==================== axis_stream_in
**axis_stream_in: close-up of the layout**

The bar under the picture is 5 µm long. Region (36, 56) to (56, 76) µm. Cells in grey, sequential cells in the stronger grey; small squares are vias.
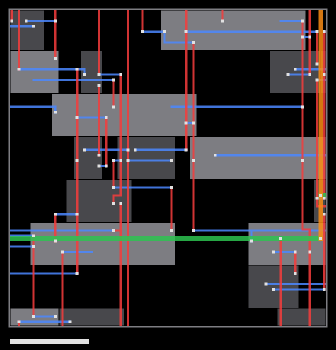

## src/rtl/axis_stream_in.sv

```systemverilog
// AXI-Stream-like sink: registered s_ready, 2-deep skid buffer (head + skid), FIFO write side, frame tagging.
// Define AXIS_IN_STALL_CNT_EN to build the saturating stall-cycle counter; otherwise stall_cycles reads 0.
module axis_stream_in #(
  parameter int DATA_W    = 16,
  parameter int FRAME_LEN = 256
) (
  input  logic              sys_clk,
  input  logic              sys_rst_n,
  input  logic              enable,
  input  logic              s_valid,
  output logic              s_ready,
  input  logic [DATA_W-1:0] s_data,
  output logic              fifo_wr_en,
  output logic [DATA_W-1:0] fifo_wr_data,
  output logic              fifo_wr_last,
  input  logic              fifo_full,
  output logic              frame_done,
  output logic [15:0]       frame_cnt,
  output logic [31:0]       stall_cycles
);

  localparam int               CNT_W    = $clog2(FRAME_LEN);
  localparam logic [CNT_W-1:0] LAST_IDX = CNT_W'(FRAME_LEN - 1);

  logic              accept;
  logic              drain;
  logic              wr_last;
  logic              head_valid;
  logic              skid_valid;
  logic              head_valid_nxt;
  logic              skid_valid_nxt;
  logic [DATA_W-1:0] head_data;
  logic [DATA_W-1:0] skid_data;
  logic [DATA_W-1:0] head_data_nxt;
  logic [DATA_W-1:0] skid_data_nxt;
  logic [CNT_W-1:0]  word_cnt;

  assign accept       = s_valid && s_ready;
  assign drain        = enable && head_valid && !fifo_full;
  assign wr_last      = drain && (word_cnt == LAST_IDX);
  assign fifo_wr_en   = drain;
  assign fifo_wr_data = head_data;
  assign fifo_wr_last = wr_last;

  // Skid update: a word arriving while head drains with skid empty goes straight to head (no bubble).
  always_comb begin
    head_valid_nxt = head_valid;
    skid_valid_nxt = skid_valid;
    head_data_nxt  = head_data;
    skid_data_nxt  = skid_data;
    if (drain) begin
      if (skid_valid) begin
        head_data_nxt  = skid_data;
        skid_valid_nxt = 1'b0;
      end else begin
        head_valid_nxt = 1'b0;
      end
    end
    if (accept) begin
      if (!head_valid || (drain && !skid_valid)) begin
        head_data_nxt  = s_data;
        head_valid_nxt = 1'b1;
      end else begin
        skid_data_nxt  = s_data;
        skid_valid_nxt = 1'b1;
      end
    end
    if (!enable) begin
      head_valid_nxt = 1'b0;
      skid_valid_nxt = 1'b0;
    end
  end

  // Buffer / ready / frame stage
  always_ff @(posedge sys_clk or negedge sys_rst_n) begin
    if (!sys_rst_n) begin
      head_valid <= 1'b0;
      skid_valid <= 1'b0;
      head_data  <= '0;
      skid_data  <= '0;
      s_ready    <= 1'b0;
      word_cnt   <= '0;
      frame_done <= 1'b0;
      frame_cnt  <= '0;
    end else begin
      head_valid <= head_valid_nxt;
      skid_valid <= skid_valid_nxt;
      head_data  <= head_data_nxt;
      skid_data  <= skid_data_nxt;
      s_ready    <= enable && !skid_valid_nxt;
      frame_done <= wr_last;
      if (wr_last)
        frame_cnt <= frame_cnt + 16'd1;
      if (!enable)
        word_cnt <= '0;
      else if (drain)
        word_cnt <= wr_last ? '0 : word_cnt + CNT_W'(1);
    end
  end

`ifdef AXIS_IN_STALL_CNT_EN
  logic [31:0] stall_q;

  always_ff @(posedge sys_clk or negedge sys_rst_n) begin
    if (!sys_rst_n)
      stall_q <= '0;
    else if (enable && head_valid && fifo_full && (stall_q != 32'hFFFF_FFFF))
      stall_q <= stall_q + 32'd1;
  end

  assign stall_cycles = stall_q;
`else
  assign stall_cycles = 32'd0;
`endif

endmodule

```

## config.mk

```make
export PLATFORM = sky130hd
export DESIGN_NAME = axis_stream_in
export DESIGN_NICKNAME = d
export VERILOG_FILES = /design/src/rtl/axis_stream_in.sv
export SDC_FILE = /design/constraint.sdc
export NUM_CORES = 1
export LEC_CHECK = 0
export CAP_MARGIN = 20
export CORE_AREA = 5 5 87 89
export CTS_CLUSTER_SIZE = 25
export DETAILED_ROUTE_END_ITERATION = 12
export DIE_AREA = 0 0 92 94
export GPL_ROUTABILITY_DRIVEN = 0
export PLACE_DENSITY_LB_ADDON = 0.05
export SLEW_MARGIN = 20
export SYNTH_ARGS = -nofsm -noshare
export SYNTH_HDL_FRONTEND = slang
export SYNTH_SLANG_ARGS = --single-unit
```

## constraint.sdc

```tcl
create_clock -name sys_clk -period 2.1 [get_ports sys_clk]
set_input_delay 0.42 -clock sys_clk [delete_from_list [all_inputs] [get_ports sys_clk]]
set_output_delay 0.42 -clock sys_clk [all_outputs]
set_load 0.01 [all_outputs]
```

==================== mm_ss_counter
**config.mk**
```make
export PLATFORM = sky130hd
export DESIGN_NAME = mm_ss_counter
export DESIGN_NICKNAME = d
export VERILOG_FILES = /design/src/rtl/mm_ss_counter.sv
export SDC_FILE = /design/constraint.sdc
export NUM_CORES = 1
export LEC_CHECK = 0
export CORE_ASPECT_RATIO = 1.5
export CORE_MARGIN = 2
export CORE_UTILIZATION = 53
export CTS_BUF_LIST = sky130_fd_sc_hd__clkbuf_8
export DETAILED_ROUTE_END_ITERATION = 8
export PLACE_DENSITY = 0.91
export SLEW_MARGIN = 5
export SYNTH_ARGS = -nofsm -noshare
export SYNTH_HDL_FRONTEND = slang
export SYNTH_SLANG_ARGS = --single-unit
```
**constraint.sdc**
```tcl
create_clock -name clk -period 2.2 [get_ports clk]
set_clock_uncertainty 0.15 [all_clocks]
set_input_delay 0.22 -clock clk [delete_from_list [all_inputs] [get_ports clk]]
set_output_delay 0.22 -clock clk [all_outputs]
set_load 0.02 [all_outputs]
```
**src/rtl/mm_ss_counter.sv**
```systemverilog
// Two-field modulo counter (minutes:seconds style) with up/down count, pause,
// manual adjust, clamped preset load and a sticky expiry on down-count to 0:0.
module mm_ss_counter #(
    parameter int LO_MOD = 60,
    parameter int HI_MOD = 60,
    parameter int LO_W   = 6,
    parameter int HI_W   = 6
) (
    input  logic            clk,
    input  logic            rst,
    input  logic            tick,
    input  logic            pause,
    input  logic            dir,
    input  logic            load,
    input  logic [LO_W-1:0] load_lo,
    input  logic [HI_W-1:0] load_hi,
    input  logic            adj_en,
    input  logic            adj_sel,
    input  logic            adj_tick,
    output logic [LO_W-1:0] lo,
    output logic [HI_W-1:0] hi,
    output logic            carry,
    output logic            expired,
    output logic [1:0]      state
);

    typedef enum logic [1:0] {
        RUN    = 2'd0,
        PAUSE  = 2'd1,
        ADJUST = 2'd2,
        DONE   = 2'd3
    } state_t;

    localparam logic [LO_W-1:0] LO_MAX = LO_W'(LO_MOD - 1);
    localparam logic [HI_W-1:0] HI_MAX = HI_W'(HI_MOD - 1);

    state_t cur;

    logic [LO_W-1:0] lo_inc, lo_dec, lo_clamp, step_lo;
    logic [HI_W-1:0] hi_inc, hi_dec, hi_clamp, step_hi;
    logic            step_carry, step_expire;
    state_t          resume;

    assign state = cur;

    // Single-field neighbours; adjust mode uses *_inc alone so no cross-field carry.
    assign lo_inc   = (lo == LO_MAX) ? '0 : lo + 1'b1;
    assign hi_inc   = (hi == HI_MAX) ? '0 : hi + 1'b1;
    assign lo_dec   = (lo == '0) ? LO_MAX : lo - 1'b1;
    assign hi_dec   = (hi == '0) ? HI_MAX : hi - 1'b1;
    assign lo_clamp = (load_lo > LO_MAX) ? LO_MAX : load_lo;
    assign hi_clamp = (load_hi > HI_MAX) ? HI_MAX : load_hi;

    // State to enter when not held in DONE: adjust wins over pause.
    assign resume = adj_en ? ADJUST : (pause ? PAUSE : RUN);

    // NOTE: every always_comb output gets a default first, so no path can infer a latch.
    always_comb begin
        step_lo     = lo;
        step_hi     = hi;
        step_carry  = 1'b0;
        step_expire = 1'b0;
        if (!dir) begin
            step_lo = lo_inc;
            if (lo == LO_MAX) begin
                step_hi    = hi_inc;
                step_carry = (hi == HI_MAX);
            end
        end else if (lo == '0 && hi == '0) begin
            // Down tick already at 0:0 (e.g. after loading 0:0): hold and expire.
            step_expire = 1'b1;
        end else begin
            step_lo = lo_dec;
            if (lo == '0) begin
                step_hi = hi_dec;
            end
            step_expire = (step_lo == '0) && (step_hi == '0);
        end
    end

    // NOTE: sequential state uses non-blocking assignments only; reset here is
    // synchronous, so it is sampled like any other input on the rising edge.
    always_ff @(posedge clk) begin
        if (rst) begin
            lo      <= '0;
            hi      <= '0;
            carry   <= 1'b0;
            expired <= 1'b0;
            cur     <= RUN;
        end else begin
            carry <= 1'b0;
            if (load) begin
                lo      <= lo_clamp;
                hi      <= hi_clamp;
                expired <= 1'b0;
                cur     <= resume;
            end else if (cur == DONE) begin
                cur <= DONE;
            end else if (adj_en) begin
                cur <= ADJUST;
                if (adj_tick) begin
                    if (adj_sel) begin
                        hi <= hi_inc;
                    end else begin
                        lo <= lo_inc;
                    end
                end
            end else if (pause) begin
                cur <= PAUSE;
            end else begin
                cur <= RUN;
                if (tick) begin
                    lo    <= step_lo;
                    hi    <= step_hi;
                    carry <= step_carry;
                    if (step_expire) begin
                        expired <= 1'b1;
                        cur     <= DONE;
                    end
                end
            end
        end
    end

endmodule
```
==================== turbo_enc_tx
<file path="src/rtl/turbo_pkg.sv">
// -----------------------------------------------------------------------------
// turbo_pkg
// Shared definitions for the rate-1/3 turbo encoder/transmitter and the
// matching decoder: frame geometry, interleaver table, codeword field
// offsets, FSM state type and the soft-symbol mapping.
// -----------------------------------------------------------------------------
package turbo_pkg;

    localparam int K         = 5;   // message bits
    localparam int SYM_W     = 4;   // soft symbol width (two's complement)
    localparam int BEAT_W    = 21;  // output beat width
    localparam int NUM_BEATS = 4;   // beats per frame
    localparam int CW_LEN    = 21;  // coded bits per frame
    localparam int SOFT_W    = CW_LEN * SYM_W;

    // Interleaver: encoder 2 sees msg[PI[i]] on ENC cycle i. Element 0 is the
    // rightmost entry of the concatenation.
    localparam logic [K-1:0][2:0] PI = {3'd2, 3'd1, 3'd4, 3'd0, 3'd3};

    // Codeword field offsets (5-bit so they index cw directly without widening)
    localparam logic [4:0] P1_LO  = 5'd5;   // p1[4:0]
    localparam logic [4:0] P2_LO  = 5'd10;  // p2[4:0]
    localparam logic [4:0] TU1_LO = 5'd15;  // encoder-1 tail inputs
    localparam logic [4:0] TP1_LO = 5'd17;  // encoder-1 tail parity
    localparam logic [4:0] TP2_LO = 5'd19;  // encoder-2 tail parity

    // Last count value of each counted phase
    localparam logic [2:0] ENC_LAST  = 3'd4;
    localparam logic [2:0] TAIL_LAST = 3'd1;
    localparam logic [2:0] SEND_LAST = 3'd3;

    typedef enum logic [2:0] {
        IDLE,
        ENC,
        TAIL,
        SEND,
        HOLD
    } state_t;

    // Coded 0 -> +mag, coded 1 -> -mag
    function automatic logic [SYM_W-1:0] soft_map(input logic c,
                                                  input logic [SYM_W-1:0] mag);
        return c ? (~mag + 1'b1) : mag;
    endfunction

endpackage

</file>
<file path="src/rtl/rsc_enc.sv">
// -----------------------------------------------------------------------------
// rsc_enc
// Bit-serial recursive systematic convolutional encoder, memory 2.
//   a = u ^ s1 ^ s2 ; p = a ^ s2 ; s1' = a ; s2' = s1
// In tail mode the input is replaced by s1 ^ s2 so the feedback term a is 0
// and two tail steps drive the state back to zero.
// Ports:
//   clk_p_i    clock, rising edge
//   reset_p_i  asynchronous active-high reset (clears the state)
//   en         advance the state on this edge
//   tail       termination step (u ignored)
//   u          input bit
//   s_out      current state {s1, s2}
//   p_out      parity bit for the current step (combinational)
// -----------------------------------------------------------------------------
module rsc_enc (
    input  logic       clk_p_i,
    input  logic       reset_p_i,
    input  logic       en,
    input  logic       tail,
    input  logic       u,
    output logic [1:0] s_out,
    output logic       p_out
);

    logic s1_q;
    logic s2_q;
    logic u_eff;
    logic a;

    assign u_eff = tail ? (s1_q ^ s2_q) : u;
    assign a     = u_eff ^ s1_q ^ s2_q;
    assign p_out = a ^ s2_q;
    assign s_out = {s1_q, s2_q};

    always_ff @(posedge clk_p_i or posedge reset_p_i) begin
        if (reset_p_i) begin
            s1_q <= 1'b0;
            s2_q <= 1'b0;
        end else if (en) begin
            s1_q <= a;
            s2_q <= s1_q;
        end
    end

endmodule

</file>
<file path="src/rtl/turbo_enc_tx.sv">
// -----------------------------------------------------------------------------
// turbo_enc_tx
// Rate-1/3 turbo encoder and transmitter feeding the decoder input interface.
// A 5-bit message is encoded by two RSC encoders (the second through the
// interleaver), terminated, soft-mapped to 21 four-bit symbols and sent as
// four 21-bit beats. start_o stays high from the first beat until done_i.
// Ports:
//   clk_p_i    clock, rising edge
//   reset_p_i  asynchronous active-high reset
//   valid_i    message valid (accepted when valid_i & ready_o)
//   msg_i      message, msg_i[i] is the i-th bit in time order
//   ready_o    high only in IDLE
//   start_o    decoder start, high during SEND and HOLD
//   data_o     current beat (zero outside SEND/HOLD)
//   done_i     decoder done, only honoured in HOLD
//   busy_o     ~ready_o
// Parameter SOFT_MAG: symbol magnitude 1..7.
// -----------------------------------------------------------------------------
module turbo_enc_tx
    import turbo_pkg::*;
#(
    parameter int SOFT_MAG = 7
) (
    input  logic              clk_p_i,
    input  logic              reset_p_i,
    input  logic              valid_i,
    input  logic [K-1:0]      msg_i,
    output logic              ready_o,
    output logic              start_o,
    output logic [BEAT_W-1:0] data_o,
    input  logic              done_i,
    output logic              busy_o
);

    localparam logic [SYM_W-1:0] MAG = SOFT_MAG[SYM_W-1:0];

    state_t              state_q, state_d;
    logic [2:0]          cnt_q, cnt_d;
    logic [CW_LEN-1:0]   cw_q, cw_d;

    logic [K-1:0]        msg_w;
    logic [4:0]          cnt5;
    logic                enc_en;
    logic                enc_tail;
    logic                u1, u2;
    logic                p1, p2;
    logic [1:0]          s1_vec, s2_vec;
    logic                tail_u1;
    logic                unused_s2;

    logic [SOFT_W-1:0]   soft_w;
    logic [BEAT_W-1:0]   beat [NUM_BEATS];

    // The systematic field doubles as the message store for the encoders.
    assign msg_w    = cw_q[K-1:0];
    assign cnt5     = {2'b00, cnt_q};
    assign enc_en   = (state_q == ENC) || (state_q == TAIL);
    assign enc_tail = (state_q == TAIL);
    assign u1       = msg_w[cnt_q];
    assign u2       = msg_w[PI[cnt_q]];
    // Tail input of encoder 1 is transmitted; it equals s1 ^ s2.
    assign tail_u1  = s1_vec[1] ^ s1_vec[0];
    // Encoder 2's tail input is not part of the codeword.
    assign unused_s2 = ^s2_vec;

    rsc_enc u_rsc1 (
        .clk_p_i   (clk_p_i),
        .reset_p_i (reset_p_i),
        .en        (enc_en),
        .tail      (enc_tail),
        .u         (u1),
        .s_out     (s1_vec),
        .p_out     (p1)
    );

    rsc_enc u_rsc2 (
        .clk_p_i   (clk_p_i),
        .reset_p_i (reset_p_i),
        .en        (enc_en),
        .tail      (enc_tail),
        .u         (u2),
        .s_out     (s2_vec),
        .p_out     (p2)
    );

    always_ff @(posedge clk_p_i or posedge reset_p_i) begin
        if (reset_p_i) begin
            state_q <= IDLE;
            cnt_q   <= '0;
            cw_q    <= '0;
        end else begin
            state_q <= state_d;
            cnt_q   <= cnt_d;
            cw_q    <= cw_d;
        end
    end

    always_comb begin
        state_d = state_q;
        cnt_d   = cnt_q;
        cw_d    = cw_q;
        case (state_q)
            IDLE: begin
                if (valid_i) begin
                    cw_d          = '0;
                    cw_d[K-1:0]   = msg_i;
                    cnt_d         = '0;
                    state_d       = ENC;
                end
            end
            ENC: begin
                cw_d[P1_LO + cnt5] = p1;
                cw_d[P2_LO + cnt5] = p2;
                if (cnt_q == ENC_LAST) begin
                    cnt_d   = '0;
                    state_d = TAIL;
                end else begin
                    cnt_d = cnt_q + 3'd1;
                end
            end
            TAIL: begin
                cw_d[TU1_LO + cnt5] = tail_u1;
                cw_d[TP1_LO + cnt5] = p1;
                cw_d[TP2_LO + cnt5] = p2;
                if (cnt_q == TAIL_LAST) begin
                    cnt_d   = '0;
                    state_d = SEND;
                end else begin
                    cnt_d = cnt_q + 3'd1;
                end
            end
            SEND: begin
                if (cnt_q == SEND_LAST) begin
                    cnt_d   = '0;
                    state_d = HOLD;
                end else begin
                    cnt_d = cnt_q + 3'd1;
                end
            end
            HOLD: begin
                if (done_i) begin
                    state_d = IDLE;
                end
            end
            default: begin
                state_d = IDLE;
            end
        endcase
    end

    // Soft symbols: symbol k occupies soft_w[4k+3:4k]
    genvar gi;
    generate
        for (gi = 0; gi < CW_LEN; gi++) begin : g_sym
            assign soft_w[gi*SYM_W +: SYM_W] = soft_map(cw_q[gi], MAG);
        end
        // Beats cut the soft word at 21-bit boundaries, so some symbols
        // straddle two beats.
        for (gi = 0; gi < NUM_BEATS; gi++) begin : g_beat
            assign beat[gi] = soft_w[gi*BEAT_W +: BEAT_W];
        end
    endgenerate

    // Outputs decode straight from the state register so reset clears them
    // immediately.
    always_comb begin
        data_o = '0;
        case (state_q)
            SEND:    data_o = beat[cnt_q[1:0]];
            HOLD:    data_o = beat[NUM_BEATS-1];
            default: data_o = '0;
        endcase
    end

    assign ready_o = (state_q == IDLE);
    assign busy_o  = ~ready_o;
    assign start_o = (state_q == SEND) || (state_q == HOLD);

endmodule

</file>
<file path="config.mk">
export PLATFORM = sky130hd
export DESIGN_NAME = turbo_enc_tx
export DESIGN_NICKNAME = d
export VERILOG_FILES = /design/src/rtl/turbo_pkg.sv /design/src/rtl/rsc_enc.sv /design/src/rtl/turbo_enc_tx.sv
export SDC_FILE = /design/constraint.sdc
export NUM_CORES = 1
export LEC_CHECK = 0
export ABC_CLOCK_PERIOD_IN_PS = 3270
export CAP_MARGIN = 40
export CORE_MARGIN = 8
export CORE_UTILIZATION = 25
export CTS_CLUSTER_SIZE = 16
export DETAILED_ROUTE_END_ITERATION = 10
export SYNTH_ARGS = -nofsm -noshare
export SYNTH_HDL_FRONTEND = slang
export SYNTH_SLANG_ARGS = --single-unit
</file>
<file path="constraint.sdc">
create_clock -name clk_p_i -period 3.27 [get_ports clk_p_i]
set_input_delay 0.654 -clock clk_p_i [delete_from_list [all_inputs] [get_ports clk_p_i]]
set_output_delay 0.654 -clock clk_p_i [all_outputs]
set_load 0.05 [all_outputs]
</file>
**turbo_enc_tx: signal metal coverage by tile**

The die is cut into 27 by 27 equal tiles; white is low, dark blue is high, scaled to the fullest tile. Values are wire area over tile area, all layers added.
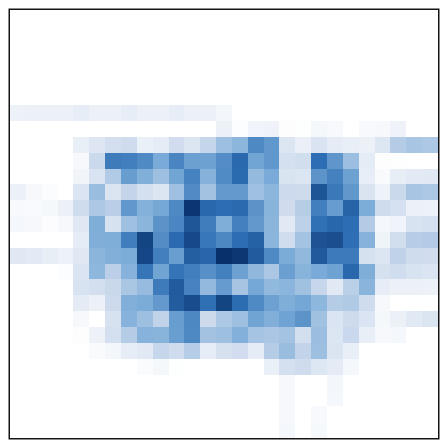
- fullest tile: 0.69
- tiles over half the peak: 14%
- densest ninth of the die: centre
- nearly empty tiles: 51%
- emptiest ninth of the die: upper left
- mean over tiles: 0.12
drt total wl: 13000 µm
routed wire length per instance: 19.6 µm
global-route total usage across every layer: 13.9%
DR vias: 3916

==> datasheet_impl.txt, turbo_enc_tx <==
Characteristics after synthesis and place and route

Parameter                              Value

Outcome
  Status    complete, no violations

Pwr
  Combinational group power    around 3600 µW
  Worst IR Drop VDD    between 0.4 and 0.5 mV
  Switching share of total power    57.7%
  Total clock network power    ~450 µW
  Cell leakage power    ~0.0017 µW
  Power share of the combinational group    between 70 and 80%
  Net Switching    2840 µW

Route
  Met2 routed WL    5460 µm
  Count of nets left with antenna violations after detail routing    0
  Number of DRC violations after detailed routing    0
  Iteration tally of the first detailed-router pass    6

Worst hold path
  Worst min-delay path category    reg2reg

Synthesis
  Count of mapped cells out of synthesis    471
  Top area cells in the synthesized netlist    sky130_fd_sc_hd__dfrtp_1, sky130_fd_sc_hd__nand2_1, sky130_fd_sc_hd__ha_1
  Dominant cell area share    approximately 22%
  Post-synthesis average cell area    7.48 µm²
  Top logic family    AND-OR/OR-AND gates
  Number of standard cells reported by yosys    471
  Tally of yosys warning messages    0
  Mux frac, synth    5.72%
  XOR/XNOR share of the synthesized area    1.21%
  Post-synthesis cell type with the largest instance count    sky130_fd_sc_hd__nand2_1
  Cell taking the most area after synthesis    sky130_fd_sc_hd__dfrtp_1
  Basic Gates by Area    23.7%

Setup path
  Critical path origin    cnt_q[0]
  Endpoint kind of the worst setup timing path    flop
  Worst-path cell chain    buf_4 -> ha_1 -> inv_1 -> ha_1 -> a21boi_1 -> a21oi_1 -> o221ai_1 -> o211ai_2
  Worst setup path class    reg2reg
  Largest delay contributor family on the critical path    AND-OR/OR-AND gates
  Critical path data required time    3.42 ns
  Slowest cell on crit path    sky130_fd_sc_hd__a21boi_1
  RR Endpoint    cw_q[18]

Final layout
  Filler cell count in the final layout    1464
  Number of antenna cells inserted    0
  Biggest register    cw_q
  Flip-flops    31
  Net total in the final layout    509
  Fraction of layout cells with a size suffix above 1    between 10% and 20%
  Logic inverters    11
  Layout clock buffer count    6
  Non-clock buffering overhead    13.4%
  Final cell count without fillers    approximately 660
  Most numerous logic cells after layout    sky130_fd_sc_hd__nand2_1, sky130_fd_sc_hd__a21oi_1, sky130_fd_sc_hd__o21ai_0
  Comb gate area    2520 µm²

Global routing
  Pin count of the biggest net entering global routing    33
  Met3 usage    about 4%
  Met1 track demand over resource in global routing    19.4%
  Antenna violations before repair    0

Die
  Starting density of the core    25.5%
  Row cnt    43
  Die boundary height    between 100 and 150 µm
  TAP cells    180
  Total die size    18200 µm²
  Total core area    13800 µm²
  Chip Width    135 µm

Clock tree
  Insertion Delay late pin    0.28 ns
  CTS Sinks    31
  Worst-path clk slew    0.05 ns
  Max H-tree Level    2
  Root Buffer Master    sky130_fd_sc_hd__clkbuf_16

Timing
  Max Fclk    356 MHz
  Post-layout min period    2.81 ns
  Cycle use final    around 86%
  Pin slew with the least headroom to its limit    0.766 ns
  Total Neg Setup Slack    0 ns

Place
  Post-placement worst setup slack    0.496 ns
  Detailed Place HPWL    9120 µm
  DP Area    between 4000 and 5000 µm²
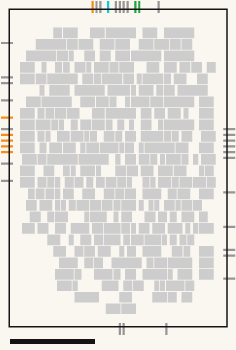
**Above:** mm_ss_counter (pin map).
The bar under the picture is 20 µm long. Pins as bars across the die edge, other pins in grey.
- state: green (pins 2; direction output; edge top)
- load_lo: orange (pins 6; direction input; edge 5 left, 1 top)
- tick: cyan (pins 1; direction input; edge top)

==> datasheet_impl.txt, mm_ss_counter <==
Characteristics after synthesis and place and route

Parameter                              Value

Final layout
  Post-synthesis to final-layout area growth    31.4%
  Mi-comb count    184
  Non-clock buffer instance count of the final layout    65
  Clock network contribution to total cell area    1.77%

Run
  MaxCap Viol Count    0

Pwr
  Total clock network power    216 µW
  Cell area power density    about 500 nW/µm²
  Power share of the combinational group    approximately half
  Sequential group share of total power    a little under a third
  Combinational group power    579 µW
  Net Switching    roughly 460 µW

Global routing
  Global route total overflow    0
  Met1 track demand over resource in global routing    32.2%
  Wire length of the first global-routing pass    approximately 9500 µm

Clock tree
  Worst-path clk slew    0.06 ns
  CTS Buf Count    3
  Hold Buf Count CTS    0

Worst hold path
  Hold Startpoint    expired
  Endpoint with the worst hold slack    expired

Die
  Total core area    3160 µm²

Setup path
  Cells on worst reg2reg path    7
  Slowest cell delay on critical path    between 0.4 and 0.5 ns

Synthesis
  Arithmetic-cell share of the synthesized area counting full adders, half adders and majority gates    4.95%
  Cell taking the most area after synthesis    sky130_fd_sc_hd__dfxtp_1

Outcome
  Status    complete, no violations

Timing
  Final hold slack    0.301 ns

Place
  Number of buffers added on ports    36

Route
  Drt total wl    6130 µm
  Via-per-instance ratio    6.85
**axis_stream_in: clock nets**

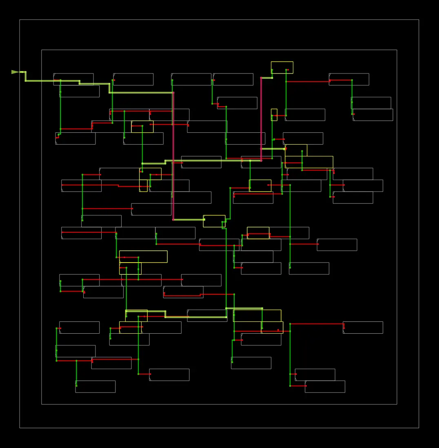
CTS Sinks: 60
layout clock buffer count: 12
Insertion Delay late pin: 0.33 ns

**axis_stream_in: signal metal coverage by tile**

The die is cut into 18 by 19 equal tiles; white is low, dark blue is high, scaled to the fullest tile. Values are wire area over tile area, all layers added.
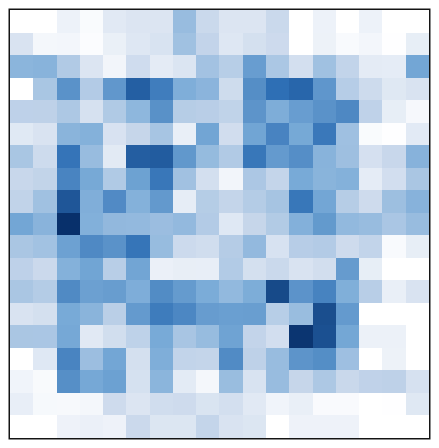
- tiles over half the peak: 23%
- nearly empty tiles: 8.2%
- fullest tile: 0.33

About 'close-up of the layout' of axis_stream_in:
- M1: blue
- M4: orange
- M2: red
- M3: green
- netlist names of flops here include: frame_cnt (3)
- most frequent: dfrtp_1 (5)
- sequential cells in the window: 5
- cells with their middle in the window: 13

==> datasheet_impl.txt, axis_stream_in <==
Characteristics after synthesis and place and route

Parameter                              Value

Setup path
  CP Max Fanout    2
  Cells on worst reg2reg path    7
  Critical path data required time    1.68 ns
  Slowest cell delay on critical path    roughly 0.42 ns

Synthesis
  Post-synthesis cell type with the largest instance count    sky130_fd_sc_hd__dfrtp_1
  Sequential element share of the synthesized area    51.5%
  Count of mapped cells out of synthesis    between 200 and 300

Die
  TAP cells    approximately 80

Route
  Via-per-instance ratio    4.72
  Initial DRC Count    39
  Iteration tally of the first detailed-router pass    4
  Count of nets left with antenna violations after detail routing    0

Final layout
  Post-synthesis to final-layout area growth    29.5%
  Most numerous logic cells after layout    sky130_fd_sc_hd__dfrtp_1, sky130_fd_sc_hd__clkdlybuf4s50_1, sky130_fd_sc_hd__conb_1
  Non-clock buffer instance count of the final layout    about 70
  Clock network contribution to total cell area    6.62%

Timing
  Total Neg Setup Slack    0 ns
  Final hold slack    0.0718 ns

Place
  Number of buffers added on ports    ~56

Pwr
  Internal power    2390 µW
  Total clock network power    roughly 1300 µW

Global routing
  Met2 track demand over resource in global routing    between 20% and 30%

Clock tree
  CTS Buf Count    9
  Setup bufs post-CTS    0

Outcome
  Status    complete, no violations

==> notes/layouts.md <==
Pictures saved along the way, in no particular order.

Selected gate families.
picture 1
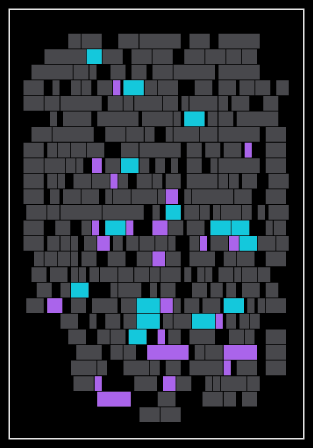
picture 2
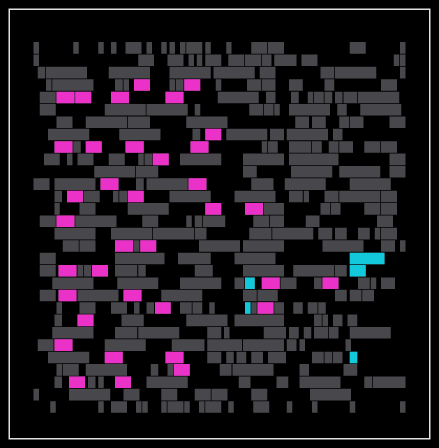
picture 3
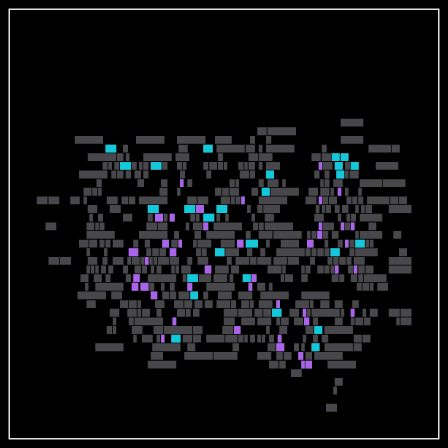
| picture | from |
|---|---|
| picture 1 | mm_ss_counter |
| picture 3 | turbo_enc_tx |
| picture 2 | axis_stream_in |


==================== store_buffer_flat
**store_buffer_flat: selected gate families**

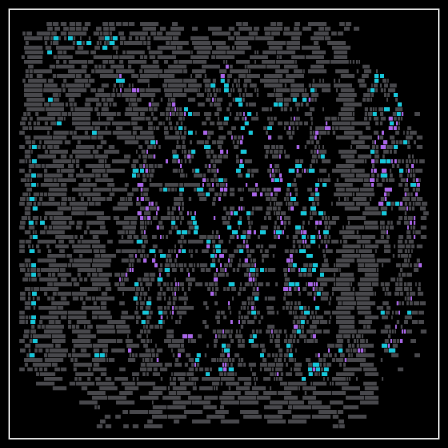

### src/rtl/sb_pkg.sv
// rtl/sb_pkg.sv - shared defaults and entry record for the store buffer
package sb_pkg;

  localparam int SB_DEPTH = 4;
  localparam int SB_AW    = 32;
  localparam int SB_DW    = 32;

  // Entry fields are sized by the package defaults; AW/DW must not exceed them.
  typedef struct packed {
    logic [SB_AW-1:0] addr;
    logic [SB_DW-1:0] data;
  } sb_entry_t;

endpackage

### src/rtl/store_buffer_if.sv
// rtl/store_buffer_if.sv - core and data-memory signals of the store buffer
interface store_buffer_if
  import sb_pkg::*;
#(
  parameter int AW = SB_AW,
  parameter int DW = SB_DW
);

  logic [AW-1:0] cpu_addr;
  logic [DW-1:0] cpu_wrdata;
  logic          cpu_memwrite;
  logic          cpu_memread;
  logic [DW-1:0] cpu_rdata;
  logic          stall;
  logic          empty;
  logic [AW-1:0] mem_addr;
  logic [DW-1:0] mem_wrdata;
  logic          mem_memwrite;
  logic          mem_memread;
  logic [DW-1:0] mem_rdata;

  // master is the surrounding system: the core plus the data memory
  modport master (
    output cpu_addr, cpu_wrdata, cpu_memwrite, cpu_memread, mem_rdata,
    input  cpu_rdata, stall, empty, mem_addr, mem_wrdata, mem_memwrite, mem_memread
  );

  modport slave (
    input  cpu_addr, cpu_wrdata, cpu_memwrite, cpu_memread, mem_rdata,
    output cpu_rdata, stall, empty, mem_addr, mem_wrdata, mem_memwrite, mem_memread
  );

endinterface

### src/rtl/sb_match.sv
// rtl/sb_match.sv - youngest exact-match select and partial-overlap detect
module sb_match
  import sb_pkg::*;
#(
  parameter int DEPTH = SB_DEPTH,
  parameter int AW    = SB_AW
) (
  input  logic [AW-1:0]            key,
  input  sb_entry_t                entries [DEPTH],
  input  logic [DEPTH-1:0]         valid,
  input  logic [$clog2(DEPTH)-1:0] head,
  output logic                     hit,
  output logic [$clog2(DEPTH)-1:0] hit_idx,
  output logic                     overlap
);

  localparam int PW = $clog2(DEPTH);

  logic [PW-1:0] idx;
  logic [AW-1:0] diff;

  // Walk oldest to youngest so the last match found is the youngest one.
  always_comb begin
    hit     = 1'b0;
    hit_idx = '0;
    overlap = 1'b0;
    idx     = '0;
    diff    = '0;
    for (int k = 0; k < DEPTH; k++) begin
      idx  = head + PW'(k);
      diff = key - AW'(entries[idx].addr);
      if (valid[idx] && (diff == '0)) begin
        hit     = 1'b1;
        hit_idx = idx;
      end
      if (valid[idx] && (diff != '0) &&
          ((diff < AW'(4)) || ((AW'(0) - diff) < AW'(4)))) begin
        overlap = 1'b1;
      end
    end
  end

endmodule

### src/rtl/store_buffer.sv
// rtl/store_buffer.sv - in-order store buffer with load bypass and hazard drain
module store_buffer
  import sb_pkg::*;
#(
  parameter int DEPTH = SB_DEPTH,
  parameter int AW    = SB_AW,
  parameter int DW    = SB_DW
) (
  input  logic           clk,
  input  logic           rst_n,
  store_buffer_if.slave  bus
);

  localparam int PW = $clog2(DEPTH);
  localparam int CW = PW + 1;

  sb_entry_t        entries [DEPTH];
  logic [DEPTH-1:0] valid;
  logic [PW-1:0]    head;
  logic [PW-1:0]    tail;
  logic [CW-1:0]    count;

  logic          full;
  logic          hit;
  logic          overlap;
  logic [PW-1:0] hit_idx;
  logic          load_go;
  logic          push;
  logic          pop;
  sb_entry_t     head_e;

  sb_match #(
    .DEPTH (DEPTH),
    .AW    (AW)
  ) u_match (
    .key     (bus.cpu_addr),
    .entries (entries),
    .valid   (valid),
    .head    (head),
    .hit     (hit),
    .hit_idx (hit_idx),
    .overlap (overlap)
  );

  assign full    = (count == CW'(DEPTH));
  assign head_e  = entries[head];

  // A load with a partial overlap is held while the buffer drains under it.
  assign load_go = rst_n && bus.cpu_memread && !overlap;
  assign pop     = rst_n && (count != '0) && !load_go;
  assign push    = bus.cpu_memwrite && !bus.stall;

  assign bus.stall        = rst_n && ((bus.cpu_memwrite && full) ||
                                      (bus.cpu_memread && overlap));
  assign bus.empty        = (count == '0);
  assign bus.mem_memread  = load_go;
  assign bus.mem_memwrite = pop;
  assign bus.mem_addr     = pop ? AW'(head_e.addr) : bus.cpu_addr;
  assign bus.mem_wrdata   = DW'(head_e.data);
  assign bus.cpu_rdata    = (bus.cpu_memread && hit) ? DW'(entries[hit_idx].data)
                                                     : bus.mem_rdata;

  always_ff @(posedge clk or negedge rst_n) begin
    if (!rst_n) begin
      head  <= '0;
      tail  <= '0;
      count <= '0;
      valid <= '0;
    end else begin
      if (push) begin
        valid[tail] <= 1'b1;
        tail        <= tail + PW'(1);
      end
      if (pop) begin
        valid[head] <= 1'b0;
        head        <= head + PW'(1);
      end
      count <= count + CW'(push) - CW'(pop);
    end
  end

  // Payload storage needs no reset; validity is tracked separately.
  always_ff @(posedge clk) begin
    if (push) begin
      entries[tail].addr <= SB_AW'(bus.cpu_addr);
      entries[tail].data <= SB_DW'(bus.cpu_wrdata);
    end
  end

endmodule

### src/flat_wrapper.sv
// flat-port wrapper written by rule: the top's interface ports become plain ports
module store_buffer_flat import sb_pkg::*;
#(
  parameter int DEPTH = SB_DEPTH,
  parameter int AW    = SB_AW,
  parameter int DW    = SB_DW
)
  (clk, rst_n, bus_cpu_addr, bus_cpu_wrdata, bus_cpu_memwrite, bus_cpu_memread, bus_mem_rdata, bus_cpu_rdata, bus_stall, bus_empty, bus_mem_addr, bus_mem_wrdata, bus_mem_memwrite, bus_mem_memread);
  store_buffer_if #(.AW(AW), .DW(DW)) bus_i ();
  input  logic clk;
  input  logic rst_n;
  input wire logic [$bits(bus_i.cpu_addr)-1:0] bus_cpu_addr;
  input wire logic [$bits(bus_i.cpu_wrdata)-1:0] bus_cpu_wrdata;
  input wire logic [$bits(bus_i.cpu_memwrite)-1:0] bus_cpu_memwrite;
  input wire logic [$bits(bus_i.cpu_memread)-1:0] bus_cpu_memread;
  input wire logic [$bits(bus_i.mem_rdata)-1:0] bus_mem_rdata;
  output wire logic [$bits(bus_i.cpu_rdata)-1:0] bus_cpu_rdata;
  output wire logic [$bits(bus_i.stall)-1:0] bus_stall;
  output wire logic [$bits(bus_i.empty)-1:0] bus_empty;
  output wire logic [$bits(bus_i.mem_addr)-1:0] bus_mem_addr;
  output wire logic [$bits(bus_i.mem_wrdata)-1:0] bus_mem_wrdata;
  output wire logic [$bits(bus_i.mem_memwrite)-1:0] bus_mem_memwrite;
  output wire logic [$bits(bus_i.mem_memread)-1:0] bus_mem_memread;
  assign bus_i.cpu_addr = bus_cpu_addr;
  assign bus_i.cpu_wrdata = bus_cpu_wrdata;
  assign bus_i.cpu_memwrite = bus_cpu_memwrite;
  assign bus_i.cpu_memread = bus_cpu_memread;
  assign bus_i.mem_rdata = bus_mem_rdata;
  assign bus_cpu_rdata = bus_i.cpu_rdata;
  assign bus_stall = bus_i.stall;
  assign bus_empty = bus_i.empty;
  assign bus_mem_addr = bus_i.mem_addr;
  assign bus_mem_wrdata = bus_i.mem_wrdata;
  assign bus_mem_memwrite = bus_i.mem_memwrite;
  assign bus_mem_memread = bus_i.mem_memread;
  store_buffer #(.DEPTH(DEPTH), .AW(AW), .DW(DW)) u_core (.clk(clk), .rst_n(rst_n), .bus(bus_i));
endmodule
### config.mk
export PLATFORM = sky130hd
export DESIGN_NAME = store_buffer_flat
export DESIGN_NICKNAME = d
export VERILOG_FILES = /design/src/rtl/sb_pkg.sv /design/src/rtl/store_buffer_if.sv /design/src/rtl/sb_match.sv /design/src/rtl/store_buffer.sv /design/src/flat_wrapper.sv
export SDC_FILE = /design/constraint.sdc
export NUM_CORES = 1
export LEC_CHECK = 0
export CAP_MARGIN = 20
export CORE_MARGIN = 5
export CORE_UTILIZATION = 47
export CTS_BUF_LIST = sky130_fd_sc_hd__clkbuf_4 sky130_fd_sc_hd__clkbuf_8 sky130_fd_sc_hd__clkbuf_16
export CTS_CLUSTER_DIAMETER = 50
export DETAILED_ROUTE_END_ITERATION = 7
export PLACE_DENSITY = 0.67
export SYNTH_ARGS = -nofsm -noshare
export SYNTH_HDL_FRONTEND = slang
export SYNTH_SLANG_ARGS = --single-unit
export TNS_END_PERCENT = 20
### constraint.sdc
create_clock -name clk -period 23.5 [get_ports clk]
set_input_delay 2.35 -clock clk [delete_from_list [all_inputs] [get_ports clk]]
set_output_delay 2.35 -clock clk [all_outputs]
set_load 0.02 [all_outputs]
==================== instr_fetch
==> src/rtl/instr_fetch.sv <==
`default_nettype none
// ============================================================================
//  Module   : instr_fetch
//  Purpose  : PC ownership, instruction memory addressing and IF/ID capture
//             with stall, flush, redirect, range check and sticky halt.
//  Revision : 1.0
// ============================================================================
module instr_fetch #(
    parameter int                ADDR_W    = 6,
    parameter int                DATA_W    = 32,
    parameter int                MEM_DEPTH = 52,
    parameter int                RESET_PC  = 0,
    parameter logic [DATA_W-1:0] HALT_WORD = 32'hFFFF_FFFF
) (
    input  logic              reloj,
    input  logic              reset,
    input  logic              stall,
    input  logic              flush,
    input  logic              branch_taken,
    input  logic [ADDR_W-1:0] branch_target,
    input  logic              jump,
    input  logic [ADDR_W-1:0] jump_target,
    output logic [ADDR_W-1:0] imem_addr,
    input  logic [DATA_W-1:0] imem_data,
    output logic [DATA_W-1:0] instr_out,
    output logic [ADDR_W-1:0] pc_out,
    output logic              instr_valid,
    output logic              halted,
    output logic              addr_err,
    output logic [15:0]       fetch_count
);

    localparam logic [ADDR_W:0]   c_depth    = (ADDR_W+1)'(MEM_DEPTH);
    localparam logic [ADDR_W-1:0] c_last     = ADDR_W'(MEM_DEPTH - 1);
    localparam logic [ADDR_W-1:0] c_reset_pc = ADDR_W'(RESET_PC);
    localparam logic [ADDR_W-1:0] c_one      = ADDR_W'(1);

    typedef enum logic [1:0] {
        S_BOOT = 2'd0,
        S_RUN  = 2'd1,
        S_HALT = 2'd2
    } state_t;

    state_t              r_state;
    logic [ADDR_W-1:0]   r_pc;
    logic [DATA_W-1:0]   r_instr;
    logic [ADDR_W-1:0]   r_pc_out;
    logic                r_valid;
    logic                r_halted;
    logic                r_addr_err;
    logic [15:0]         r_count;

    logic                w_redirect;
    logic [ADDR_W-1:0]   w_target;
    logic                w_target_bad;
    logic [ADDR_W-1:0]   w_seq_pc;

    // Jump outranks branch; the range check uses one extra bit so it still
    // works when MEM_DEPTH fills the whole address space.
    always_comb begin
        w_redirect   = jump | branch_taken;
        w_target     = jump ? jump_target : branch_target;
        w_target_bad = ({1'b0, w_target} >= c_depth);
        w_seq_pc     = (r_pc == c_last) ? '0 : (r_pc + c_one);
    end

    always_ff @(posedge reloj or negedge reset) begin
        if (!reset) begin
            r_state    <= S_BOOT;
            r_pc       <= c_reset_pc;
            r_instr    <= '0;
            r_pc_out   <= '0;
            r_valid    <= 1'b0;
            r_halted   <= 1'b0;
            r_addr_err <= 1'b0;
            r_count    <= '0;
        end else begin
            case (r_state)
                S_BOOT: begin
                    r_state <= S_RUN;
                end
                S_RUN: begin
                    if (w_redirect) begin
                        // Wrong-path slot is squashed even when stalled.
                        r_pc    <= w_target_bad ? '0 : w_target;
                        r_valid <= 1'b0;
                        r_instr <= '0;
                        if (w_target_bad) begin
                            r_addr_err <= 1'b1;
                        end
                    end else begin
                        if (!stall) begin
                            r_pc <= w_seq_pc;
                        end
                        if (flush) begin
                            r_valid <= 1'b0;
                            r_instr <= '0;
                        end else if (!stall) begin
                            r_instr  <= imem_data;
                            r_pc_out <= r_pc;
                            r_valid  <= 1'b1;
                            r_count  <= r_count + 16'd1;
                            if (imem_data == HALT_WORD) begin
                                r_halted <= 1'b1;
                                r_state  <= S_HALT;
                            end
                        end
                    end
                end
                S_HALT: begin
                    r_valid <= 1'b0;
                end
                default: begin
                    r_state <= S_BOOT;
                end
            endcase
        end
    end

    assign imem_addr   = r_pc;
    assign instr_out   = r_instr;
    assign pc_out      = r_pc_out;
    assign instr_valid = r_valid;
    assign halted      = r_halted;
    assign addr_err    = r_addr_err;
    assign fetch_count = r_count;

endmodule
`default_nettype wire

==> config.mk <==
export PLATFORM = sky130hd
export DESIGN_NAME = instr_fetch
export DESIGN_NICKNAME = d
export VERILOG_FILES = /design/src/rtl/instr_fetch.sv
export SDC_FILE = /design/constraint.sdc
export NUM_CORES = 1
export LEC_CHECK = 0
export ABC_AREA = 1
export CORE_UTILIZATION = 46
export DETAILED_ROUTE_END_ITERATION = 12
export PLACE_DENSITY = 0.9
export SKIP_CTS_REPAIR_TIMING = 1
export SLEW_MARGIN = 20
export SYNTH_ARGS = -nofsm -noshare
export SYNTH_HDL_FRONTEND = slang
export SYNTH_SLANG_ARGS = --single-unit
==> constraint.sdc <==
create_clock -name reloj -period 1.7 [get_ports reloj]
set_input_delay 0.255 -clock reloj [delete_from_list [all_inputs] [get_ports reloj]]
set_output_delay 0.255 -clock reloj [all_outputs]
set_load 0.01 [all_outputs]
==================== sr_config_loader
$ cat src/rtl/sr_config_loader_pkg.sv
// Shared constants and FSM encoding for the shift-register configuration loader.
package sr_config_loader_pkg;

  localparam int unsigned WIDTH  = 170;
  localparam int unsigned WORD_W = 32;
  localparam int unsigned NWORDS = (WIDTH + WORD_W - 1) / WORD_W;

  typedef enum logic [1:0] {
    StCollect = 2'd0,
    StStart   = 2'd1,
    StWait    = 2'd2
  } state_e;

endpackage

$ cat src/rtl/sr_word_packer.sv
// Packs a stream of host words into the staging register, lowest word first.
module sr_word_packer #(
  parameter int unsigned WIDTH  = sr_config_loader_pkg::WIDTH,
  parameter int unsigned WORD_W = sr_config_loader_pkg::WORD_W
) (
  input  logic              clk,
  input  logic              rst_n,
  input  logic              clear,
  input  logic              wr_en,
  input  logic [WORD_W-1:0] wr_data,
  output logic [WIDTH-1:0]  staging,
  output logic              last_word
);

  localparam int unsigned NW    = (WIDTH + WORD_W - 1) / WORD_W;
  localparam int unsigned IdxW  = (NW > 1) ? $clog2(NW) : 1;
  // The final word only carries the bits that remain above the full words.
  localparam int unsigned LastW = WIDTH - (NW - 1) * WORD_W;

  logic [IdxW-1:0]  idx_q, idx_d;
  logic [WIDTH-1:0] staging_q, staging_d;

  assign last_word = (idx_q == IdxW'(NW - 1));
  assign staging   = staging_q;

  always_comb begin
    idx_d = idx_q;
    if (clear) begin
      idx_d = '0;
    end else if (wr_en) begin
      idx_d = last_word ? '0 : idx_q + IdxW'(1);
    end
  end

  always_comb begin
    staging_d = staging_q;
    if (wr_en) begin
      for (int i = 0; i < int'(NW) - 1; i++) begin
        if (idx_q == IdxW'(i)) begin
          staging_d[i*WORD_W +: WORD_W] = wr_data;
        end
      end
      if (last_word) begin
        staging_d[WIDTH-1 -: LastW] = wr_data[LastW-1:0];
      end
    end
  end

  always_ff @(posedge clk or negedge rst_n) begin
    if (!rst_n) begin
      idx_q     <= '0;
      staging_q <= '0;
    end else begin
      idx_q     <= idx_d;
      staging_q <= staging_d;
    end
  end

endmodule

$ cat src/rtl/sr_config_loader.sv
// Loads a configuration word from host writes, pulses start, waits, then captures
// and compares the readback against the previously loaded configuration.
module sr_config_loader #(
  parameter int unsigned WIDTH  = sr_config_loader_pkg::WIDTH,
  parameter int unsigned WORD_W = sr_config_loader_pkg::WORD_W,
  parameter int unsigned WAIT_W = 16
) (
  input  logic              clk,
  input  logic              rst_n,
  input  logic              clear,
  input  logic [WORD_W-1:0] wr_data,
  input  logic              wr_valid,
  output logic              wr_ready,
  input  logic [WAIT_W-1:0] wait_cycles,
  output logic [WIDTH-1:0]  din,
  output logic              start,
  input  logic [WIDTH-1:0]  dout_in,
  output logic [WIDTH-1:0]  rb_data,
  output logic              done,
  output logic              busy,
  output logic              mismatch
);

  import sr_config_loader_pkg::*;

  state_e            state_q, state_d;
  logic [WAIT_W-1:0] cnt_q, w_q;
  logic              ready_en_q;
  logic [WIDTH-1:0]  rb_q, prev_cfg_q;
  logic              prev_valid_q, mismatch_q;
  logic [WIDTH-1:0]  staging;
  logic              last_word, accept, capture;

  assign accept  = wr_ready && wr_valid && !clear;
  assign capture = (state_q == StWait) && (cnt_q == w_q - WAIT_W'(1)) && !clear;

  sr_word_packer #(
    .WIDTH  (WIDTH),
    .WORD_W (WORD_W)
  ) u_packer (
    .clk       (clk),
    .rst_n     (rst_n),
    .clear     (clear),
    .wr_en     (accept),
    .wr_data   (wr_data),
    .staging   (staging),
    .last_word (last_word)
  );

  always_comb begin
    state_d = state_q;
    unique case (state_q)
      StCollect: if (accept && last_word) state_d = StStart;
      StStart:   state_d = StWait;
      StWait:    if (capture) state_d = StCollect;
      default:   state_d = StCollect;
    endcase
    if (clear) state_d = StCollect;
  end

  // ready_en_q holds wr_ready low until the first edge after reset release.
  assign wr_ready = ready_en_q && (state_q == StCollect);
  assign busy     = (state_q != StCollect);
  assign start    = (state_q == StStart);
  assign done     = capture;
  assign din      = staging;
  assign rb_data  = rb_q;
  assign mismatch = mismatch_q;

  always_ff @(posedge clk or negedge rst_n) begin
    if (!rst_n) begin
      state_q      <= StCollect;
      ready_en_q   <= 1'b0;
      cnt_q        <= '0;
      w_q          <= WAIT_W'(1);
      rb_q         <= '0;
      prev_cfg_q   <= '0;
      prev_valid_q <= 1'b0;
      mismatch_q   <= 1'b0;
    end else begin
      state_q    <= state_d;
      ready_en_q <= 1'b1;
      if (state_q == StStart) begin
        cnt_q <= '0;
        w_q   <= (wait_cycles == '0) ? WAIT_W'(1) : wait_cycles;
      end else if (state_q == StWait) begin
        cnt_q <= cnt_q + WAIT_W'(1);
      end
      if (capture) begin
        rb_q         <= dout_in;
        mismatch_q   <= prev_valid_q && (dout_in != prev_cfg_q);
        prev_cfg_q   <= staging;
        prev_valid_q <= 1'b1;
      end
    end
  end

endmodule

$ cat config.mk
export PLATFORM = sky130hd
export DESIGN_NAME = sr_config_loader
export DESIGN_NICKNAME = d
export VERILOG_FILES = /design/src/rtl/sr_config_loader_pkg.sv /design/src/rtl/sr_word_packer.sv /design/src/rtl/sr_config_loader.sv
export SDC_FILE = /design/constraint.sdc
export NUM_CORES = 1
export LEC_CHECK = 0
export CAP_MARGIN = 10
export CORE_ASPECT_RATIO = 1.75
export CORE_MARGIN = 2
export CORE_UTILIZATION = 46
export CTS_BUF_LIST = sky130_fd_sc_hd__clkbuf_4 sky130_fd_sc_hd__clkbuf_8
export DETAILED_ROUTE_END_ITERATION = 8
export PLACE_DENSITY = 0.85
export SLEW_MARGIN = 5
export SYNTH_ARGS = -nofsm -noshare
export SYNTH_HDL_FRONTEND = slang
export SYNTH_SLANG_ARGS = --single-unit
$ cat constraint.sdc
create_clock -name clk -period 3 [get_ports clk]
set_input_delay 0.45 -clock clk [delete_from_list [all_inputs] [get_ports clk]]
set_output_delay 0.45 -clock clk [all_outputs]
set_load 0.05 [all_outputs]
==================== voice_allocator
### config.mk
export PLATFORM = sky130hd
export DESIGN_NAME = voice_allocator
export DESIGN_NICKNAME = d
export VERILOG_FILES = /design/src/rtl/synth_pkg.sv /design/src/rtl/voice_slot.sv /design/src/rtl/voice_allocator.sv
export SDC_FILE = /design/constraint.sdc
export NUM_CORES = 1
export LEC_CHECK = 0
export ABC_AREA = 1
export ABC_CLOCK_PERIOD_IN_PS = 2800
export CAP_MARGIN = 15
export CORE_ASPECT_RATIO = 0.8
export CORE_UTILIZATION = 55
export DETAILED_ROUTE_END_ITERATION = 7
export PLACE_DENSITY = 0.76
export SLEW_MARGIN = 5
export SYNTH_ARGS = -nofsm -noshare
export SYNTH_HDL_FRONTEND = slang
export SYNTH_HIERARCHICAL = 1
export SYNTH_SLANG_ARGS = --single-unit
### constraint.sdc
create_clock -name clk -period 2.8 [get_ports clk]
set_input_delay 0.56 -clock clk [delete_from_list [all_inputs] [get_ports clk]]
set_output_delay 0.56 -clock clk [all_outputs]
set_load 0.01 [all_outputs]
### src/rtl/synth_pkg.sv
// Shared definitions for the voice allocator: command layout, special note codes
// and the allocator state encoding.
package synth_pkg;

    localparam int unsigned CMD_W          = 16;
    localparam int unsigned NOTE_W         = 7;
    localparam int unsigned VEL_W          = 8;
    localparam int unsigned IDX_W          = 4;
    localparam int unsigned NUM_VOICES_DEF = 10;

    localparam int unsigned CMD_START_BIT = 15;
    localparam int unsigned CMD_NOTE_HI   = 14;
    localparam int unsigned CMD_NOTE_LO   = 8;

    localparam logic [NOTE_W-1:0] STOP_ALL_NOTE = 7'h7F;

    typedef struct packed {
        logic              start;
        logic [NOTE_W-1:0] note;
        logic [VEL_W-1:0]  vel;
    } cmd_t;

    typedef enum logic [2:0] {
        ST_INIT_CLR = 3'd0,
        ST_IDLE     = 3'd1,
        ST_SEARCH   = 3'd2,
        ST_WRITE    = 3'd3,
        ST_CLR_ALL  = 3'd4
    } state_e;

endpackage

### src/rtl/voice_slot.sv
// One voice table entry: note and age, with clear > set > age-increment priority.
module voice_slot
    import synth_pkg::*;
#(
    parameter int unsigned AGE_W = 8
) (
    input  logic              clk,
    input  logic              reset,
    input  logic              set,
    input  logic [NOTE_W-1:0] set_note,
    input  logic              clr,
    input  logic              age_inc,
    output logic [NOTE_W-1:0] note,
    output logic [AGE_W-1:0]  age,
    output logic              active
);

    always_ff @(posedge clk or negedge reset) begin
        if (!reset) begin
            note   <= '0;
            age    <= '0;
            active <= 1'b0;
        end else if (clr) begin
            note   <= '0;
            age    <= '0;
            active <= 1'b0;
        end else if (set) begin
            note   <= set_note;
            age    <= '0;
            active <= (set_note != '0);
        end else if (age_inc && active && (age != '1)) begin
            age <= age + AGE_W'(1);
        end
    end

endmodule

### src/rtl/voice_allocator.sv
// Voice allocator: accepts START/STOP commands, scans the slot table one entry per
// cycle and writes the chosen slot's configuration to the phase bank.
module voice_allocator
    import synth_pkg::*;
#(
    parameter int unsigned NUM_VOICES = NUM_VOICES_DEF,
    parameter int unsigned AGE_W      = 8
) (
    input  logic                  clk,
    input  logic                  reset,
    input  logic                  i_cmd_valid,
    input  logic [CMD_W-1:0]      i_cmd_data,
    output logic                  o_cmd_ready,
    output logic                  o_voice_wr,
    output logic [IDX_W-1:0]      o_voice_idx,
    output logic [CMD_W-1:0]      o_voice_data,
    output logic [NUM_VOICES-1:0] o_active,
    output logic                  o_steal
);

    localparam logic [IDX_W-1:0] LAST_IDX = IDX_W'(NUM_VOICES - 1);

    state_e            state_q, state_d;
    cmd_t              cmd_q, cmd_d;
    logic [IDX_W-1:0]  scan_idx_q, scan_idx_d;
    logic              match_found_q, match_found_d;
    logic [IDX_W-1:0]  match_idx_q, match_idx_d;
    logic              free_found_q, free_found_d;
    logic [IDX_W-1:0]  free_idx_q, free_idx_d;
    logic [IDX_W-1:0]  old_idx_q, old_idx_d;
    logic [AGE_W-1:0]  old_age_q, old_age_d;

    logic              wr_d, steal_d;
    logic [IDX_W-1:0]  idx_d, wr_idx;
    logic [CMD_W-1:0]  data_d;

    logic [NOTE_W-1:0]     slot_note [NUM_VOICES];
    logic [AGE_W-1:0]      slot_age  [NUM_VOICES];
    logic [NUM_VOICES-1:0] slot_active, slot_set, slot_clr;
    logic                  age_inc;

    logic [NOTE_W-1:0] cur_note;
    logic [AGE_W-1:0]  cur_age;
    logic              cur_active;

    logic [NOTE_W-1:0] new_note;
    logic              new_start;

    for (genvar g = 0; g < NUM_VOICES; g++) begin : g_slot
        voice_slot #(.AGE_W(AGE_W)) u_slot (
            .clk      (clk),
            .reset    (reset),
            .set      (slot_set[g]),
            .set_note (cmd_q.note),
            .clr      (slot_clr[g]),
            .age_inc  (age_inc),
            .note     (slot_note[g]),
            .age      (slot_age[g]),
            .active   (slot_active[g])
        );
    end

    assign o_active  = slot_active;
    assign new_note  = i_cmd_data[CMD_NOTE_HI:CMD_NOTE_LO];
    assign new_start = i_cmd_data[CMD_START_BIT];

    // Slot currently under the scan pointer (also the clear-sweep pointer)
    always_comb begin
        cur_note   = '0;
        cur_age    = '0;
        cur_active = 1'b0;
        for (int i = 0; i < NUM_VOICES; i++) begin
            if (scan_idx_q == IDX_W'(i)) begin
                cur_note   = slot_note[i];
                cur_age    = slot_age[i];
                cur_active = slot_active[i];
            end
        end
    end

    always_comb begin
        state_d       = state_q;
        cmd_d         = cmd_q;
        scan_idx_d    = scan_idx_q;
        match_found_d = match_found_q;
        match_idx_d   = match_idx_q;
        free_found_d  = free_found_q;
        free_idx_d    = free_idx_q;
        old_idx_d     = old_idx_q;
        old_age_d     = old_age_q;
        wr_d          = 1'b0;
        steal_d       = 1'b0;
        idx_d         = o_voice_idx;
        data_d        = o_voice_data;
        wr_idx        = '0;
        slot_set      = '0;
        slot_clr      = '0;
        age_inc       = 1'b0;

        unique case (state_q)
            ST_INIT_CLR, ST_CLR_ALL: begin
                wr_d   = 1'b1;
                idx_d  = scan_idx_q;
                data_d = '0;
                for (int i = 0; i < NUM_VOICES; i++) begin
                    if (scan_idx_q == IDX_W'(i)) slot_clr[i] = 1'b1;
                end
                if (scan_idx_q == LAST_IDX) begin
                    scan_idx_d = '0;
                    state_d    = ST_IDLE;
                end else begin
                    scan_idx_d = scan_idx_q + IDX_W'(1);
                end
            end

            ST_IDLE: begin
                if (i_cmd_valid) begin
                    cmd_d         = cmd_t'(i_cmd_data);
                    scan_idx_d    = '0;
                    match_found_d = 1'b0;
                    match_idx_d   = '0;
                    free_found_d  = 1'b0;
                    free_idx_d    = '0;
                    old_idx_d     = '0;
                    old_age_d     = '0;
                    // START of note 0 / 7F is swallowed; STOP of 7F clears everything
                    if (new_start && (new_note == '0 || new_note == STOP_ALL_NOTE)) begin
                        state_d = ST_IDLE;
                    end else if (!new_start && new_note == STOP_ALL_NOTE) begin
                        state_d = ST_CLR_ALL;
                    end else begin
                        state_d = ST_SEARCH;
                    end
                end
            end

            ST_SEARCH: begin
                if (!match_found_q && cur_active && cur_note == cmd_q.note) begin
                    match_found_d = 1'b1;
                    match_idx_d   = scan_idx_q;
                end
                if (!free_found_q && !cur_active) begin
                    free_found_d = 1'b1;
                    free_idx_d   = scan_idx_q;
                end
                // Strict compare keeps the lowest index among equally old slots
                if (cur_active && cur_age > old_age_q) begin
                    old_age_d = cur_age;
                    old_idx_d = scan_idx_q;
                end
                if (scan_idx_q == LAST_IDX) begin
                    scan_idx_d = '0;
                    state_d    = (!cmd_q.start && !match_found_d) ? ST_IDLE : ST_WRITE;
                end else begin
                    scan_idx_d = scan_idx_q + IDX_W'(1);
                end
            end

            ST_WRITE: begin
                wr_d = 1'b1;
                if (cmd_q.start) begin
                    if (match_found_q) begin
                        wr_idx = match_idx_q;
                    end else if (free_found_q) begin
                        wr_idx = free_idx_q;
                    end else begin
                        wr_idx  = old_idx_q;
                        steal_d = 1'b1;
                    end
                    data_d  = CMD_W'(cmd_q);
                    age_inc = 1'b1;
                end else begin
                    wr_idx = match_idx_q;
                    data_d = '0;
                end
                for (int i = 0; i < NUM_VOICES; i++) begin
                    if (wr_idx == IDX_W'(i)) begin
                        slot_set[i] = cmd_q.start;
                        slot_clr[i] = !cmd_q.start;
                    end
                end
                idx_d   = wr_idx;
                state_d = ST_IDLE;
            end

            default: state_d = ST_IDLE;
        endcase
    end

    always_ff @(posedge clk or negedge reset) begin
        if (!reset) begin
            state_q       <= ST_INIT_CLR;
            cmd_q         <= '0;
            scan_idx_q    <= '0;
            match_found_q <= 1'b0;
            match_idx_q   <= '0;
            free_found_q  <= 1'b0;
            free_idx_q    <= '0;
            old_idx_q     <= '0;
            old_age_q     <= '0;
            o_cmd_ready   <= 1'b0;
            o_voice_wr    <= 1'b0;
            o_steal       <= 1'b0;
            o_voice_idx   <= '0;
            o_voice_data  <= '0;
        end else begin
            state_q       <= state_d;
            cmd_q         <= cmd_d;
            scan_idx_q    <= scan_idx_d;
            match_found_q <= match_found_d;
            match_idx_q   <= match_idx_d;
            free_found_q  <= free_found_d;
            free_idx_q    <= free_idx_d;
            old_idx_q     <= old_idx_d;
            old_age_q     <= old_age_d;
            o_cmd_ready   <= (state_d == ST_IDLE);
            o_voice_wr    <= wr_d;
            o_steal       <= steal_d;
            o_voice_idx   <= idx_d;
            o_voice_data  <= data_d;
        end
    end

endmodule

==> screenshots <==
Signal metal coverage by tile.
Plate I
The die is cut into 35 by 28 equal tiles; white is low, dark blue is high, scaled to the fullest tile. Values are wire area over tile area, all layers added.
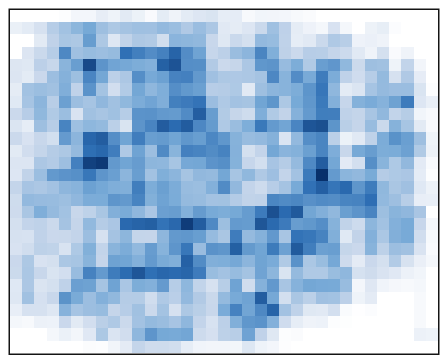
Plate II
The die is cut into 17 by 17 equal tiles; white is low, dark blue is high, scaled to the fullest tile. Values are wire area over tile area, all layers added.
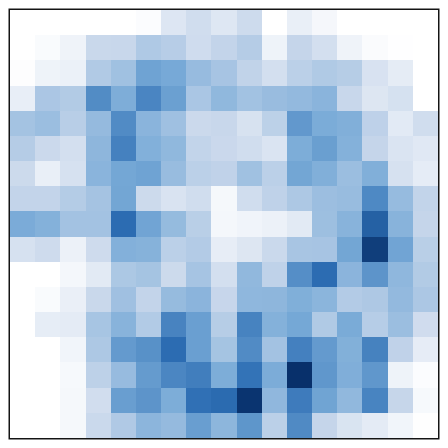
Plate III
The die is cut into 25 by 25 equal tiles; white is low, dark blue is high, scaled to the fullest tile. Values are wire area over tile area, all layers added.
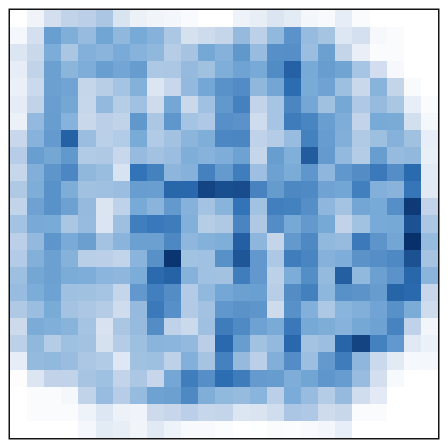
Plate IV
The die is cut into 17 by 30 equal tiles; white is low, dark blue is high, scaled to the fullest tile. Values are wire area over tile area, all layers added.
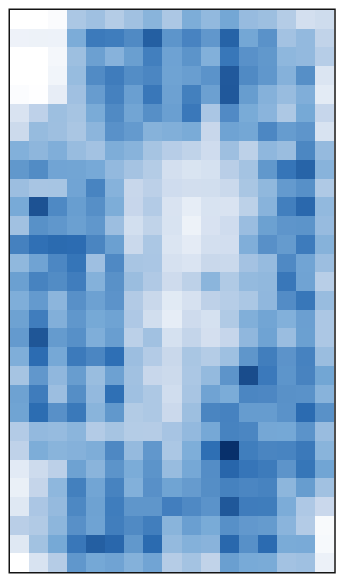
For store_buffer_flat, see Plate III.
For instr_fetch, see Plate II.
For voice_allocator, see Plate I.
For sr_config_loader, see Plate IV.

**voice_allocator: clock nets**

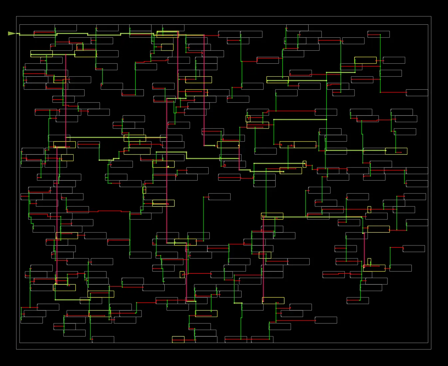
CTS Sinks: 228
flip-flops: 228
layout clock buffer count: 34
post-route clock skew: 0.0251 ns

==> datasheet_impl.txt, voice_allocator <==
Characteristics after synthesis and place and route

Parameter                              Value

Final layout
  Filler cell count in the final layout    1875
  Non-clock buffering overhead    9.23%
  Final cell count without fillers    2236
  Mi-comb count    1292
  Non-clock buffer instance count of the final layout    162
  Largest registers ranked by flip-flop count    g_slot.u_slot/age x80, g_slot.u_slot/note x70
  Fraction of area in registers    36.5%
  Fraction of layout cells with a size suffix above 1    14.7%

Synthesis
  Tally of yosys warning messages    6
  Post-synthesis cell type with the largest instance count    sky130_fd_sc_hd__nand2_1
  Number of storage elements in the synthesis netlist    228
  Sequential element share of the synthesized area    a little over two fifths
  Most used flip-flop cell    sky130_fd_sc_hd__dfrtp_1
  Count of mapped cells out of synthesis    roughly 1.8k
  XOR/XNOR share of the synthesized area    0.742%
  Top area cells in the synthesized netlist    sky130_fd_sc_hd__dfrtp_1, sky130_fd_sc_hd__nand2_1, sky130_fd_sc_hd__nand3_1
  Arithmetic-cell share of the synthesized area counting full adders, half adders and majority gates    about 1.7%
  Netlist area before placement    13000 µm²
  Yosys aoi share    10.7%

Place
  DP Area    14400 µm²

Setup path
  Cells on worst reg2reg path    17
  Cell occurring most often along the worst timing path    sky130_fd_sc_hd__buf_4
  Termination of the worst setup path    old_idx_q[1]
  Worst EP arrival    3.50 ns
  Sum of buffers and inverters on the critical path    5
  Slowest cell on crit path    sky130_fd_sc_hd__dfrtp_2
  RR Endpoint    old_idx_q[1]
  Endpoint kind of the worst setup timing path    flop
  Crit Reg-Reg Startpoint    scan_idx_q[3]
  Largest delay contributor family on the critical path    AND-OR/OR-AND gates

Timing
  Min setup slack post-route    -0.244 ns
  Rel. slew slack    46.0%
  Cycle use final    109%
  Max Fclk    329 MHz
  Final hold slack    0.0416 ns
  Setup-failing EPs final    16

Die
  TAP cells    306
  Top-level port count    52
  Starting density of the core    56.9%

Clock tree
  CTS Buf Count    24

Outcome
  Failing checks    setup timing
  Status    finished, violations left

Global routing
  Via count of the first global-routing pass    11.6k
  Antenna violations before repair    0
  GRT Max-Usage Layer    met2

Worst hold path
  Worst min-delay path category    in2async

Run
  MaxCap Viol Count    0
  Tally of OpenROAD warnings    28

Route
  Via-per-instance ratio    5.66
  Top routing layer in use    met4
  Routed metal-1 wirelength    between 15000 and 20000 µm
  Count of nets left with antenna violations after detail routing    0
  Number of DRC violations after detailed routing    0
**store_buffer_flat: close-up of the layout**

The bar under the picture is 5 µm long. Region (113, 162) to (133, 182) µm. Cells in grey, sequential cells in the stronger grey; small squares are vias.
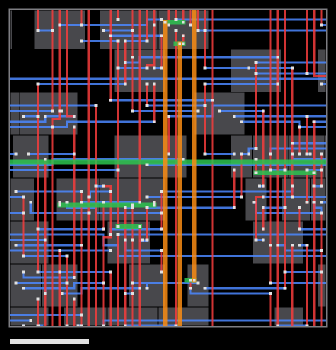
- M4: orange
- M3: green
- M1: blue
- M2: red
- sequential cells in the window: 0
- cells with their middle in the window: 25
- most frequent: nor2_1 (2)

Notes on 'selected gate families' of store_buffer_flat above:
- nor cells: purple (cells 228; most used nor2_1)
- non-inverting ao/oa cells: cyan (cells 189; most used a21o_1)
most frequently placed logic cell in the final layout: sky130_fd_sc_hd__edfxtp_1
final cell count without fillers: 3508

==> datasheet_impl.txt, store_buffer_flat <==
Characteristics after synthesis and place and route

Parameter                              Value

Outcome
  Status    complete, no violations

Clock tree
  Clock tree from TritonCTS    built
  Max H-tree Level    1
  CTS-repair resized insts    0

Setup path
  Termination of the worst setup path    bus_cpu_rdata[12]
  Sum of buffers and inverters on the critical path    5
  Setup crit start kind    input port
  Minimum setup slack among reg-to-reg paths    13.82 ns

Die
  Top-level port count    200

Route
  Routed wire length per instance    ~25 µm

Final layout
  Fraction of layout cells with a size suffix above 1    12.6%
  Fraction of area in registers    26.8%
  Non-clock buffering overhead    roughly 7.2%

Timing
  Setup-failing EPs final    0

Global routing
  GRT Max-Usage Layer    met2
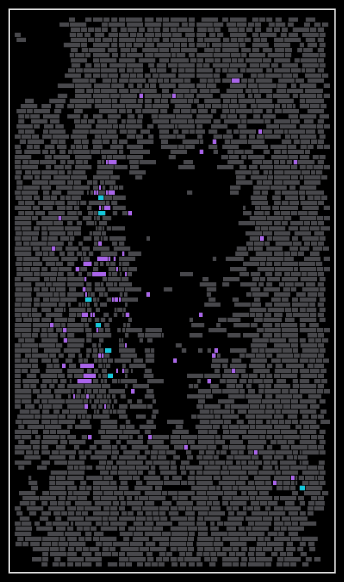
**Above:** sr_config_loader (selected gate families).
- nor cells: purple (cells 71; most used nor4_1)
- non-inverting ao/oa cells: cyan (cells 7; most used a22o_1)
multi-input combinational area share: 29.8%
final cell count without fillers: 3017
most frequently placed logic cell in the final layout: sky130_fd_sc_hd__clkdlybuf4s50_1

==> datasheet_impl.txt, sr_config_loader <==
Characteristics after synthesis and place and route

Parameter                              Value

Outcome
  Status    finished, violations left
  Failing checks    setup timing

Timing
  Unrepaired setup endpoints after global routing    yes
  Pin slew with the least headroom to its limit    0.968 ns
  Post-route clock skew    0.0341 ns
  Count of pins over their slew limit    0
  Min setup slack post-route    -0.294 ns
  Setup-failing EPs final    337

Global routing
  Met3 usage    about 6.4%
  Global-route total usage across every layer    34.2%
  Pin count of the biggest net entering global routing    approximately 170
  Met1 track demand over resource in global routing    37.2%
  Global route total overflow    0

Synthesis
  Most used flip-flop cell    sky130_fd_sc_hd__dfrtp_1
  Tally of yosys warning messages    0
  Top cells by count, synth    sky130_fd_sc_hd__dfrtp_1, sky130_fd_sc_hd__mux2_2, sky130_fd_sc_hd__mux2_1
  Yosys aoi share    under 10%
  XOR/XNOR share of the synthesized area    ~7.4%
  Post-synthesis average cell area    14.8 µm²
  Number of standard cells reported by yosys    1560
  Cell taking the most area after synthesis    sky130_fd_sc_hd__dfrtp_1
  Netlist area before placement    23100 µm²
  Sequential element share of the synthesized area    59.7%

Final layout
  Post-synthesis to final-layout area growth    50.7%
  Clock network contribution to total cell area    4.78%
  Flip-flops    550
  Filler cell count in the final layout    3121
  Fraction of layout cells with a size suffix above 1    35.6%
  Most area-hungry cell class in the final design    registers
  Area of all sequential standard cells    between 10000 and 15000 µm²

Place
  Post-placement worst setup slack    -0.543 ns
  Number of buffers added on ports    566
  Placed Cells incl. Taps    roughly 2.8k

Setup path
  Slowest cell delay on critical path    0.57 ns
  Endpoint kind of the worst setup timing path    primary output
  CP Max Fanout    3
  Slowest cell on crit path    sky130_fd_sc_hd__dfstp_2
  Critical path origin    w_q[0]
  Worst EP arrival    2.84 ns
  Sum of buffers and inverters on the critical path    2

Clock tree
  CTS Buf Count    80
  CTS Sinks    550
  Insertion Delay late pin    0.65 ns

Route
  Routed metal-1 wirelength    31900 µm
  Count of nets left with antenna violations after detail routing    0
  Top routing layer in use    met4
  Number of DRC violations after detailed routing    0

Die
  Die boundary height    between 300 and 400 µm
  Total die size    between 50000 and 60000 µm²
  TAP cells    ~660

Worst hold path
  Worst min-delay path category    in2async
**instr_fetch: selected gate families**

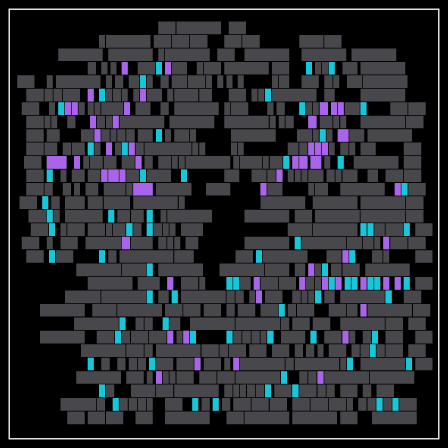
- nor cells: purple (cells 54; most used nor2_1)
- inv cells: cyan (cells 71; most used inv_1; where all over the die)

==> datasheet_impl.txt, instr_fetch <==
Characteristics after synthesis and place and route

Parameter                              Value

Outcome
  Status    complete, no violations

Final layout
  Net total in the final layout    approximately 600
  Most numerous logic cells after layout    sky130_fd_sc_hd__clkdlybuf4s50_1, sky130_fd_sc_hd__nand2_1, sky130_fd_sc_hd__inv_1
  Layout clock buffer count    13
  Fraction of area in registers    33.0%
  Post-route design area    4940 µm²
  Flip-flops    65
  Multi-input combinational area share    27.1%
  Logic inverters    71
  Final core utilization    between 70% and 80%
  Post-synthesis to final-layout area growth    50.1%

Route
  Via-per-instance ratio    around 4.8
  Initial DRC Count    about 150
  DR vias    3135
  Routed wire length per instance    13.1 µm
  Drt total wl    approximately 8500 µm
  Routed metal-1 wirelength    3460 µm

Setup path
  Crit Reg-Reg Startpoint    r_state[1]
  CP Max Fanout    7
  Critical path origin    imem_addr[2]
  Slowest cell on crit path    sky130_fd_sc_hd__clkdlybuf4s50_1
  Worst setup path class    reg2out
  Worst EP arrival    1.40 ns
  RR Endpoint    instr_out[31]
  Cells on worst reg2reg path    7

Synthesis
  Net count of the mapped netlist    roughly 470
  Sequential element share of the synthesized area    between 40% and 50%
  Async set-reset flop share out of synthesis    100%
  Yosys aoi share    10.1%
  Number of storage elements in the synthesis netlist    65
  Cell taking the most area after synthesis    sky130_fd_sc_hd__dfrtp_1
  Number of distinct standard cells referenced by the synthesized netlist    26
  Dominant cell area share    49.4%
  Post-synthesis cell type with the largest instance count    sky130_fd_sc_hd__nand2_1
  Post-synthesis average cell area    8.01 µm²

Global routing
  Via count of the first global-routing pass    3118
  Met2 track demand over resource in global routing    43.5%
  Met3 usage    about 3.6%
  Met1 track demand over resource in global routing    around 25%
  Antenna violations before repair    0

Timing
  Total Neg Setup Slack    0 ns
  Max Fclk    605 MHz
  Pin slew with the least headroom to its limit    about 0.35 ns
  Count of pins over their slew limit    0
  Rel. slew slack    76.6%
  Unrepaired setup endpoints after global routing    no
  Post-route clock skew    0.0105 ns

Place
  Global placement routability congestion    slightly above 0.8

Clock tree
  Clock tree from TritonCTS    built
  Insertion Delay late pin    0.34 ns
  Maximum buffer depth of the clock tree    2
  CTS Sinks    between 60 and 70

Die
  Die boundary height    ~87 µm
  Starting density of the core    a little under half

Run
  Tally of OpenROAD warnings    29
  MaxCap Viol Count    0

Worst hold path
  Worst min-delay path category    in2async

==================== stall_ctrl
**stall_ctrl: pin map**

The bar under the picture is 20 µm long. Pins as bars across the die edge, other pins in grey.
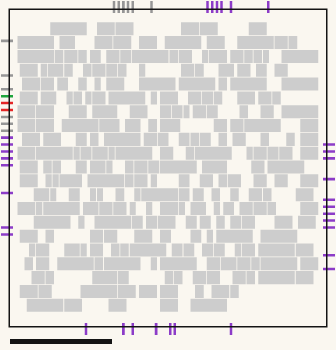

[src/rtl/stall_ctrl.sv]
// Pipeline stall/flush controller: turns the register-file pause code into PC, IF/ID and ID/EX
// enables, with branch flush, whole-pipe hold, stall statistics and a sticky hazard-timeout flag.
module stall_ctrl #(
    parameter int MAX_STALL = 3,
    parameter int CNT_W     = 32
) (
    input  logic             clk,
    input  logic             rst,
    input  logic [1:0]       pause,
    input  logic             id_uses_rs,
    input  logic             id_uses_rt,
    input  logic             flush,
    input  logic             ext_hold,
    output logic             pc_we,
    output logic             ifid_we,
    output logic             ifid_flush,
    output logic             idex_we,
    output logic             idex_bubble,
    output logic             stall_active,
    output logic             hazard_err,
    output logic [CNT_W-1:0] stall_cycles
);
    // state  | meaning
    // RUN_S  | normal flow or flush last cycle; stall_len is zero
    // HAZ_S  | last cycle was a hazard stall; stall_len counts the run
    // HOLD_S | last cycle was an external hold; stall_len frozen
    typedef enum logic [1:0] {RUN_S, HAZ_S, HOLD_S} state_t;

    localparam int                LEN_W   = $clog2(MAX_STALL + 1);
    localparam logic [LEN_W-1:0]  MAX_LEN = LEN_W'(MAX_STALL);

    state_t             state_q, state_d;
    logic [LEN_W-1:0]   stall_len_q, stall_len_d;
    logic               flush_pend_q, flush_pend_d;
    logic               hazard_err_q, hazard_err_d;
    logic [CNT_W-1:0]   stall_cycles_q, stall_cycles_d;

    logic               hz;
    logic               fl;
    logic [LEN_W-1:0]   len_base;

    always_comb begin
        hz             = (pause[0] & id_uses_rs) | (pause[1] & id_uses_rt);
        fl             = flush | flush_pend_q;
        pc_we          = 1'b0;
        ifid_we        = 1'b0;
        ifid_flush     = 1'b0;
        idex_we        = 1'b0;
        idex_bubble    = 1'b0;
        stall_active   = 1'b0;
        state_d        = RUN_S;
        stall_len_d    = stall_len_q;
        flush_pend_d   = flush_pend_q;
        hazard_err_d   = hazard_err_q;
        stall_cycles_d = stall_cycles_q;
        // A hazard following a non-stall cycle always starts a fresh run
        len_base       = (state_q == RUN_S) ? '0 : stall_len_q;

        if (!rst) begin
            ifid_flush  = 1'b1;
            idex_bubble = 1'b1;
        end else if (ext_hold) begin
            state_d = HOLD_S;
            if (flush) flush_pend_d = 1'b1;
        end else if (fl) begin
            pc_we        = 1'b1;
            ifid_flush   = 1'b1;
            idex_we      = 1'b1;
            idex_bubble  = 1'b1;
            flush_pend_d = 1'b0;
            stall_len_d  = '0;
        end else if (hz) begin
            idex_we        = 1'b1;
            idex_bubble    = 1'b1;
            stall_active   = 1'b1;
            state_d        = HAZ_S;
            stall_cycles_d = stall_cycles_q + 1'b1;
            if (len_base == MAX_LEN) begin
                hazard_err_d = 1'b1;
                stall_len_d  = len_base;
            end else begin
                stall_len_d  = len_base + 1'b1;
            end
        end else begin
            pc_we       = 1'b1;
            ifid_we     = 1'b1;
            idex_we     = 1'b1;
            stall_len_d = '0;
        end
    end

    always_ff @(posedge clk) begin
        if (!rst) begin
            state_q        <= RUN_S;
            stall_len_q    <= '0;
            flush_pend_q   <= 1'b0;
            hazard_err_q   <= 1'b0;
            stall_cycles_q <= '0;
        end else begin
            state_q        <= state_d;
            stall_len_q    <= stall_len_d;
            flush_pend_q   <= flush_pend_d;
            hazard_err_q   <= hazard_err_d;
            stall_cycles_q <= stall_cycles_d;
        end
    end

    assign hazard_err   = hazard_err_q;
    assign stall_cycles = stall_cycles_q;

endmodule

[config.mk]
export PLATFORM = sky130hd
export DESIGN_NAME = stall_ctrl
export DESIGN_NICKNAME = d
export VERILOG_FILES = /design/src/rtl/stall_ctrl.sv
export SDC_FILE = /design/constraint.sdc
export NUM_CORES = 1
export LEC_CHECK = 0
export CAP_MARGIN = 20
export CORE_UTILIZATION = 52
export DETAILED_ROUTE_END_ITERATION = 6
export PLACE_DENSITY = 0.84
export SETUP_SLACK_MARGIN = 0.02
export SYNTH_ARGS = -nofsm -noshare
export SYNTH_HDL_FRONTEND = slang
export SYNTH_SLANG_ARGS = --single-unit
[constraint.sdc]
create_clock -name clk -period 4.8 [get_ports clk]
set_input_delay 0.96 -clock clk [delete_from_list [all_inputs] [get_ports clk]]
set_output_delay 0.96 -clock clk [all_outputs]
set_load 0.03 [all_outputs]
==================== hazard_ctrl
[config.mk]
export PLATFORM = sky130hd
export DESIGN_NAME = hazard_ctrl
export DESIGN_NICKNAME = d
export VERILOG_FILES = /design/src/rtl/hazard_ctrl.sv
export SDC_FILE = /design/constraint.sdc
export NUM_CORES = 1
export LEC_CHECK = 0
export CAP_MARGIN = 20
export CELL_PAD_IN_SITES_DETAIL_PLACEMENT = 0
export CELL_PAD_IN_SITES_GLOBAL_PLACEMENT = 1
export CORE_MARGIN = 2
export CORE_UTILIZATION = 40
export CTS_CLUSTER_SIZE = 12
export DETAILED_ROUTE_END_ITERATION = 7
export PLACE_DENSITY = 0.92
export SLEW_MARGIN = 20
export SYNTH_ARGS = -nofsm -noshare
export SYNTH_HDL_FRONTEND = slang
export SYNTH_SLANG_ARGS = --single-unit
export TNS_END_PERCENT = 5
[constraint.sdc]
create_clock -name clk_i -period 3.55 [get_ports clk_i]
set_input_delay 0.71 -clock clk_i [delete_from_list [all_inputs] [get_ports clk_i]]
set_output_delay 0.71 -clock clk_i [all_outputs]
set_load 0.03 [all_outputs]
[src/rtl/hazard_ctrl.sv]
// Pipeline hazard control: load-use bubbles, branch flushes, and a freeze while data memory is slow.
// Control outputs are combinational; the memory-wait FSM, sticky error and event counters are registered.
module hazard_ctrl #(
  parameter int CNT_W       = 32,
  parameter int MEM_TIMEOUT = 16
) (
  input  logic             clk_i,
  input  logic             rst_i,
  input  logic             IDEX_MemRead_i,
  input  logic [4:0]       IDEX_RDaddr_i,
  input  logic [4:0]       IFID_RS1addr_i,
  input  logic [4:0]       IFID_RS2addr_i,
  input  logic             Branch_i,
  input  logic             mem_req_i,
  input  logic             mem_ack_i,
  output logic             PCWrite_o,
  output logic             Stall_o,
  output logic             Flush_o,
  output logic             NoOp_o,
  output logic             Freeze_o,
  output logic             mem_err_o,
  output logic [CNT_W-1:0] stall_cnt_o,
  output logic [CNT_W-1:0] flush_cnt_o
);

  localparam int WAIT_W = $clog2(MEM_TIMEOUT + 1);

  typedef enum logic [1:0] {RUN, MEM_WAIT, ERR} state_t;

  state_t            state;
  logic [WAIT_W-1:0] wait_cnt;
  logic [WAIT_W-1:0] wait_nxt;
  logic              memwait;
  logic              loaduse;

  function automatic logic [CNT_W-1:0] sat_inc(input logic [CNT_W-1:0] v);
    return (&v) ? v : v + CNT_W'(1);
  endfunction

  assign memwait  = mem_req_i & ~mem_ack_i;
  assign loaduse  = IDEX_MemRead_i && (IDEX_RDaddr_i != 5'd0) &&
                    ((IDEX_RDaddr_i == IFID_RS1addr_i) || (IDEX_RDaddr_i == IFID_RS2addr_i));
  // wait_cnt never exceeds MEM_TIMEOUT-1, so the increment cannot overflow WAIT_W
  assign wait_nxt = wait_cnt + WAIT_W'(1);

  always_comb begin
    PCWrite_o = 1'b1;
    Stall_o   = 1'b0;
    Flush_o   = 1'b0;
    NoOp_o    = 1'b0;
    Freeze_o  = 1'b0;
    if (rst_i) begin
      PCWrite_o = 1'b1;
    end else if (state == ERR || memwait) begin
      Freeze_o  = 1'b1;
      Stall_o   = 1'b1;
      PCWrite_o = 1'b0;
    end else if (loaduse) begin
      // a taken branch is dropped here and re-resolves once the bubble has passed
      Stall_o   = 1'b1;
      NoOp_o    = 1'b1;
      PCWrite_o = 1'b0;
    end else if (Branch_i) begin
      Flush_o   = 1'b1;
    end
  end

  always_ff @(posedge clk_i) begin
    if (rst_i) begin
      state       <= RUN;
      wait_cnt    <= '0;
      mem_err_o   <= 1'b0;
      stall_cnt_o <= '0;
      flush_cnt_o <= '0;
    end else begin
      if (Stall_o) stall_cnt_o <= sat_inc(stall_cnt_o);
      if (Flush_o) flush_cnt_o <= sat_inc(flush_cnt_o);
      case (state)
        RUN, MEM_WAIT: begin
          if (memwait) begin
            if (wait_nxt >= WAIT_W'(MEM_TIMEOUT)) begin
              state     <= ERR;
              mem_err_o <= 1'b1;
            end else begin
              state    <= MEM_WAIT;
              wait_cnt <= wait_nxt;
            end
          end else begin
            // ack, or the request withdrawn without ack, both release the freeze
            state    <= RUN;
            wait_cnt <= '0;
          end
        end
        ERR:     state <= ERR;
        default: state <= RUN;
      endcase
    end
  end

endmodule

==================== id_ex_stage
--- config.mk ---
export PLATFORM = sky130hd
export DESIGN_NAME = id_ex_stage
export DESIGN_NICKNAME = d
export VERILOG_FILES = /design/src/rtl/riscv_pkg.sv /design/src/rtl/fwd_sel.sv /design/src/rtl/id_ex_stage.sv
export SDC_FILE = /design/constraint.sdc
export NUM_CORES = 1
export LEC_CHECK = 0
export CAP_MARGIN = 0
export CORE_AREA = 2 2 119 121
export DETAILED_ROUTE_END_ITERATION = 16
export DIE_AREA = 0 0 121 123
export GPL_ROUTABILITY_DRIVEN = 0
export PLACE_DENSITY = 0.77
export SYNTH_ARGS = -nofsm -noshare
export SYNTH_HDL_FRONTEND = slang
export SYNTH_HIERARCHICAL = 1
export SYNTH_SLANG_ARGS = --single-unit
--- constraint.sdc ---
create_clock -name clk -period 1.4 [get_ports clk]
set_input_delay 0.28 -clock clk [delete_from_list [all_inputs] [get_ports clk]]
set_output_delay 0.28 -clock clk [all_outputs]
set_load 0.02 [all_outputs]
--- src/rtl/riscv_pkg.sv ---
// rtl/riscv_pkg.sv - shared datapath widths, ALU op encodings and one-hot check
package riscv_pkg;

    localparam int XLEN = 32;
    localparam int RA_W = 5;

    localparam logic [3:0] ALU_AND = 4'b0001;
    localparam logic [3:0] ALU_OR  = 4'b0010;
    localparam logic [3:0] ALU_ADD = 4'b0100;
    localparam logic [3:0] ALU_SUB = 4'b1000;

    // True when exactly one bit of the ALU op is set
    function automatic logic alu_ctrl_is_one_hot(input logic [3:0] ctrl);
        return (ctrl != 4'b0000) && ((ctrl & (ctrl - 4'b0001)) == 4'b0000);
    endfunction

endpackage

--- src/rtl/fwd_sel.sv ---
// rtl/fwd_sel.sv - combinational operand forward mux (EX/MEM over WB over register file)
module fwd_sel
    import riscv_pkg::*;
(
    input  logic [RA_W-1:0] rs_addr,
    input  logic [XLEN-1:0] rf_data,
    input  logic            exm_valid,
    input  logic [RA_W-1:0] exm_rd,
    input  logic [XLEN-1:0] exm_data,
    input  logic            wb_valid,
    input  logic [RA_W-1:0] wb_rd,
    input  logic [XLEN-1:0] wb_data,
    output logic [XLEN-1:0] data
);

    // The youngest producer wins; x0 is hardwired and never forwarded
    always_comb begin
        data = rf_data;
        if (rs_addr != '0) begin
            if (exm_valid && (exm_rd == rs_addr)) begin
                data = exm_data;
            end else if (wb_valid && (wb_rd == rs_addr)) begin
                data = wb_data;
            end
        end
    end

endmodule

--- src/rtl/id_ex_stage.sv ---
// rtl/id_ex_stage.sv - ID/EX pipeline register with forwarding, hold refresh and flush (option: ID_EX_FORWARD_EN)
module id_ex_stage
    import riscv_pkg::*;
(
    input  logic            clk,
    input  logic            rst_n,
    input  logic            flush,
    input  logic            in_valid,
    output logic            in_ready,
    input  logic [RA_W-1:0] in_rs1_addr,
    input  logic [RA_W-1:0] in_rs2_addr,
    input  logic [RA_W-1:0] in_rd_addr,
    input  logic [XLEN-1:0] in_rs1_data,
    input  logic [XLEN-1:0] in_rs2_data,
    input  logic [XLEN-1:0] in_imm,
    input  logic            in_alu_src,
    input  logic [3:0]      in_alu_ctrl,
    input  logic            fwd_exm_valid,
    input  logic [RA_W-1:0] fwd_exm_rd,
    input  logic [XLEN-1:0] fwd_exm_data,
    input  logic            fwd_wb_valid,
    input  logic [RA_W-1:0] fwd_wb_rd,
    input  logic [XLEN-1:0] fwd_wb_data,
    output logic            out_valid,
    input  logic            out_ready,
    output logic [XLEN-1:0] SrcA,
    output logic [XLEN-1:0] SrcB,
    output logic [3:0]      ALUControl,
    output logic [XLEN-1:0] out_rs2_data,
    output logic [RA_W-1:0] out_rd_addr,
    output logic            out_illegal
);

    logic            load;
    logic            ctrl_ok;
    logic [XLEN-1:0] cap_rs1;
    logic [XLEN-1:0] cap_rs2;

    assign in_ready = !out_valid || out_ready;
    assign load     = in_valid && in_ready;
    assign ctrl_ok  = alu_ctrl_is_one_hot(in_alu_ctrl);

`ifdef ID_EX_FORWARD_EN
    logic [RA_W-1:0] rs1_q;
    logic [RA_W-1:0] rs2_q;
    logic            alu_src_q;
    logic [XLEN-1:0] ref_rs1;
    logic [XLEN-1:0] ref_rs2;

    fwd_sel u_cap_rs1 (
        .rs_addr(in_rs1_addr), .rf_data(in_rs1_data),
        .exm_valid(fwd_exm_valid), .exm_rd(fwd_exm_rd), .exm_data(fwd_exm_data),
        .wb_valid(fwd_wb_valid), .wb_rd(fwd_wb_rd), .wb_data(fwd_wb_data),
        .data(cap_rs1)
    );

    fwd_sel u_cap_rs2 (
        .rs_addr(in_rs2_addr), .rf_data(in_rs2_data),
        .exm_valid(fwd_exm_valid), .exm_rd(fwd_exm_rd), .exm_data(fwd_exm_data),
        .wb_valid(fwd_wb_valid), .wb_rd(fwd_wb_rd), .wb_data(fwd_wb_data),
        .data(cap_rs2)
    );

    // Refresh muxes fall back to the currently held value when nothing matches
    fwd_sel u_ref_rs1 (
        .rs_addr(rs1_q), .rf_data(SrcA),
        .exm_valid(fwd_exm_valid), .exm_rd(fwd_exm_rd), .exm_data(fwd_exm_data),
        .wb_valid(fwd_wb_valid), .wb_rd(fwd_wb_rd), .wb_data(fwd_wb_data),
        .data(ref_rs1)
    );

    fwd_sel u_ref_rs2 (
        .rs_addr(rs2_q), .rf_data(out_rs2_data),
        .exm_valid(fwd_exm_valid), .exm_rd(fwd_exm_rd), .exm_data(fwd_exm_data),
        .wb_valid(fwd_wb_valid), .wb_rd(fwd_wb_rd), .wb_data(fwd_wb_data),
        .data(ref_rs2)
    );

    // Source addresses and operand-B select kept so a held entry can be refreshed
    always_ff @(posedge clk) begin
        if (!rst_n) begin
            rs1_q     <= '0;
            rs2_q     <= '0;
            alu_src_q <= 1'b0;
        end else if (!flush && load) begin
            rs1_q     <= in_rs1_addr;
            rs2_q     <= in_rs2_addr;
            alu_src_q <= in_alu_src;
        end
    end
`else
    logic unused_fwd;

    assign cap_rs1    = in_rs1_data;
    assign cap_rs2    = in_rs2_data;
    assign unused_fwd = ^{fwd_exm_valid, fwd_exm_rd, fwd_exm_data,
                          fwd_wb_valid, fwd_wb_rd, fwd_wb_data,
                          in_rs1_addr, in_rs2_addr};
`endif

    // Stage register: reset > flush > load > hold/refresh > drain
    always_ff @(posedge clk) begin
        if (!rst_n) begin
            out_valid    <= 1'b0;
            out_illegal  <= 1'b0;
            SrcA         <= '0;
            SrcB         <= '0;
            out_rs2_data <= '0;
            out_rd_addr  <= '0;
            ALUControl   <= 4'b0000;
        end else if (flush) begin
            out_valid <= 1'b0;
        end else if (load) begin
            out_valid    <= 1'b1;
            SrcA         <= cap_rs1;
            SrcB         <= in_alu_src ? in_imm : cap_rs2;
            out_rs2_data <= cap_rs2;
            out_rd_addr  <= in_rd_addr;
            ALUControl   <= ctrl_ok ? in_alu_ctrl : 4'b0000;
            out_illegal  <= !ctrl_ok;
        end else if (out_valid && !out_ready) begin
`ifdef ID_EX_FORWARD_EN
            SrcA         <= ref_rs1;
            out_rs2_data <= ref_rs2;
            if (!alu_src_q) begin
                SrcB <= ref_rs2;
            end
`endif
        end else begin
            out_valid <= 1'b0;
        end
    end

endmodule

==================== cp0_regs
<file path="config.mk">
export PLATFORM = sky130hd
export DESIGN_NAME = cp0_regs
export DESIGN_NICKNAME = d
export VERILOG_FILES = /design/src/rtl/cp0_pkg.sv /design/src/rtl/cp0_timer.sv /design/src/rtl/cp0_regs.sv
export SDC_FILE = /design/constraint.sdc
export NUM_CORES = 1
export LEC_CHECK = 0
export ABC_AREA = 1
export CAP_MARGIN = 10
export CELL_PAD_IN_SITES_DETAIL_PLACEMENT = 1
export CELL_PAD_IN_SITES_GLOBAL_PLACEMENT = 1
export CORE_MARGIN = 2
export CORE_UTILIZATION = 39
export CTS_CLUSTER_DIAMETER = 40
export DETAILED_ROUTE_END_ITERATION = 10
export PLACE_DENSITY = 0.85
export SYNTH_ARGS = -nofsm -noshare
export SYNTH_HDL_FRONTEND = slang
export SYNTH_SLANG_ARGS = --single-unit
export TNS_END_PERCENT = 30
</file>
<file path="constraint.sdc">
create_clock -name clk -period 3.6 [get_ports clk]
set_input_delay 0.36 -clock clk [delete_from_list [all_inputs] [get_ports clk]]
set_output_delay 0.36 -clock clk [all_outputs]
set_load 0.01 [all_outputs]
</file>
<file path="src/rtl/cp0_pkg.sv">
// -----------------------------------------------------------------------------
// cp0_pkg
// Shared definitions for the coprocessor-0 register block: register indices,
// Status/Cause field positions, the interrupt ExcCode and the helpers that
// assemble the architectural read-back words from the stored fields.
// -----------------------------------------------------------------------------
package cp0_pkg;

    // CP0 register indices (rd field of mfc0/mtc0)
    localparam logic [4:0] CP0_COUNT   = 5'd9;
    localparam logic [4:0] CP0_COMPARE = 5'd11;
    localparam logic [4:0] CP0_STATUS  = 5'd12;
    localparam logic [4:0] CP0_CAUSE   = 5'd13;
    localparam logic [4:0] CP0_EPC     = 5'd14;

    // Status bit positions
    localparam int STATUS_IE     = 0;
    localparam int STATUS_EXL    = 1;
    localparam int STATUS_IM_LSB = 8;

    // Cause bit positions: IP[1:0] software, IP[6:2] hardware, IP[7] timer
    localparam int CAUSE_EXC_LSB   = 2;
    localparam int CAUSE_IP_SW_LSB = 8;
    localparam int CAUSE_IP_HW_LSB = 10;
    localparam int CAUSE_IP_TIMER  = 15;

    // ExcCode for an interrupt
    localparam logic [4:0] EXC_CODE_INT = 5'd0;

    // Writable/stored part of Status
    typedef struct packed {
        logic [7:0] im;
        logic       exl;
        logic       ie;
    } status_t;

    function automatic logic [31:0] status_pack(input status_t s);
        logic [31:0] w;
        w = '0;
        w[STATUS_IM_LSB +: 8] = s.im;
        w[STATUS_EXL]         = s.exl;
        w[STATUS_IE]          = s.ie;
        return w;
    endfunction

    function automatic logic [31:0] cause_pack(input logic       timer_pend,
                                               input logic [4:0] hw,
                                               input logic [1:0] sw);
        logic [31:0] w;
        w = '0;
        w[CAUSE_IP_TIMER]           = timer_pend;
        w[CAUSE_IP_HW_LSB +: 5]     = hw;
        w[CAUSE_IP_SW_LSB +: 2]     = sw;
        w[CAUSE_EXC_LSB +: 5]       = EXC_CODE_INT;
        return w;
    endfunction

endpackage

</file>
<file path="src/rtl/cp0_timer.sv">
// -----------------------------------------------------------------------------
// cp0_timer
// Count/Compare pair and the sticky timer-pending flag (Cause.IP[7]).
// Ports:
//   clk, clrn          clock, asynchronous active-low reset
//   wr_count           write wr_data into Count this cycle (beats increment)
//   wr_compare         write wr_data into Compare and clear timer_pend
//   wr_data            write data
//   count, compare     current register values
//   timer_pend         sticky match flag
// -----------------------------------------------------------------------------
module cp0_timer #(
    parameter bit COUNT_EN = 1'b1
) (
    input  logic        clk,
    input  logic        clrn,
    input  logic        wr_count,
    input  logic        wr_compare,
    input  logic [31:0] wr_data,
    output logic [31:0] count,
    output logic [31:0] compare,
    output logic        timer_pend
);

    logic [31:0] count_q, count_d;
    logic [31:0] compare_q, compare_d;
    logic        timer_pend_q, timer_pend_d;

    always_comb begin
        count_d      = count_q;
        compare_d    = compare_q;
        timer_pend_d = timer_pend_q;

        if (wr_count) begin
            count_d = wr_data;
        end else if (COUNT_EN) begin
            count_d = count_q + 32'd1;   // natural wrap at 2^32
        end

        // A Compare write acknowledges the timer; it takes priority over
        // a match occurring on the same edge.
        if (wr_compare) begin
            compare_d    = wr_data;
            timer_pend_d = 1'b0;
        end else if ((count_q == compare_q) && (compare_q != 32'd0)) begin
            timer_pend_d = 1'b1;
        end
    end

    always_ff @(posedge clk or negedge clrn) begin
        if (!clrn) begin
            count_q      <= '0;
            compare_q    <= '0;
            timer_pend_q <= 1'b0;
        end else begin
            count_q      <= count_d;
            compare_q    <= compare_d;
            timer_pend_q <= timer_pend_d;
        end
    end

    assign count      = count_q;
    assign compare    = compare_q;
    assign timer_pend = timer_pend_q;

endmodule

</file>
<file path="src/rtl/cp0_regs.sv">
// -----------------------------------------------------------------------------
// cp0_regs
// Coprocessor-0 register block: Count, Compare, Status, Cause, EPC.
// Handles mtc0 writes, mfc0 reads, interrupt sampling, interrupt entry
// (EXL set, EPC captured) and eret (EXL cleared).
// Ports:
//   clk, clrn                 clock, asynchronous active-low reset
//   mtc0/mtc0_rd/mtc0_data    CP0 register write
//   mfc0_rd/mfc0_src          combinational CP0 register read
//   int_req[4:0]              level interrupt lines -> Cause.IP[6:2]
//   inst_valid, epc_in        interrupt-stage instruction valid and its PC
//   eret                      exception return executing
//   intr, intr_pc             interrupt taken / redirect target
//   status_ie                 Status.IE
// -----------------------------------------------------------------------------
module cp0_regs
    import cp0_pkg::*;
#(
    parameter logic [31:0] EXC_VECTOR = 32'h0000_0004,
    parameter bit          COUNT_EN   = 1'b1
) (
    input  logic        clk,
    input  logic        clrn,
    input  logic        mtc0,
    input  logic [4:0]  mtc0_rd,
    input  logic [31:0] mtc0_data,
    input  logic [4:0]  mfc0_rd,
    output logic [31:0] mfc0_src,
    input  logic [4:0]  int_req,
    input  logic        inst_valid,
    input  logic [31:0] epc_in,
    input  logic        eret,
    output logic        intr,
    output logic [31:0] intr_pc,
    output logic        status_ie
);

    status_t     status_q, status_d;
    logic [1:0]  cause_sw_q, cause_sw_d;
    logic [4:0]  cause_hw_q, cause_hw_d;
    logic [31:0] epc_q, epc_d;

    logic [31:0] count, compare;
    logic        timer_pend;
    logic [7:0]  ip;
    logic        pend;
    logic        wr_en;
    logic        wr_count, wr_compare;

    assign ip   = {timer_pend, cause_hw_q, cause_sw_q};
    assign pend = |(ip & status_q.im);
    assign intr = pend & status_q.ie & ~status_q.exl & inst_valid & ~eret;

    // The interrupted instruction will re-execute, so its mtc0 must not land.
    assign wr_en      = mtc0 & ~intr;
    assign wr_count   = wr_en && (mtc0_rd == CP0_COUNT);
    assign wr_compare = wr_en && (mtc0_rd == CP0_COMPARE);

    cp0_timer #(
        .COUNT_EN (COUNT_EN)
    ) u_timer (
        .clk        (clk),
        .clrn       (clrn),
        .wr_count   (wr_count),
        .wr_compare (wr_compare),
        .wr_data    (mtc0_data),
        .count      (count),
        .compare    (compare),
        .timer_pend (timer_pend)
    );

    always_comb begin
        status_d   = status_q;
        cause_sw_d = cause_sw_q;
        cause_hw_d = int_req;          // level sample, not sticky
        epc_d      = epc_q;

        if (wr_en) begin
            unique case (mtc0_rd)
                CP0_STATUS: begin
                    status_d.im  = mtc0_data[STATUS_IM_LSB +: 8];
                    status_d.exl = mtc0_data[STATUS_EXL];
                    status_d.ie  = mtc0_data[STATUS_IE];
                end
                CP0_CAUSE: cause_sw_d = mtc0_data[CAUSE_IP_SW_LSB +: 2];
                CP0_EPC:   epc_d      = mtc0_data;
                default: ;
            endcase
        end

        // intr already excludes eret, so these two never collide.
        if (intr) begin
            status_d.exl = 1'b1;
            epc_d        = epc_in;
        end else if (eret) begin
            status_d.exl = 1'b0;
        end
    end

    always_ff @(posedge clk or negedge clrn) begin
        if (!clrn) begin
            status_q   <= '0;
            cause_sw_q <= '0;
            cause_hw_q <= '0;
            epc_q      <= '0;
        end else begin
            status_q   <= status_d;
            cause_sw_q <= cause_sw_d;
            cause_hw_q <= cause_hw_d;
            epc_q      <= epc_d;
        end
    end

    // Read mux: no bypass of a same-cycle write.
    always_comb begin
        mfc0_src = '0;
        unique case (mfc0_rd)
            CP0_COUNT:   mfc0_src = count;
            CP0_COMPARE: mfc0_src = compare;
            CP0_STATUS:  mfc0_src = status_pack(status_q);
            CP0_CAUSE:   mfc0_src = cause_pack(timer_pend, cause_hw_q, cause_sw_q);
            CP0_EPC:     mfc0_src = epc_q;
            default:     mfc0_src = '0;
        endcase
    end

    assign intr_pc   = intr ? EXC_VECTOR : epc_q;
    assign status_ie = status_q.ie;

endmodule

</file>
==================== k12a_spi_regs
## src/rtl/k12a_spi_regs.sv

```systemverilog
// K12A SPI register stage: state, bit counter, data shift register and pin registers behind the SPI FSM.
// Build option K12A_SPI_LSB_FIRST_EN selects LSB-first shifting; MSB-first when undefined.
module k12a_spi_regs #(
  parameter int DATA_WIDTH    = 8,
  parameter int COUNTER_WIDTH = 4
) (
  input  logic                  clock,
  input  logic                  reset,
  input  logic                  spi_counter_tick,
  input  logic                  spi_data_sel,
  input  logic                  spi_data_store,
  input  logic                  spi_next_state,
  input  logic [DATA_WIDTH-1:0] spi_data_in,
  input  logic                  spi_ss_store,
  input  logic                  spi_ss_in,
  input  logic                  spi_miso,
  output logic                  spi_state,
  output logic                  spi_counter_zero,
  output logic                  spi_sck,
  output logic                  spi_mosi,
  output logic                  spi_ss_n,
  output logic [DATA_WIDTH-1:0] spi_data_out,
  output logic                  spi_busy
);

  typedef enum logic {
    SPI_STATE_IDLE = 1'b0,
    SPI_STATE_XFER = 1'b1
  } spi_state_t;

  typedef enum logic {
    SPI_DATA_SEL_DATA_BUS = 1'b0,
    SPI_DATA_SEL_SHIFT    = 1'b1
  } spi_data_sel_t;

  spi_state_t               state_q, state_d;
  logic [COUNTER_WIDTH-1:0] counter_q, counter_d;
  logic [DATA_WIDTH-1:0]    data_q, data_d;
  logic                     sck_q, sck_d;
  logic                     miso_q, miso_d;
  logic                     ss_n_q, ss_n_d;

  function automatic logic [DATA_WIDTH-1:0] shift_in(input logic [DATA_WIDTH-1:0] d,
                                                     input logic b);
`ifdef K12A_SPI_LSB_FIRST_EN
    return {b, d[DATA_WIDTH-1:1]};
`else
    return {d[DATA_WIDTH-2:0], b};
`endif
  endfunction

  always_comb begin
    state_d   = spi_state_t'(spi_next_state);
    counter_d = counter_q;
    data_d    = data_q;
    sck_d     = sck_q;
    miso_d    = miso_q;
    ss_n_d    = ss_n_q;
    if (spi_counter_tick) counter_d = counter_q - COUNTER_WIDTH'(1);
    if (state_q == SPI_STATE_XFER) begin
      sck_d = ~sck_q;
      // sck low here means this edge raises SCK: sample MISO now
      if (!sck_q) miso_d = spi_miso;
    end
    if (spi_data_store) begin
      if (spi_data_sel_t'(spi_data_sel) == SPI_DATA_SEL_SHIFT) data_d = shift_in(data_q, miso_q);
      else                                                     data_d = spi_data_in;
    end
    if (spi_ss_store) ss_n_d = spi_ss_in;
  end

  always_ff @(posedge clock) begin
    if (reset) begin
      state_q   <= SPI_STATE_IDLE;
      counter_q <= '0;
      data_q    <= '0;
      sck_q     <= 1'b0;
      miso_q    <= 1'b0;
      ss_n_q    <= 1'b1;
    end else begin
      state_q   <= state_d;
      counter_q <= counter_d;
      data_q    <= data_d;
      sck_q     <= sck_d;
      miso_q    <= miso_d;
      ss_n_q    <= ss_n_d;
    end
  end

  assign spi_state        = state_q;
  assign spi_counter_zero = (counter_q == '0);
  assign spi_sck          = sck_q;
`ifdef K12A_SPI_LSB_FIRST_EN
  assign spi_mosi         = data_q[0];
`else
  assign spi_mosi         = data_q[DATA_WIDTH-1];
`endif
  assign spi_ss_n         = ss_n_q;
  assign spi_data_out     = data_q;
  assign spi_busy         = (state_q == SPI_STATE_XFER);

endmodule

```

## config.mk

```make
export PLATFORM = sky130hd
export DESIGN_NAME = k12a_spi_regs
export DESIGN_NICKNAME = d
export VERILOG_FILES = /design/src/rtl/k12a_spi_regs.sv
export SDC_FILE = /design/constraint.sdc
export NUM_CORES = 1
export LEC_CHECK = 0
export CAP_MARGIN = 20
export CORE_MARGIN = 5
export CORE_UTILIZATION = 35
export DETAILED_ROUTE_END_ITERATION = 12
export PLACE_DENSITY = 0.73
export RECOVER_POWER = 25
export SYNTH_ARGS = -nofsm -noshare
export SYNTH_HDL_FRONTEND = slang
export SYNTH_SLANG_ARGS = --single-unit
```

## constraint.sdc

```tcl
create_clock -name clock -period 1.3 [get_ports clock]
set_input_delay 0.26 -clock clock [delete_from_list [all_inputs] [get_ports clock]]
set_output_delay 0.26 -clock clock [all_outputs]
set_load 0.1 [all_outputs]
```

**cp0_regs: close-up of the layout**

The bar under the picture is 5 µm long. Region (59, 86) to (79, 106) µm. Cells in grey, sequential cells in the stronger grey; small squares are vias.
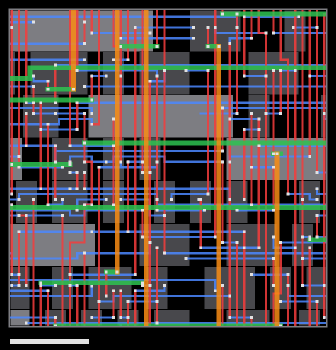
- M1: blue
- M4: orange
- M3: green
- M2: red
- netlist names of flops here include: u_timer.count (2)
- sequential cells in the window: 4
- cells with their middle in the window: 31
- most frequent: nand2_1 (14), dfrtp_1 (4)

==> datasheet_impl.txt, cp0_regs <==
Characteristics after synthesis and place and route

Parameter                              Value

Outcome
  Status    complete, no violations

Global routing
  Met2 track demand over resource in global routing    between 40% and 50%
  Met3 usage    7.91%
  Antenna violations before repair    0
  Met1 track demand over resource in global routing    44.8%
  Via count of the first global-routing pass    7772
  Global-route total usage across every layer    between 30% and 40%
  Global route total overflow    0

Route
  Iteration tally of the first detailed-router pass    6
  Top routing layer in use    met4
  Initial DRC Count    about 630
  Number of DRC violations after detailed routing    0
  Routed wire length per instance    21.0 µm
  Drt total wl    about 29000 µm

Synthesis
  Top area cells in the synthesized netlist    sky130_fd_sc_hd__dfrtp_1, sky130_fd_sc_hd__nand2_1, sky130_fd_sc_hd__nor2_1
  Tally of yosys warning messages    0
  Number of distinct standard cells referenced by the synthesized netlist    36
  Top logic family    simple AND/OR/NAND/NOR gates
  Number of storage elements in the synthesis netlist    approximately 110
  Mux frac, synth    0%
  Most used flip-flop cell    sky130_fd_sc_hd__dfrtp_1
  Post-synthesis average cell area    about 7.0 µm²
  XOR/XNOR share of the synthesized area    4.04%
  Dominant cell area share    41.1%

Die
  Total core area    17400 µm²
  Row cnt    48
  Die boundary height    137 µm

Final layout
  Filler cell count in the final layout    2175
  Net total in the final layout    1217
  Layout clock buffer count    18
  Fraction of layout cells with a size suffix above 1    5.24%
  Post-route design area    9230 µm²
  Post-synthesis to final-layout area growth    33.1%
  Final cell count without fillers    1370
  Area of all sequential standard cells    about 2900 µm²
  Logic inverters    about 120

Setup path
  Termination of the worst setup path    mfc0_src[3]
  Largest delay contributor family on the critical path    buffers and inverters
  Slowest cell delay on critical path    0.60 ns
  Worst EP arrival    2.79 ns
  Cell occurring most often along the worst timing path    sky130_fd_sc_hd__clkdlybuf4s50_1
  Setup crit start kind    input port
  Worst-path cell chain    clkdlybuf4s50_1 -> inv_1 -> nor2_2 -> nand4_2 -> buf_4 -> o221ai_1 -> clkdlybuf4s50_1
  Critical path origin    mfc0_rd[0]

Clock tree
  Maximum buffer depth of the clock tree    2
  Hold Buf Count CTS    0
  Insertion Delay late pin    0.44 ns

Pwr
  Combinational group power    2140 µW
  Sequential group share of total power    34.6%
  Power share of the combinational group    36.4%
  Flop+latch power    roughly 2000 µW
  Cell area power density    638 nW/µm²
  Worst IR Drop VDD    0.382 mV
  Clock network power share    29.0%
  Design Power    about 5900 µW
  Net Switching    2280 µW

Timing
  Final hold slack    between 0.07 and 0.08 ns
  Rel. slew slack    37.3%
  Pin slew with the least headroom to its limit    0.941 ns
  Post-layout min period    between 3 and 4 ns
  Cycle use final    approximately 90%
**k12a_spi_regs: clock nets**

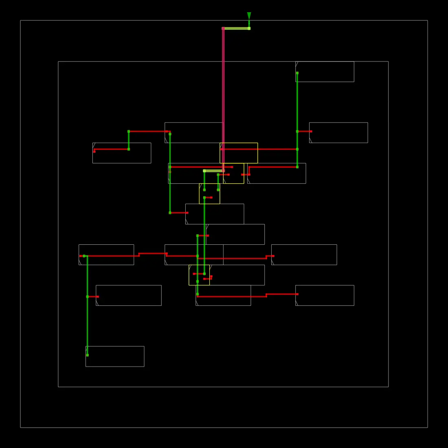
layout clock buffer count: 4
total clock network power: 318 µW
flip-flops: 16

==> datasheet_impl.txt, k12a_spi_regs <==
Characteristics after synthesis and place and route

Parameter                              Value

Clock tree
  Maximum buffer depth of the clock tree    2
  CTS Sinks    16
  Setup bufs post-CTS    1

Route
  Met2 routed WL    799 µm
  Routed wire length per instance    between 10 and 15 µm
  DR vias    595
  Via-per-instance ratio    4.58
  Iteration tally of the first detailed-router pass    2

Die
  Die boundary height    around 54 µm
  Starting density of the core    36.0%
  Row cnt    16

Global routing
  Pin count of the biggest net entering global routing    15
  Via count of the first global-routing pass    556

Final layout
  Most area-hungry cell class in the final design    buffers

Setup path
  Sum of buffers and inverters on the critical path    2
  Slowest cell on crit path    sky130_fd_sc_hd__dfxtp_4
  Minimum setup slack among reg-to-reg paths    0.26 ns
  Worst-path cell chain    inv_2 -> ha_4 -> nor3b_4 -> buf_12
  Critical path origin    counter_q[0]
  Worst setup path class    reg2out
  RR Endpoint    counter_q[3]

Outcome
  Status    finished, violations left
  Failing checks    setup timing

Pwr
  Flop+latch power    591 µW
  Switching share of total power    36.4%

Synthesis
  Yosys aoi share    11.0%
  Arithmetic-cell share of the synthesized area counting full adders, half adders and majority gates    1.81%
  Basic Gates by Area    15.4%
  Number of distinct standard cells referenced by the synthesized netlist    17
  Top cells by count, synth    sky130_fd_sc_hd__dfxtp_1, sky130_fd_sc_hd__nor2_1, sky130_fd_sc_hd__a211oi_1, sky130_fd_sc_hd__mux2i_1

Timing
  Final hold slack    0.518 ns
  Setup-failing EPs final    1
  Max Fclk    roughly 680 MHz
  Min setup slack post-route    -0.173 ns
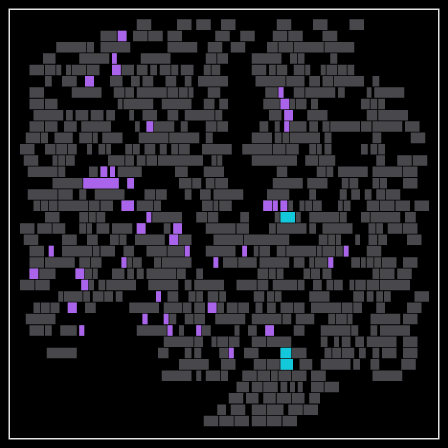
**Above:** hazard_ctrl (selected gate families).
- nor cells: purple (cells 41; most used nor2_1)
- non-inverting ao/oa cells: cyan (cells 3)
multi-input combinational area share: 44.1%
most frequently placed logic cell in the final layout: sky130_fd_sc_hd__clkdlybuf4s50_1
final cell count without fillers: 688

==> datasheet_impl.txt, hazard_ctrl <==
Characteristics after synthesis and place and route

Parameter                              Value

Outcome
  Status    complete, no violations

Worst hold path
  Worst min-delay path category    reg2reg

Setup path
  Endpoint kind of the worst setup timing path    primary output
  Termination of the worst setup path    Flush_o

Clock tree
  CTS Buf Count    9
  Root Buffer Master    sky130_fd_sc_hd__clkbuf_8
  CTS-repair resized insts    0
  Setup bufs post-CTS    0

Place
  Global placement routability congestion    0.848

Die
  Row cnt    36
  Top-level port count    slightly above 90
  Total core area    9640 µm²

Route
  Initial DRC Count    around 160
  Routed metal-1 wirelength    4560 µm
  Met3 wire len    561 µm
  Top routing layer in use    met4
  Routed wire length per instance    14.9 µm

Synthesis
  Post-synthesis average cell area    between 8 and 9 µm²
  Tally of yosys warning messages    0

Pwr
  Internal power    1350 µW
  Total clock network power    795 µW
  Sequential group share of total power    46.6%
  Worst IR Drop VDD    0.234 mV
  Net Switching    394 µW
  Cell area power density    339 nW/µm²
  Power share of the combinational group    7.9%
  Switching share of total power    approximately 23%

Global routing
  Global-route total usage across every layer    20.1%
  Antenna violations before repair    0
  Wire length of the first global-routing pass    17200 µm
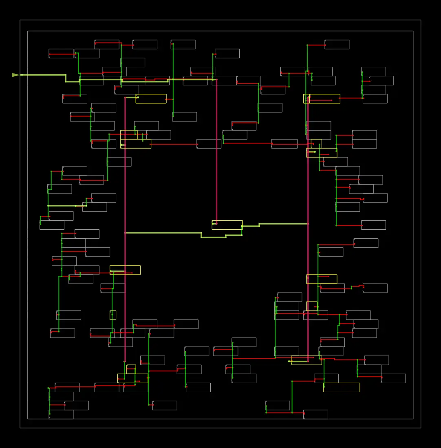
**Above:** id_ex_stage (clock nets).
flip-flops: 107
layout clock buffer count: 10
total clock network power: 2610 µW

==> datasheet_impl.txt, id_ex_stage <==
Characteristics after synthesis and place and route

Parameter                              Value

Outcome
  Status    complete, no violations

Timing
  Post-layout min period    1.35 ns
  Pin slew with the least headroom to its limit    approximately 0.37 ns
  Unrepaired setup endpoints after global routing    no

Final layout
  Post-synthesis to final-layout area growth    64.2%
  Fraction of area in registers    29.5%
  Non-clock buffering overhead    36.1%

Run
  Tally of OpenROAD warnings    112

Global routing
  Met3 usage    4.57%
  Met2 track demand over resource in global routing    30.8%
  Via count of the first global-routing pass    4475

Synthesis
  Top area cells in the synthesized netlist    sky130_fd_sc_hd__dfxtp_1, sky130_fd_sc_hd__a21oi_1, sky130_fd_sc_hd__nand3_1
  Async set-reset flop share out of synthesis    0%
  Top logic family    AND-OR/OR-AND gates

Route
  Drt total wl    roughly 16000 µm
  Count of nets left with antenna violations after detail routing    0
  DR vias    4776

Place
  Number of buffers added on ports    218
  DP Area    6830 µm²
  Post-placement worst setup slack    -0.417 ns

Worst hold path
  Endpoint with the worst hold slack    out_valid
  Worst min-delay path category    in2reg
  Hold Startpoint    flush

Pwr
  Biggest consumer    registers
  Combinational group power    roughly 1500 µW
  Worst IR Drop VDD    0.485 mV
  Switching share of total power    between 20% and 30%
  Power share of the combinational group    19.8%

Die
  TAP cells    180

Setup path
  Critical path data required time    1.12 ns
  Cells on worst reg2reg path    6
  Endpoint kind of the worst setup timing path    primary output
  Setup crit start kind    flop
  Worst-path cell chain    dlygate4sd2_1

Clock tree
  CTS Buf Count    9
  CTS Sinks    approximately 110
**stall_ctrl: close-up of the layout**

The bar under the picture is 5 µm long. Region (21, 34) to (41, 54) µm. Cells in grey, sequential cells in the stronger grey; small squares are vias.
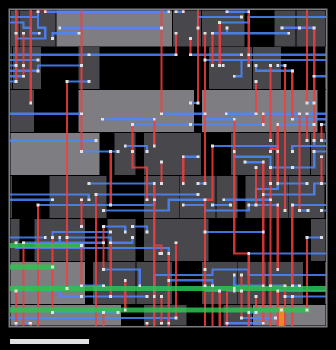
- M2: red
- M1: blue
- M3: green
- M4: orange
- netlist names of flops here include: stall_cycles (5)
- most frequent: dfxtp_1 (7)
- sequential cells in the window: 7
- cells with their middle in the window: 37

Notes on 'pin map' of stall_ctrl above:
- pause: red (pins 2; direction input; edge left)
- id_uses_rt: green (pins 1; direction input; edge left)
- stall_cycles: purple (pins 32; direction output; edge 11 right, 8 left, 7 bottom, 6 top)
- all pins by edge: 17 left, 12 top, 11 right, 7 bottom
number of buffers added on ports: 46
die boundary height: 62.2 µm
Chip Width: 62.2 µm

==> datasheet_impl.txt, stall_ctrl <==
Characteristics after synthesis and place and route

Parameter                              Value

Route
  Met3 wire len    approximately 240 µm
  Met2 routed WL    2140 µm
  Drt total wl    4520 µm
  Initial DRC Count    88
  Count of nets left with antenna violations after detail routing    0

Final layout
  Number of antenna cells inserted    0
  Post-route design area    2430 µm²
  Fraction of area in registers    31.3%
  Area of all sequential standard cells    around 760 µm²

Clock tree
  CTS Sinks    38
  Worst-path clk slew    around 0.11 ns

Synthesis
  Number of storage elements in the synthesis netlist    38
  Cell taking the most area after synthesis    sky130_fd_sc_hd__dfxtp_1
  Most used flip-flop cell    sky130_fd_sc_hd__dfxtp_1
  XOR/XNOR share of the synthesized area    under 10%
  Number of enable flip-flop cells    0
  Arithmetic-cell share of the synthesized area counting full adders, half adders and majority gates    less than 1%
  Top area cells in the synthesized netlist    sky130_fd_sc_hd__dfxtp_1, sky130_fd_sc_hd__or4_1, sky130_fd_sc_hd__o31ai_1
  Synthesis area per yosys    about 1900 µm²
  Post-synthesis average cell area    8.44 µm²

Timing
  Setup-failing EPs final    0
  Post-route clock skew    about 0.0066 ns
  Cycle use final    80.1%

Outcome
  Status    complete, no violations

Die
  Starting density of the core    approximately 56%
  TAP cells    about 46
  Total die size    3870 µm²
  Top-level port count    47

Setup path
  Worst setup path class    in2out
  Critical path origin    rst
  Endpoint kind of the worst setup timing path    primary output
  Critical path data required time    between 3 and 4 ns

Pwr
  Flop+latch power    approximately 320 µW
  Biggest consumer    registers
  Cell leakage power    0.000735 µW
  Internal power    433 µW

Global routing
  Global route total overflow    0
  Met3 usage    roughly 5.5%
  Pin count of the biggest net entering global routing    29
  Met2 track demand over resource in global routing    41.2%
  GRT Max-Usage Layer    met2

Place
  Post-placement worst setup slack    roughly 0.96 ns
  Global placement routability congestion    0.814
  DP Area    2350 µm²
  Placed Cells incl. Taps    304

Run
  MaxCap Viol Count    0
  Tally of OpenROAD warnings    26


==> notes/layouts.md <==
Pictures saved along the way, in no particular order.

Clock nets.
shot_01.png
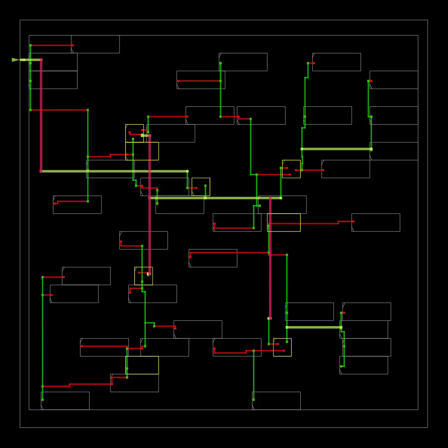
shot_02.png
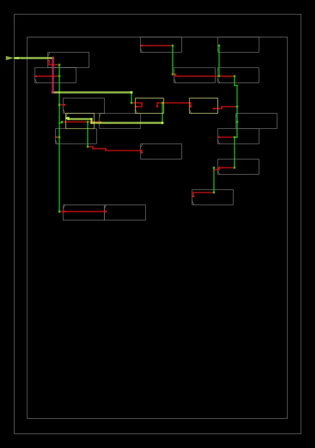
shot_03.png
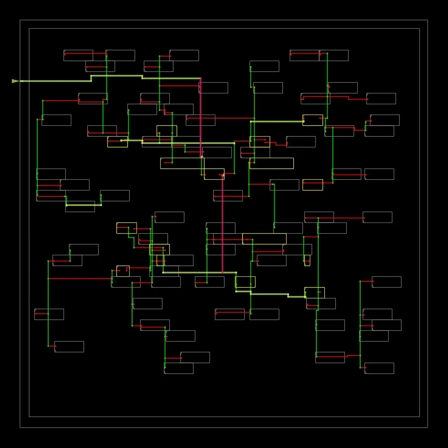
shot_04.png
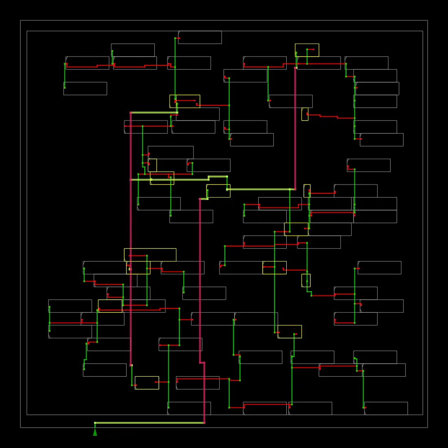
shot_05.png
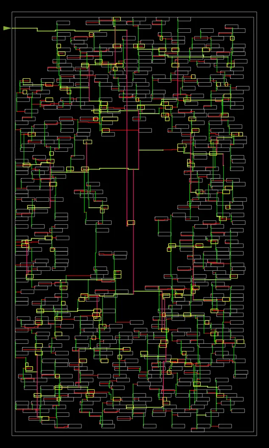
shot_06.png
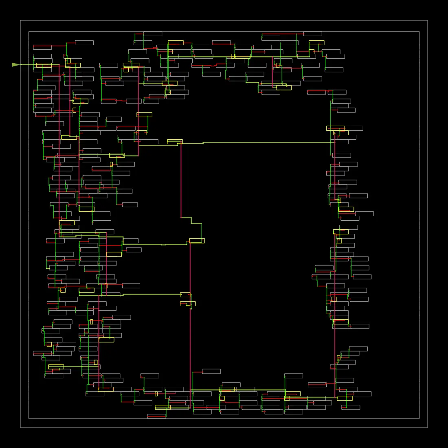
The one with the fewest clock buffers is shot_02.png.
shot_04.png is instr_fetch.
shot_05.png is sr_config_loader.
shot_06.png is store_buffer_flat.
shot_01.png is stall_ctrl.
shot_02.png is mm_ss_counter.
shot_03.png is hazard_ctrl.


==> screenshots <==
Pin map.
image #1
The bar under the picture is 50 µm long. Pins as bars across the die edge, other pins in grey.
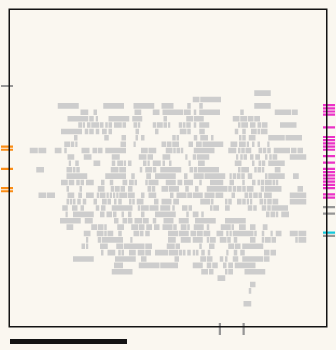
image #2
The bar under the picture is 20 µm long. Pins as bars across the die edge, other pins in grey.
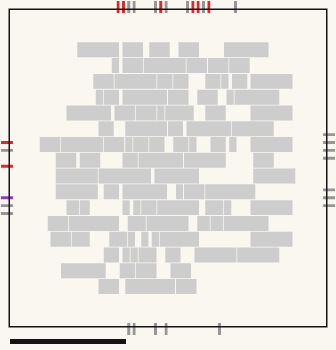
image #3
The bar under the picture is 20 µm long. Pins as bars across the die edge, other pins in grey.
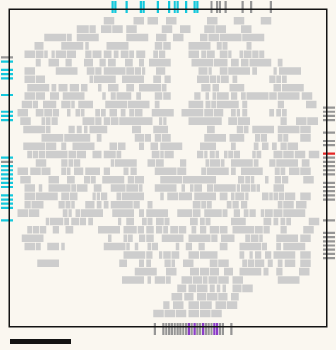
image #4
The bar under the picture is 50 µm long. Pins as bars across the die edge, other pins in grey.
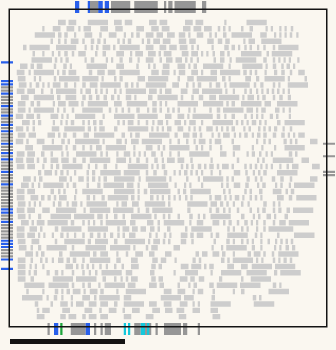
image #5
The bar under the picture is 20 µm long. Pins as bars across the die edge, other pins in grey.
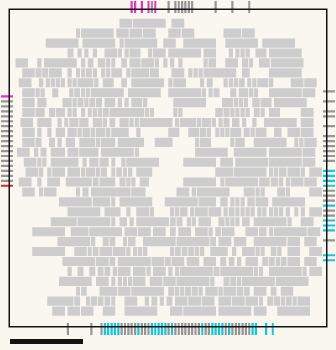
image #6
The bar under the picture is 50 µm long. Pins as bars across the die edge, other pins in grey.
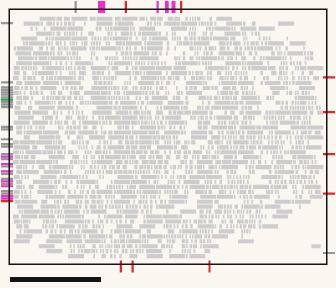
Of these, largest die: image #6
Of these, most pins: image #4
| from | picture |
|---|---|
| cp0_regs | image #4 |
| k12a_spi_regs | image #2 |
| hazard_ctrl | image #3 |
| instr_fetch | image #5 |
| turbo_enc_tx | image #1 |
| voice_allocator | image #6 |

Power and IR drop assume default switching activity.
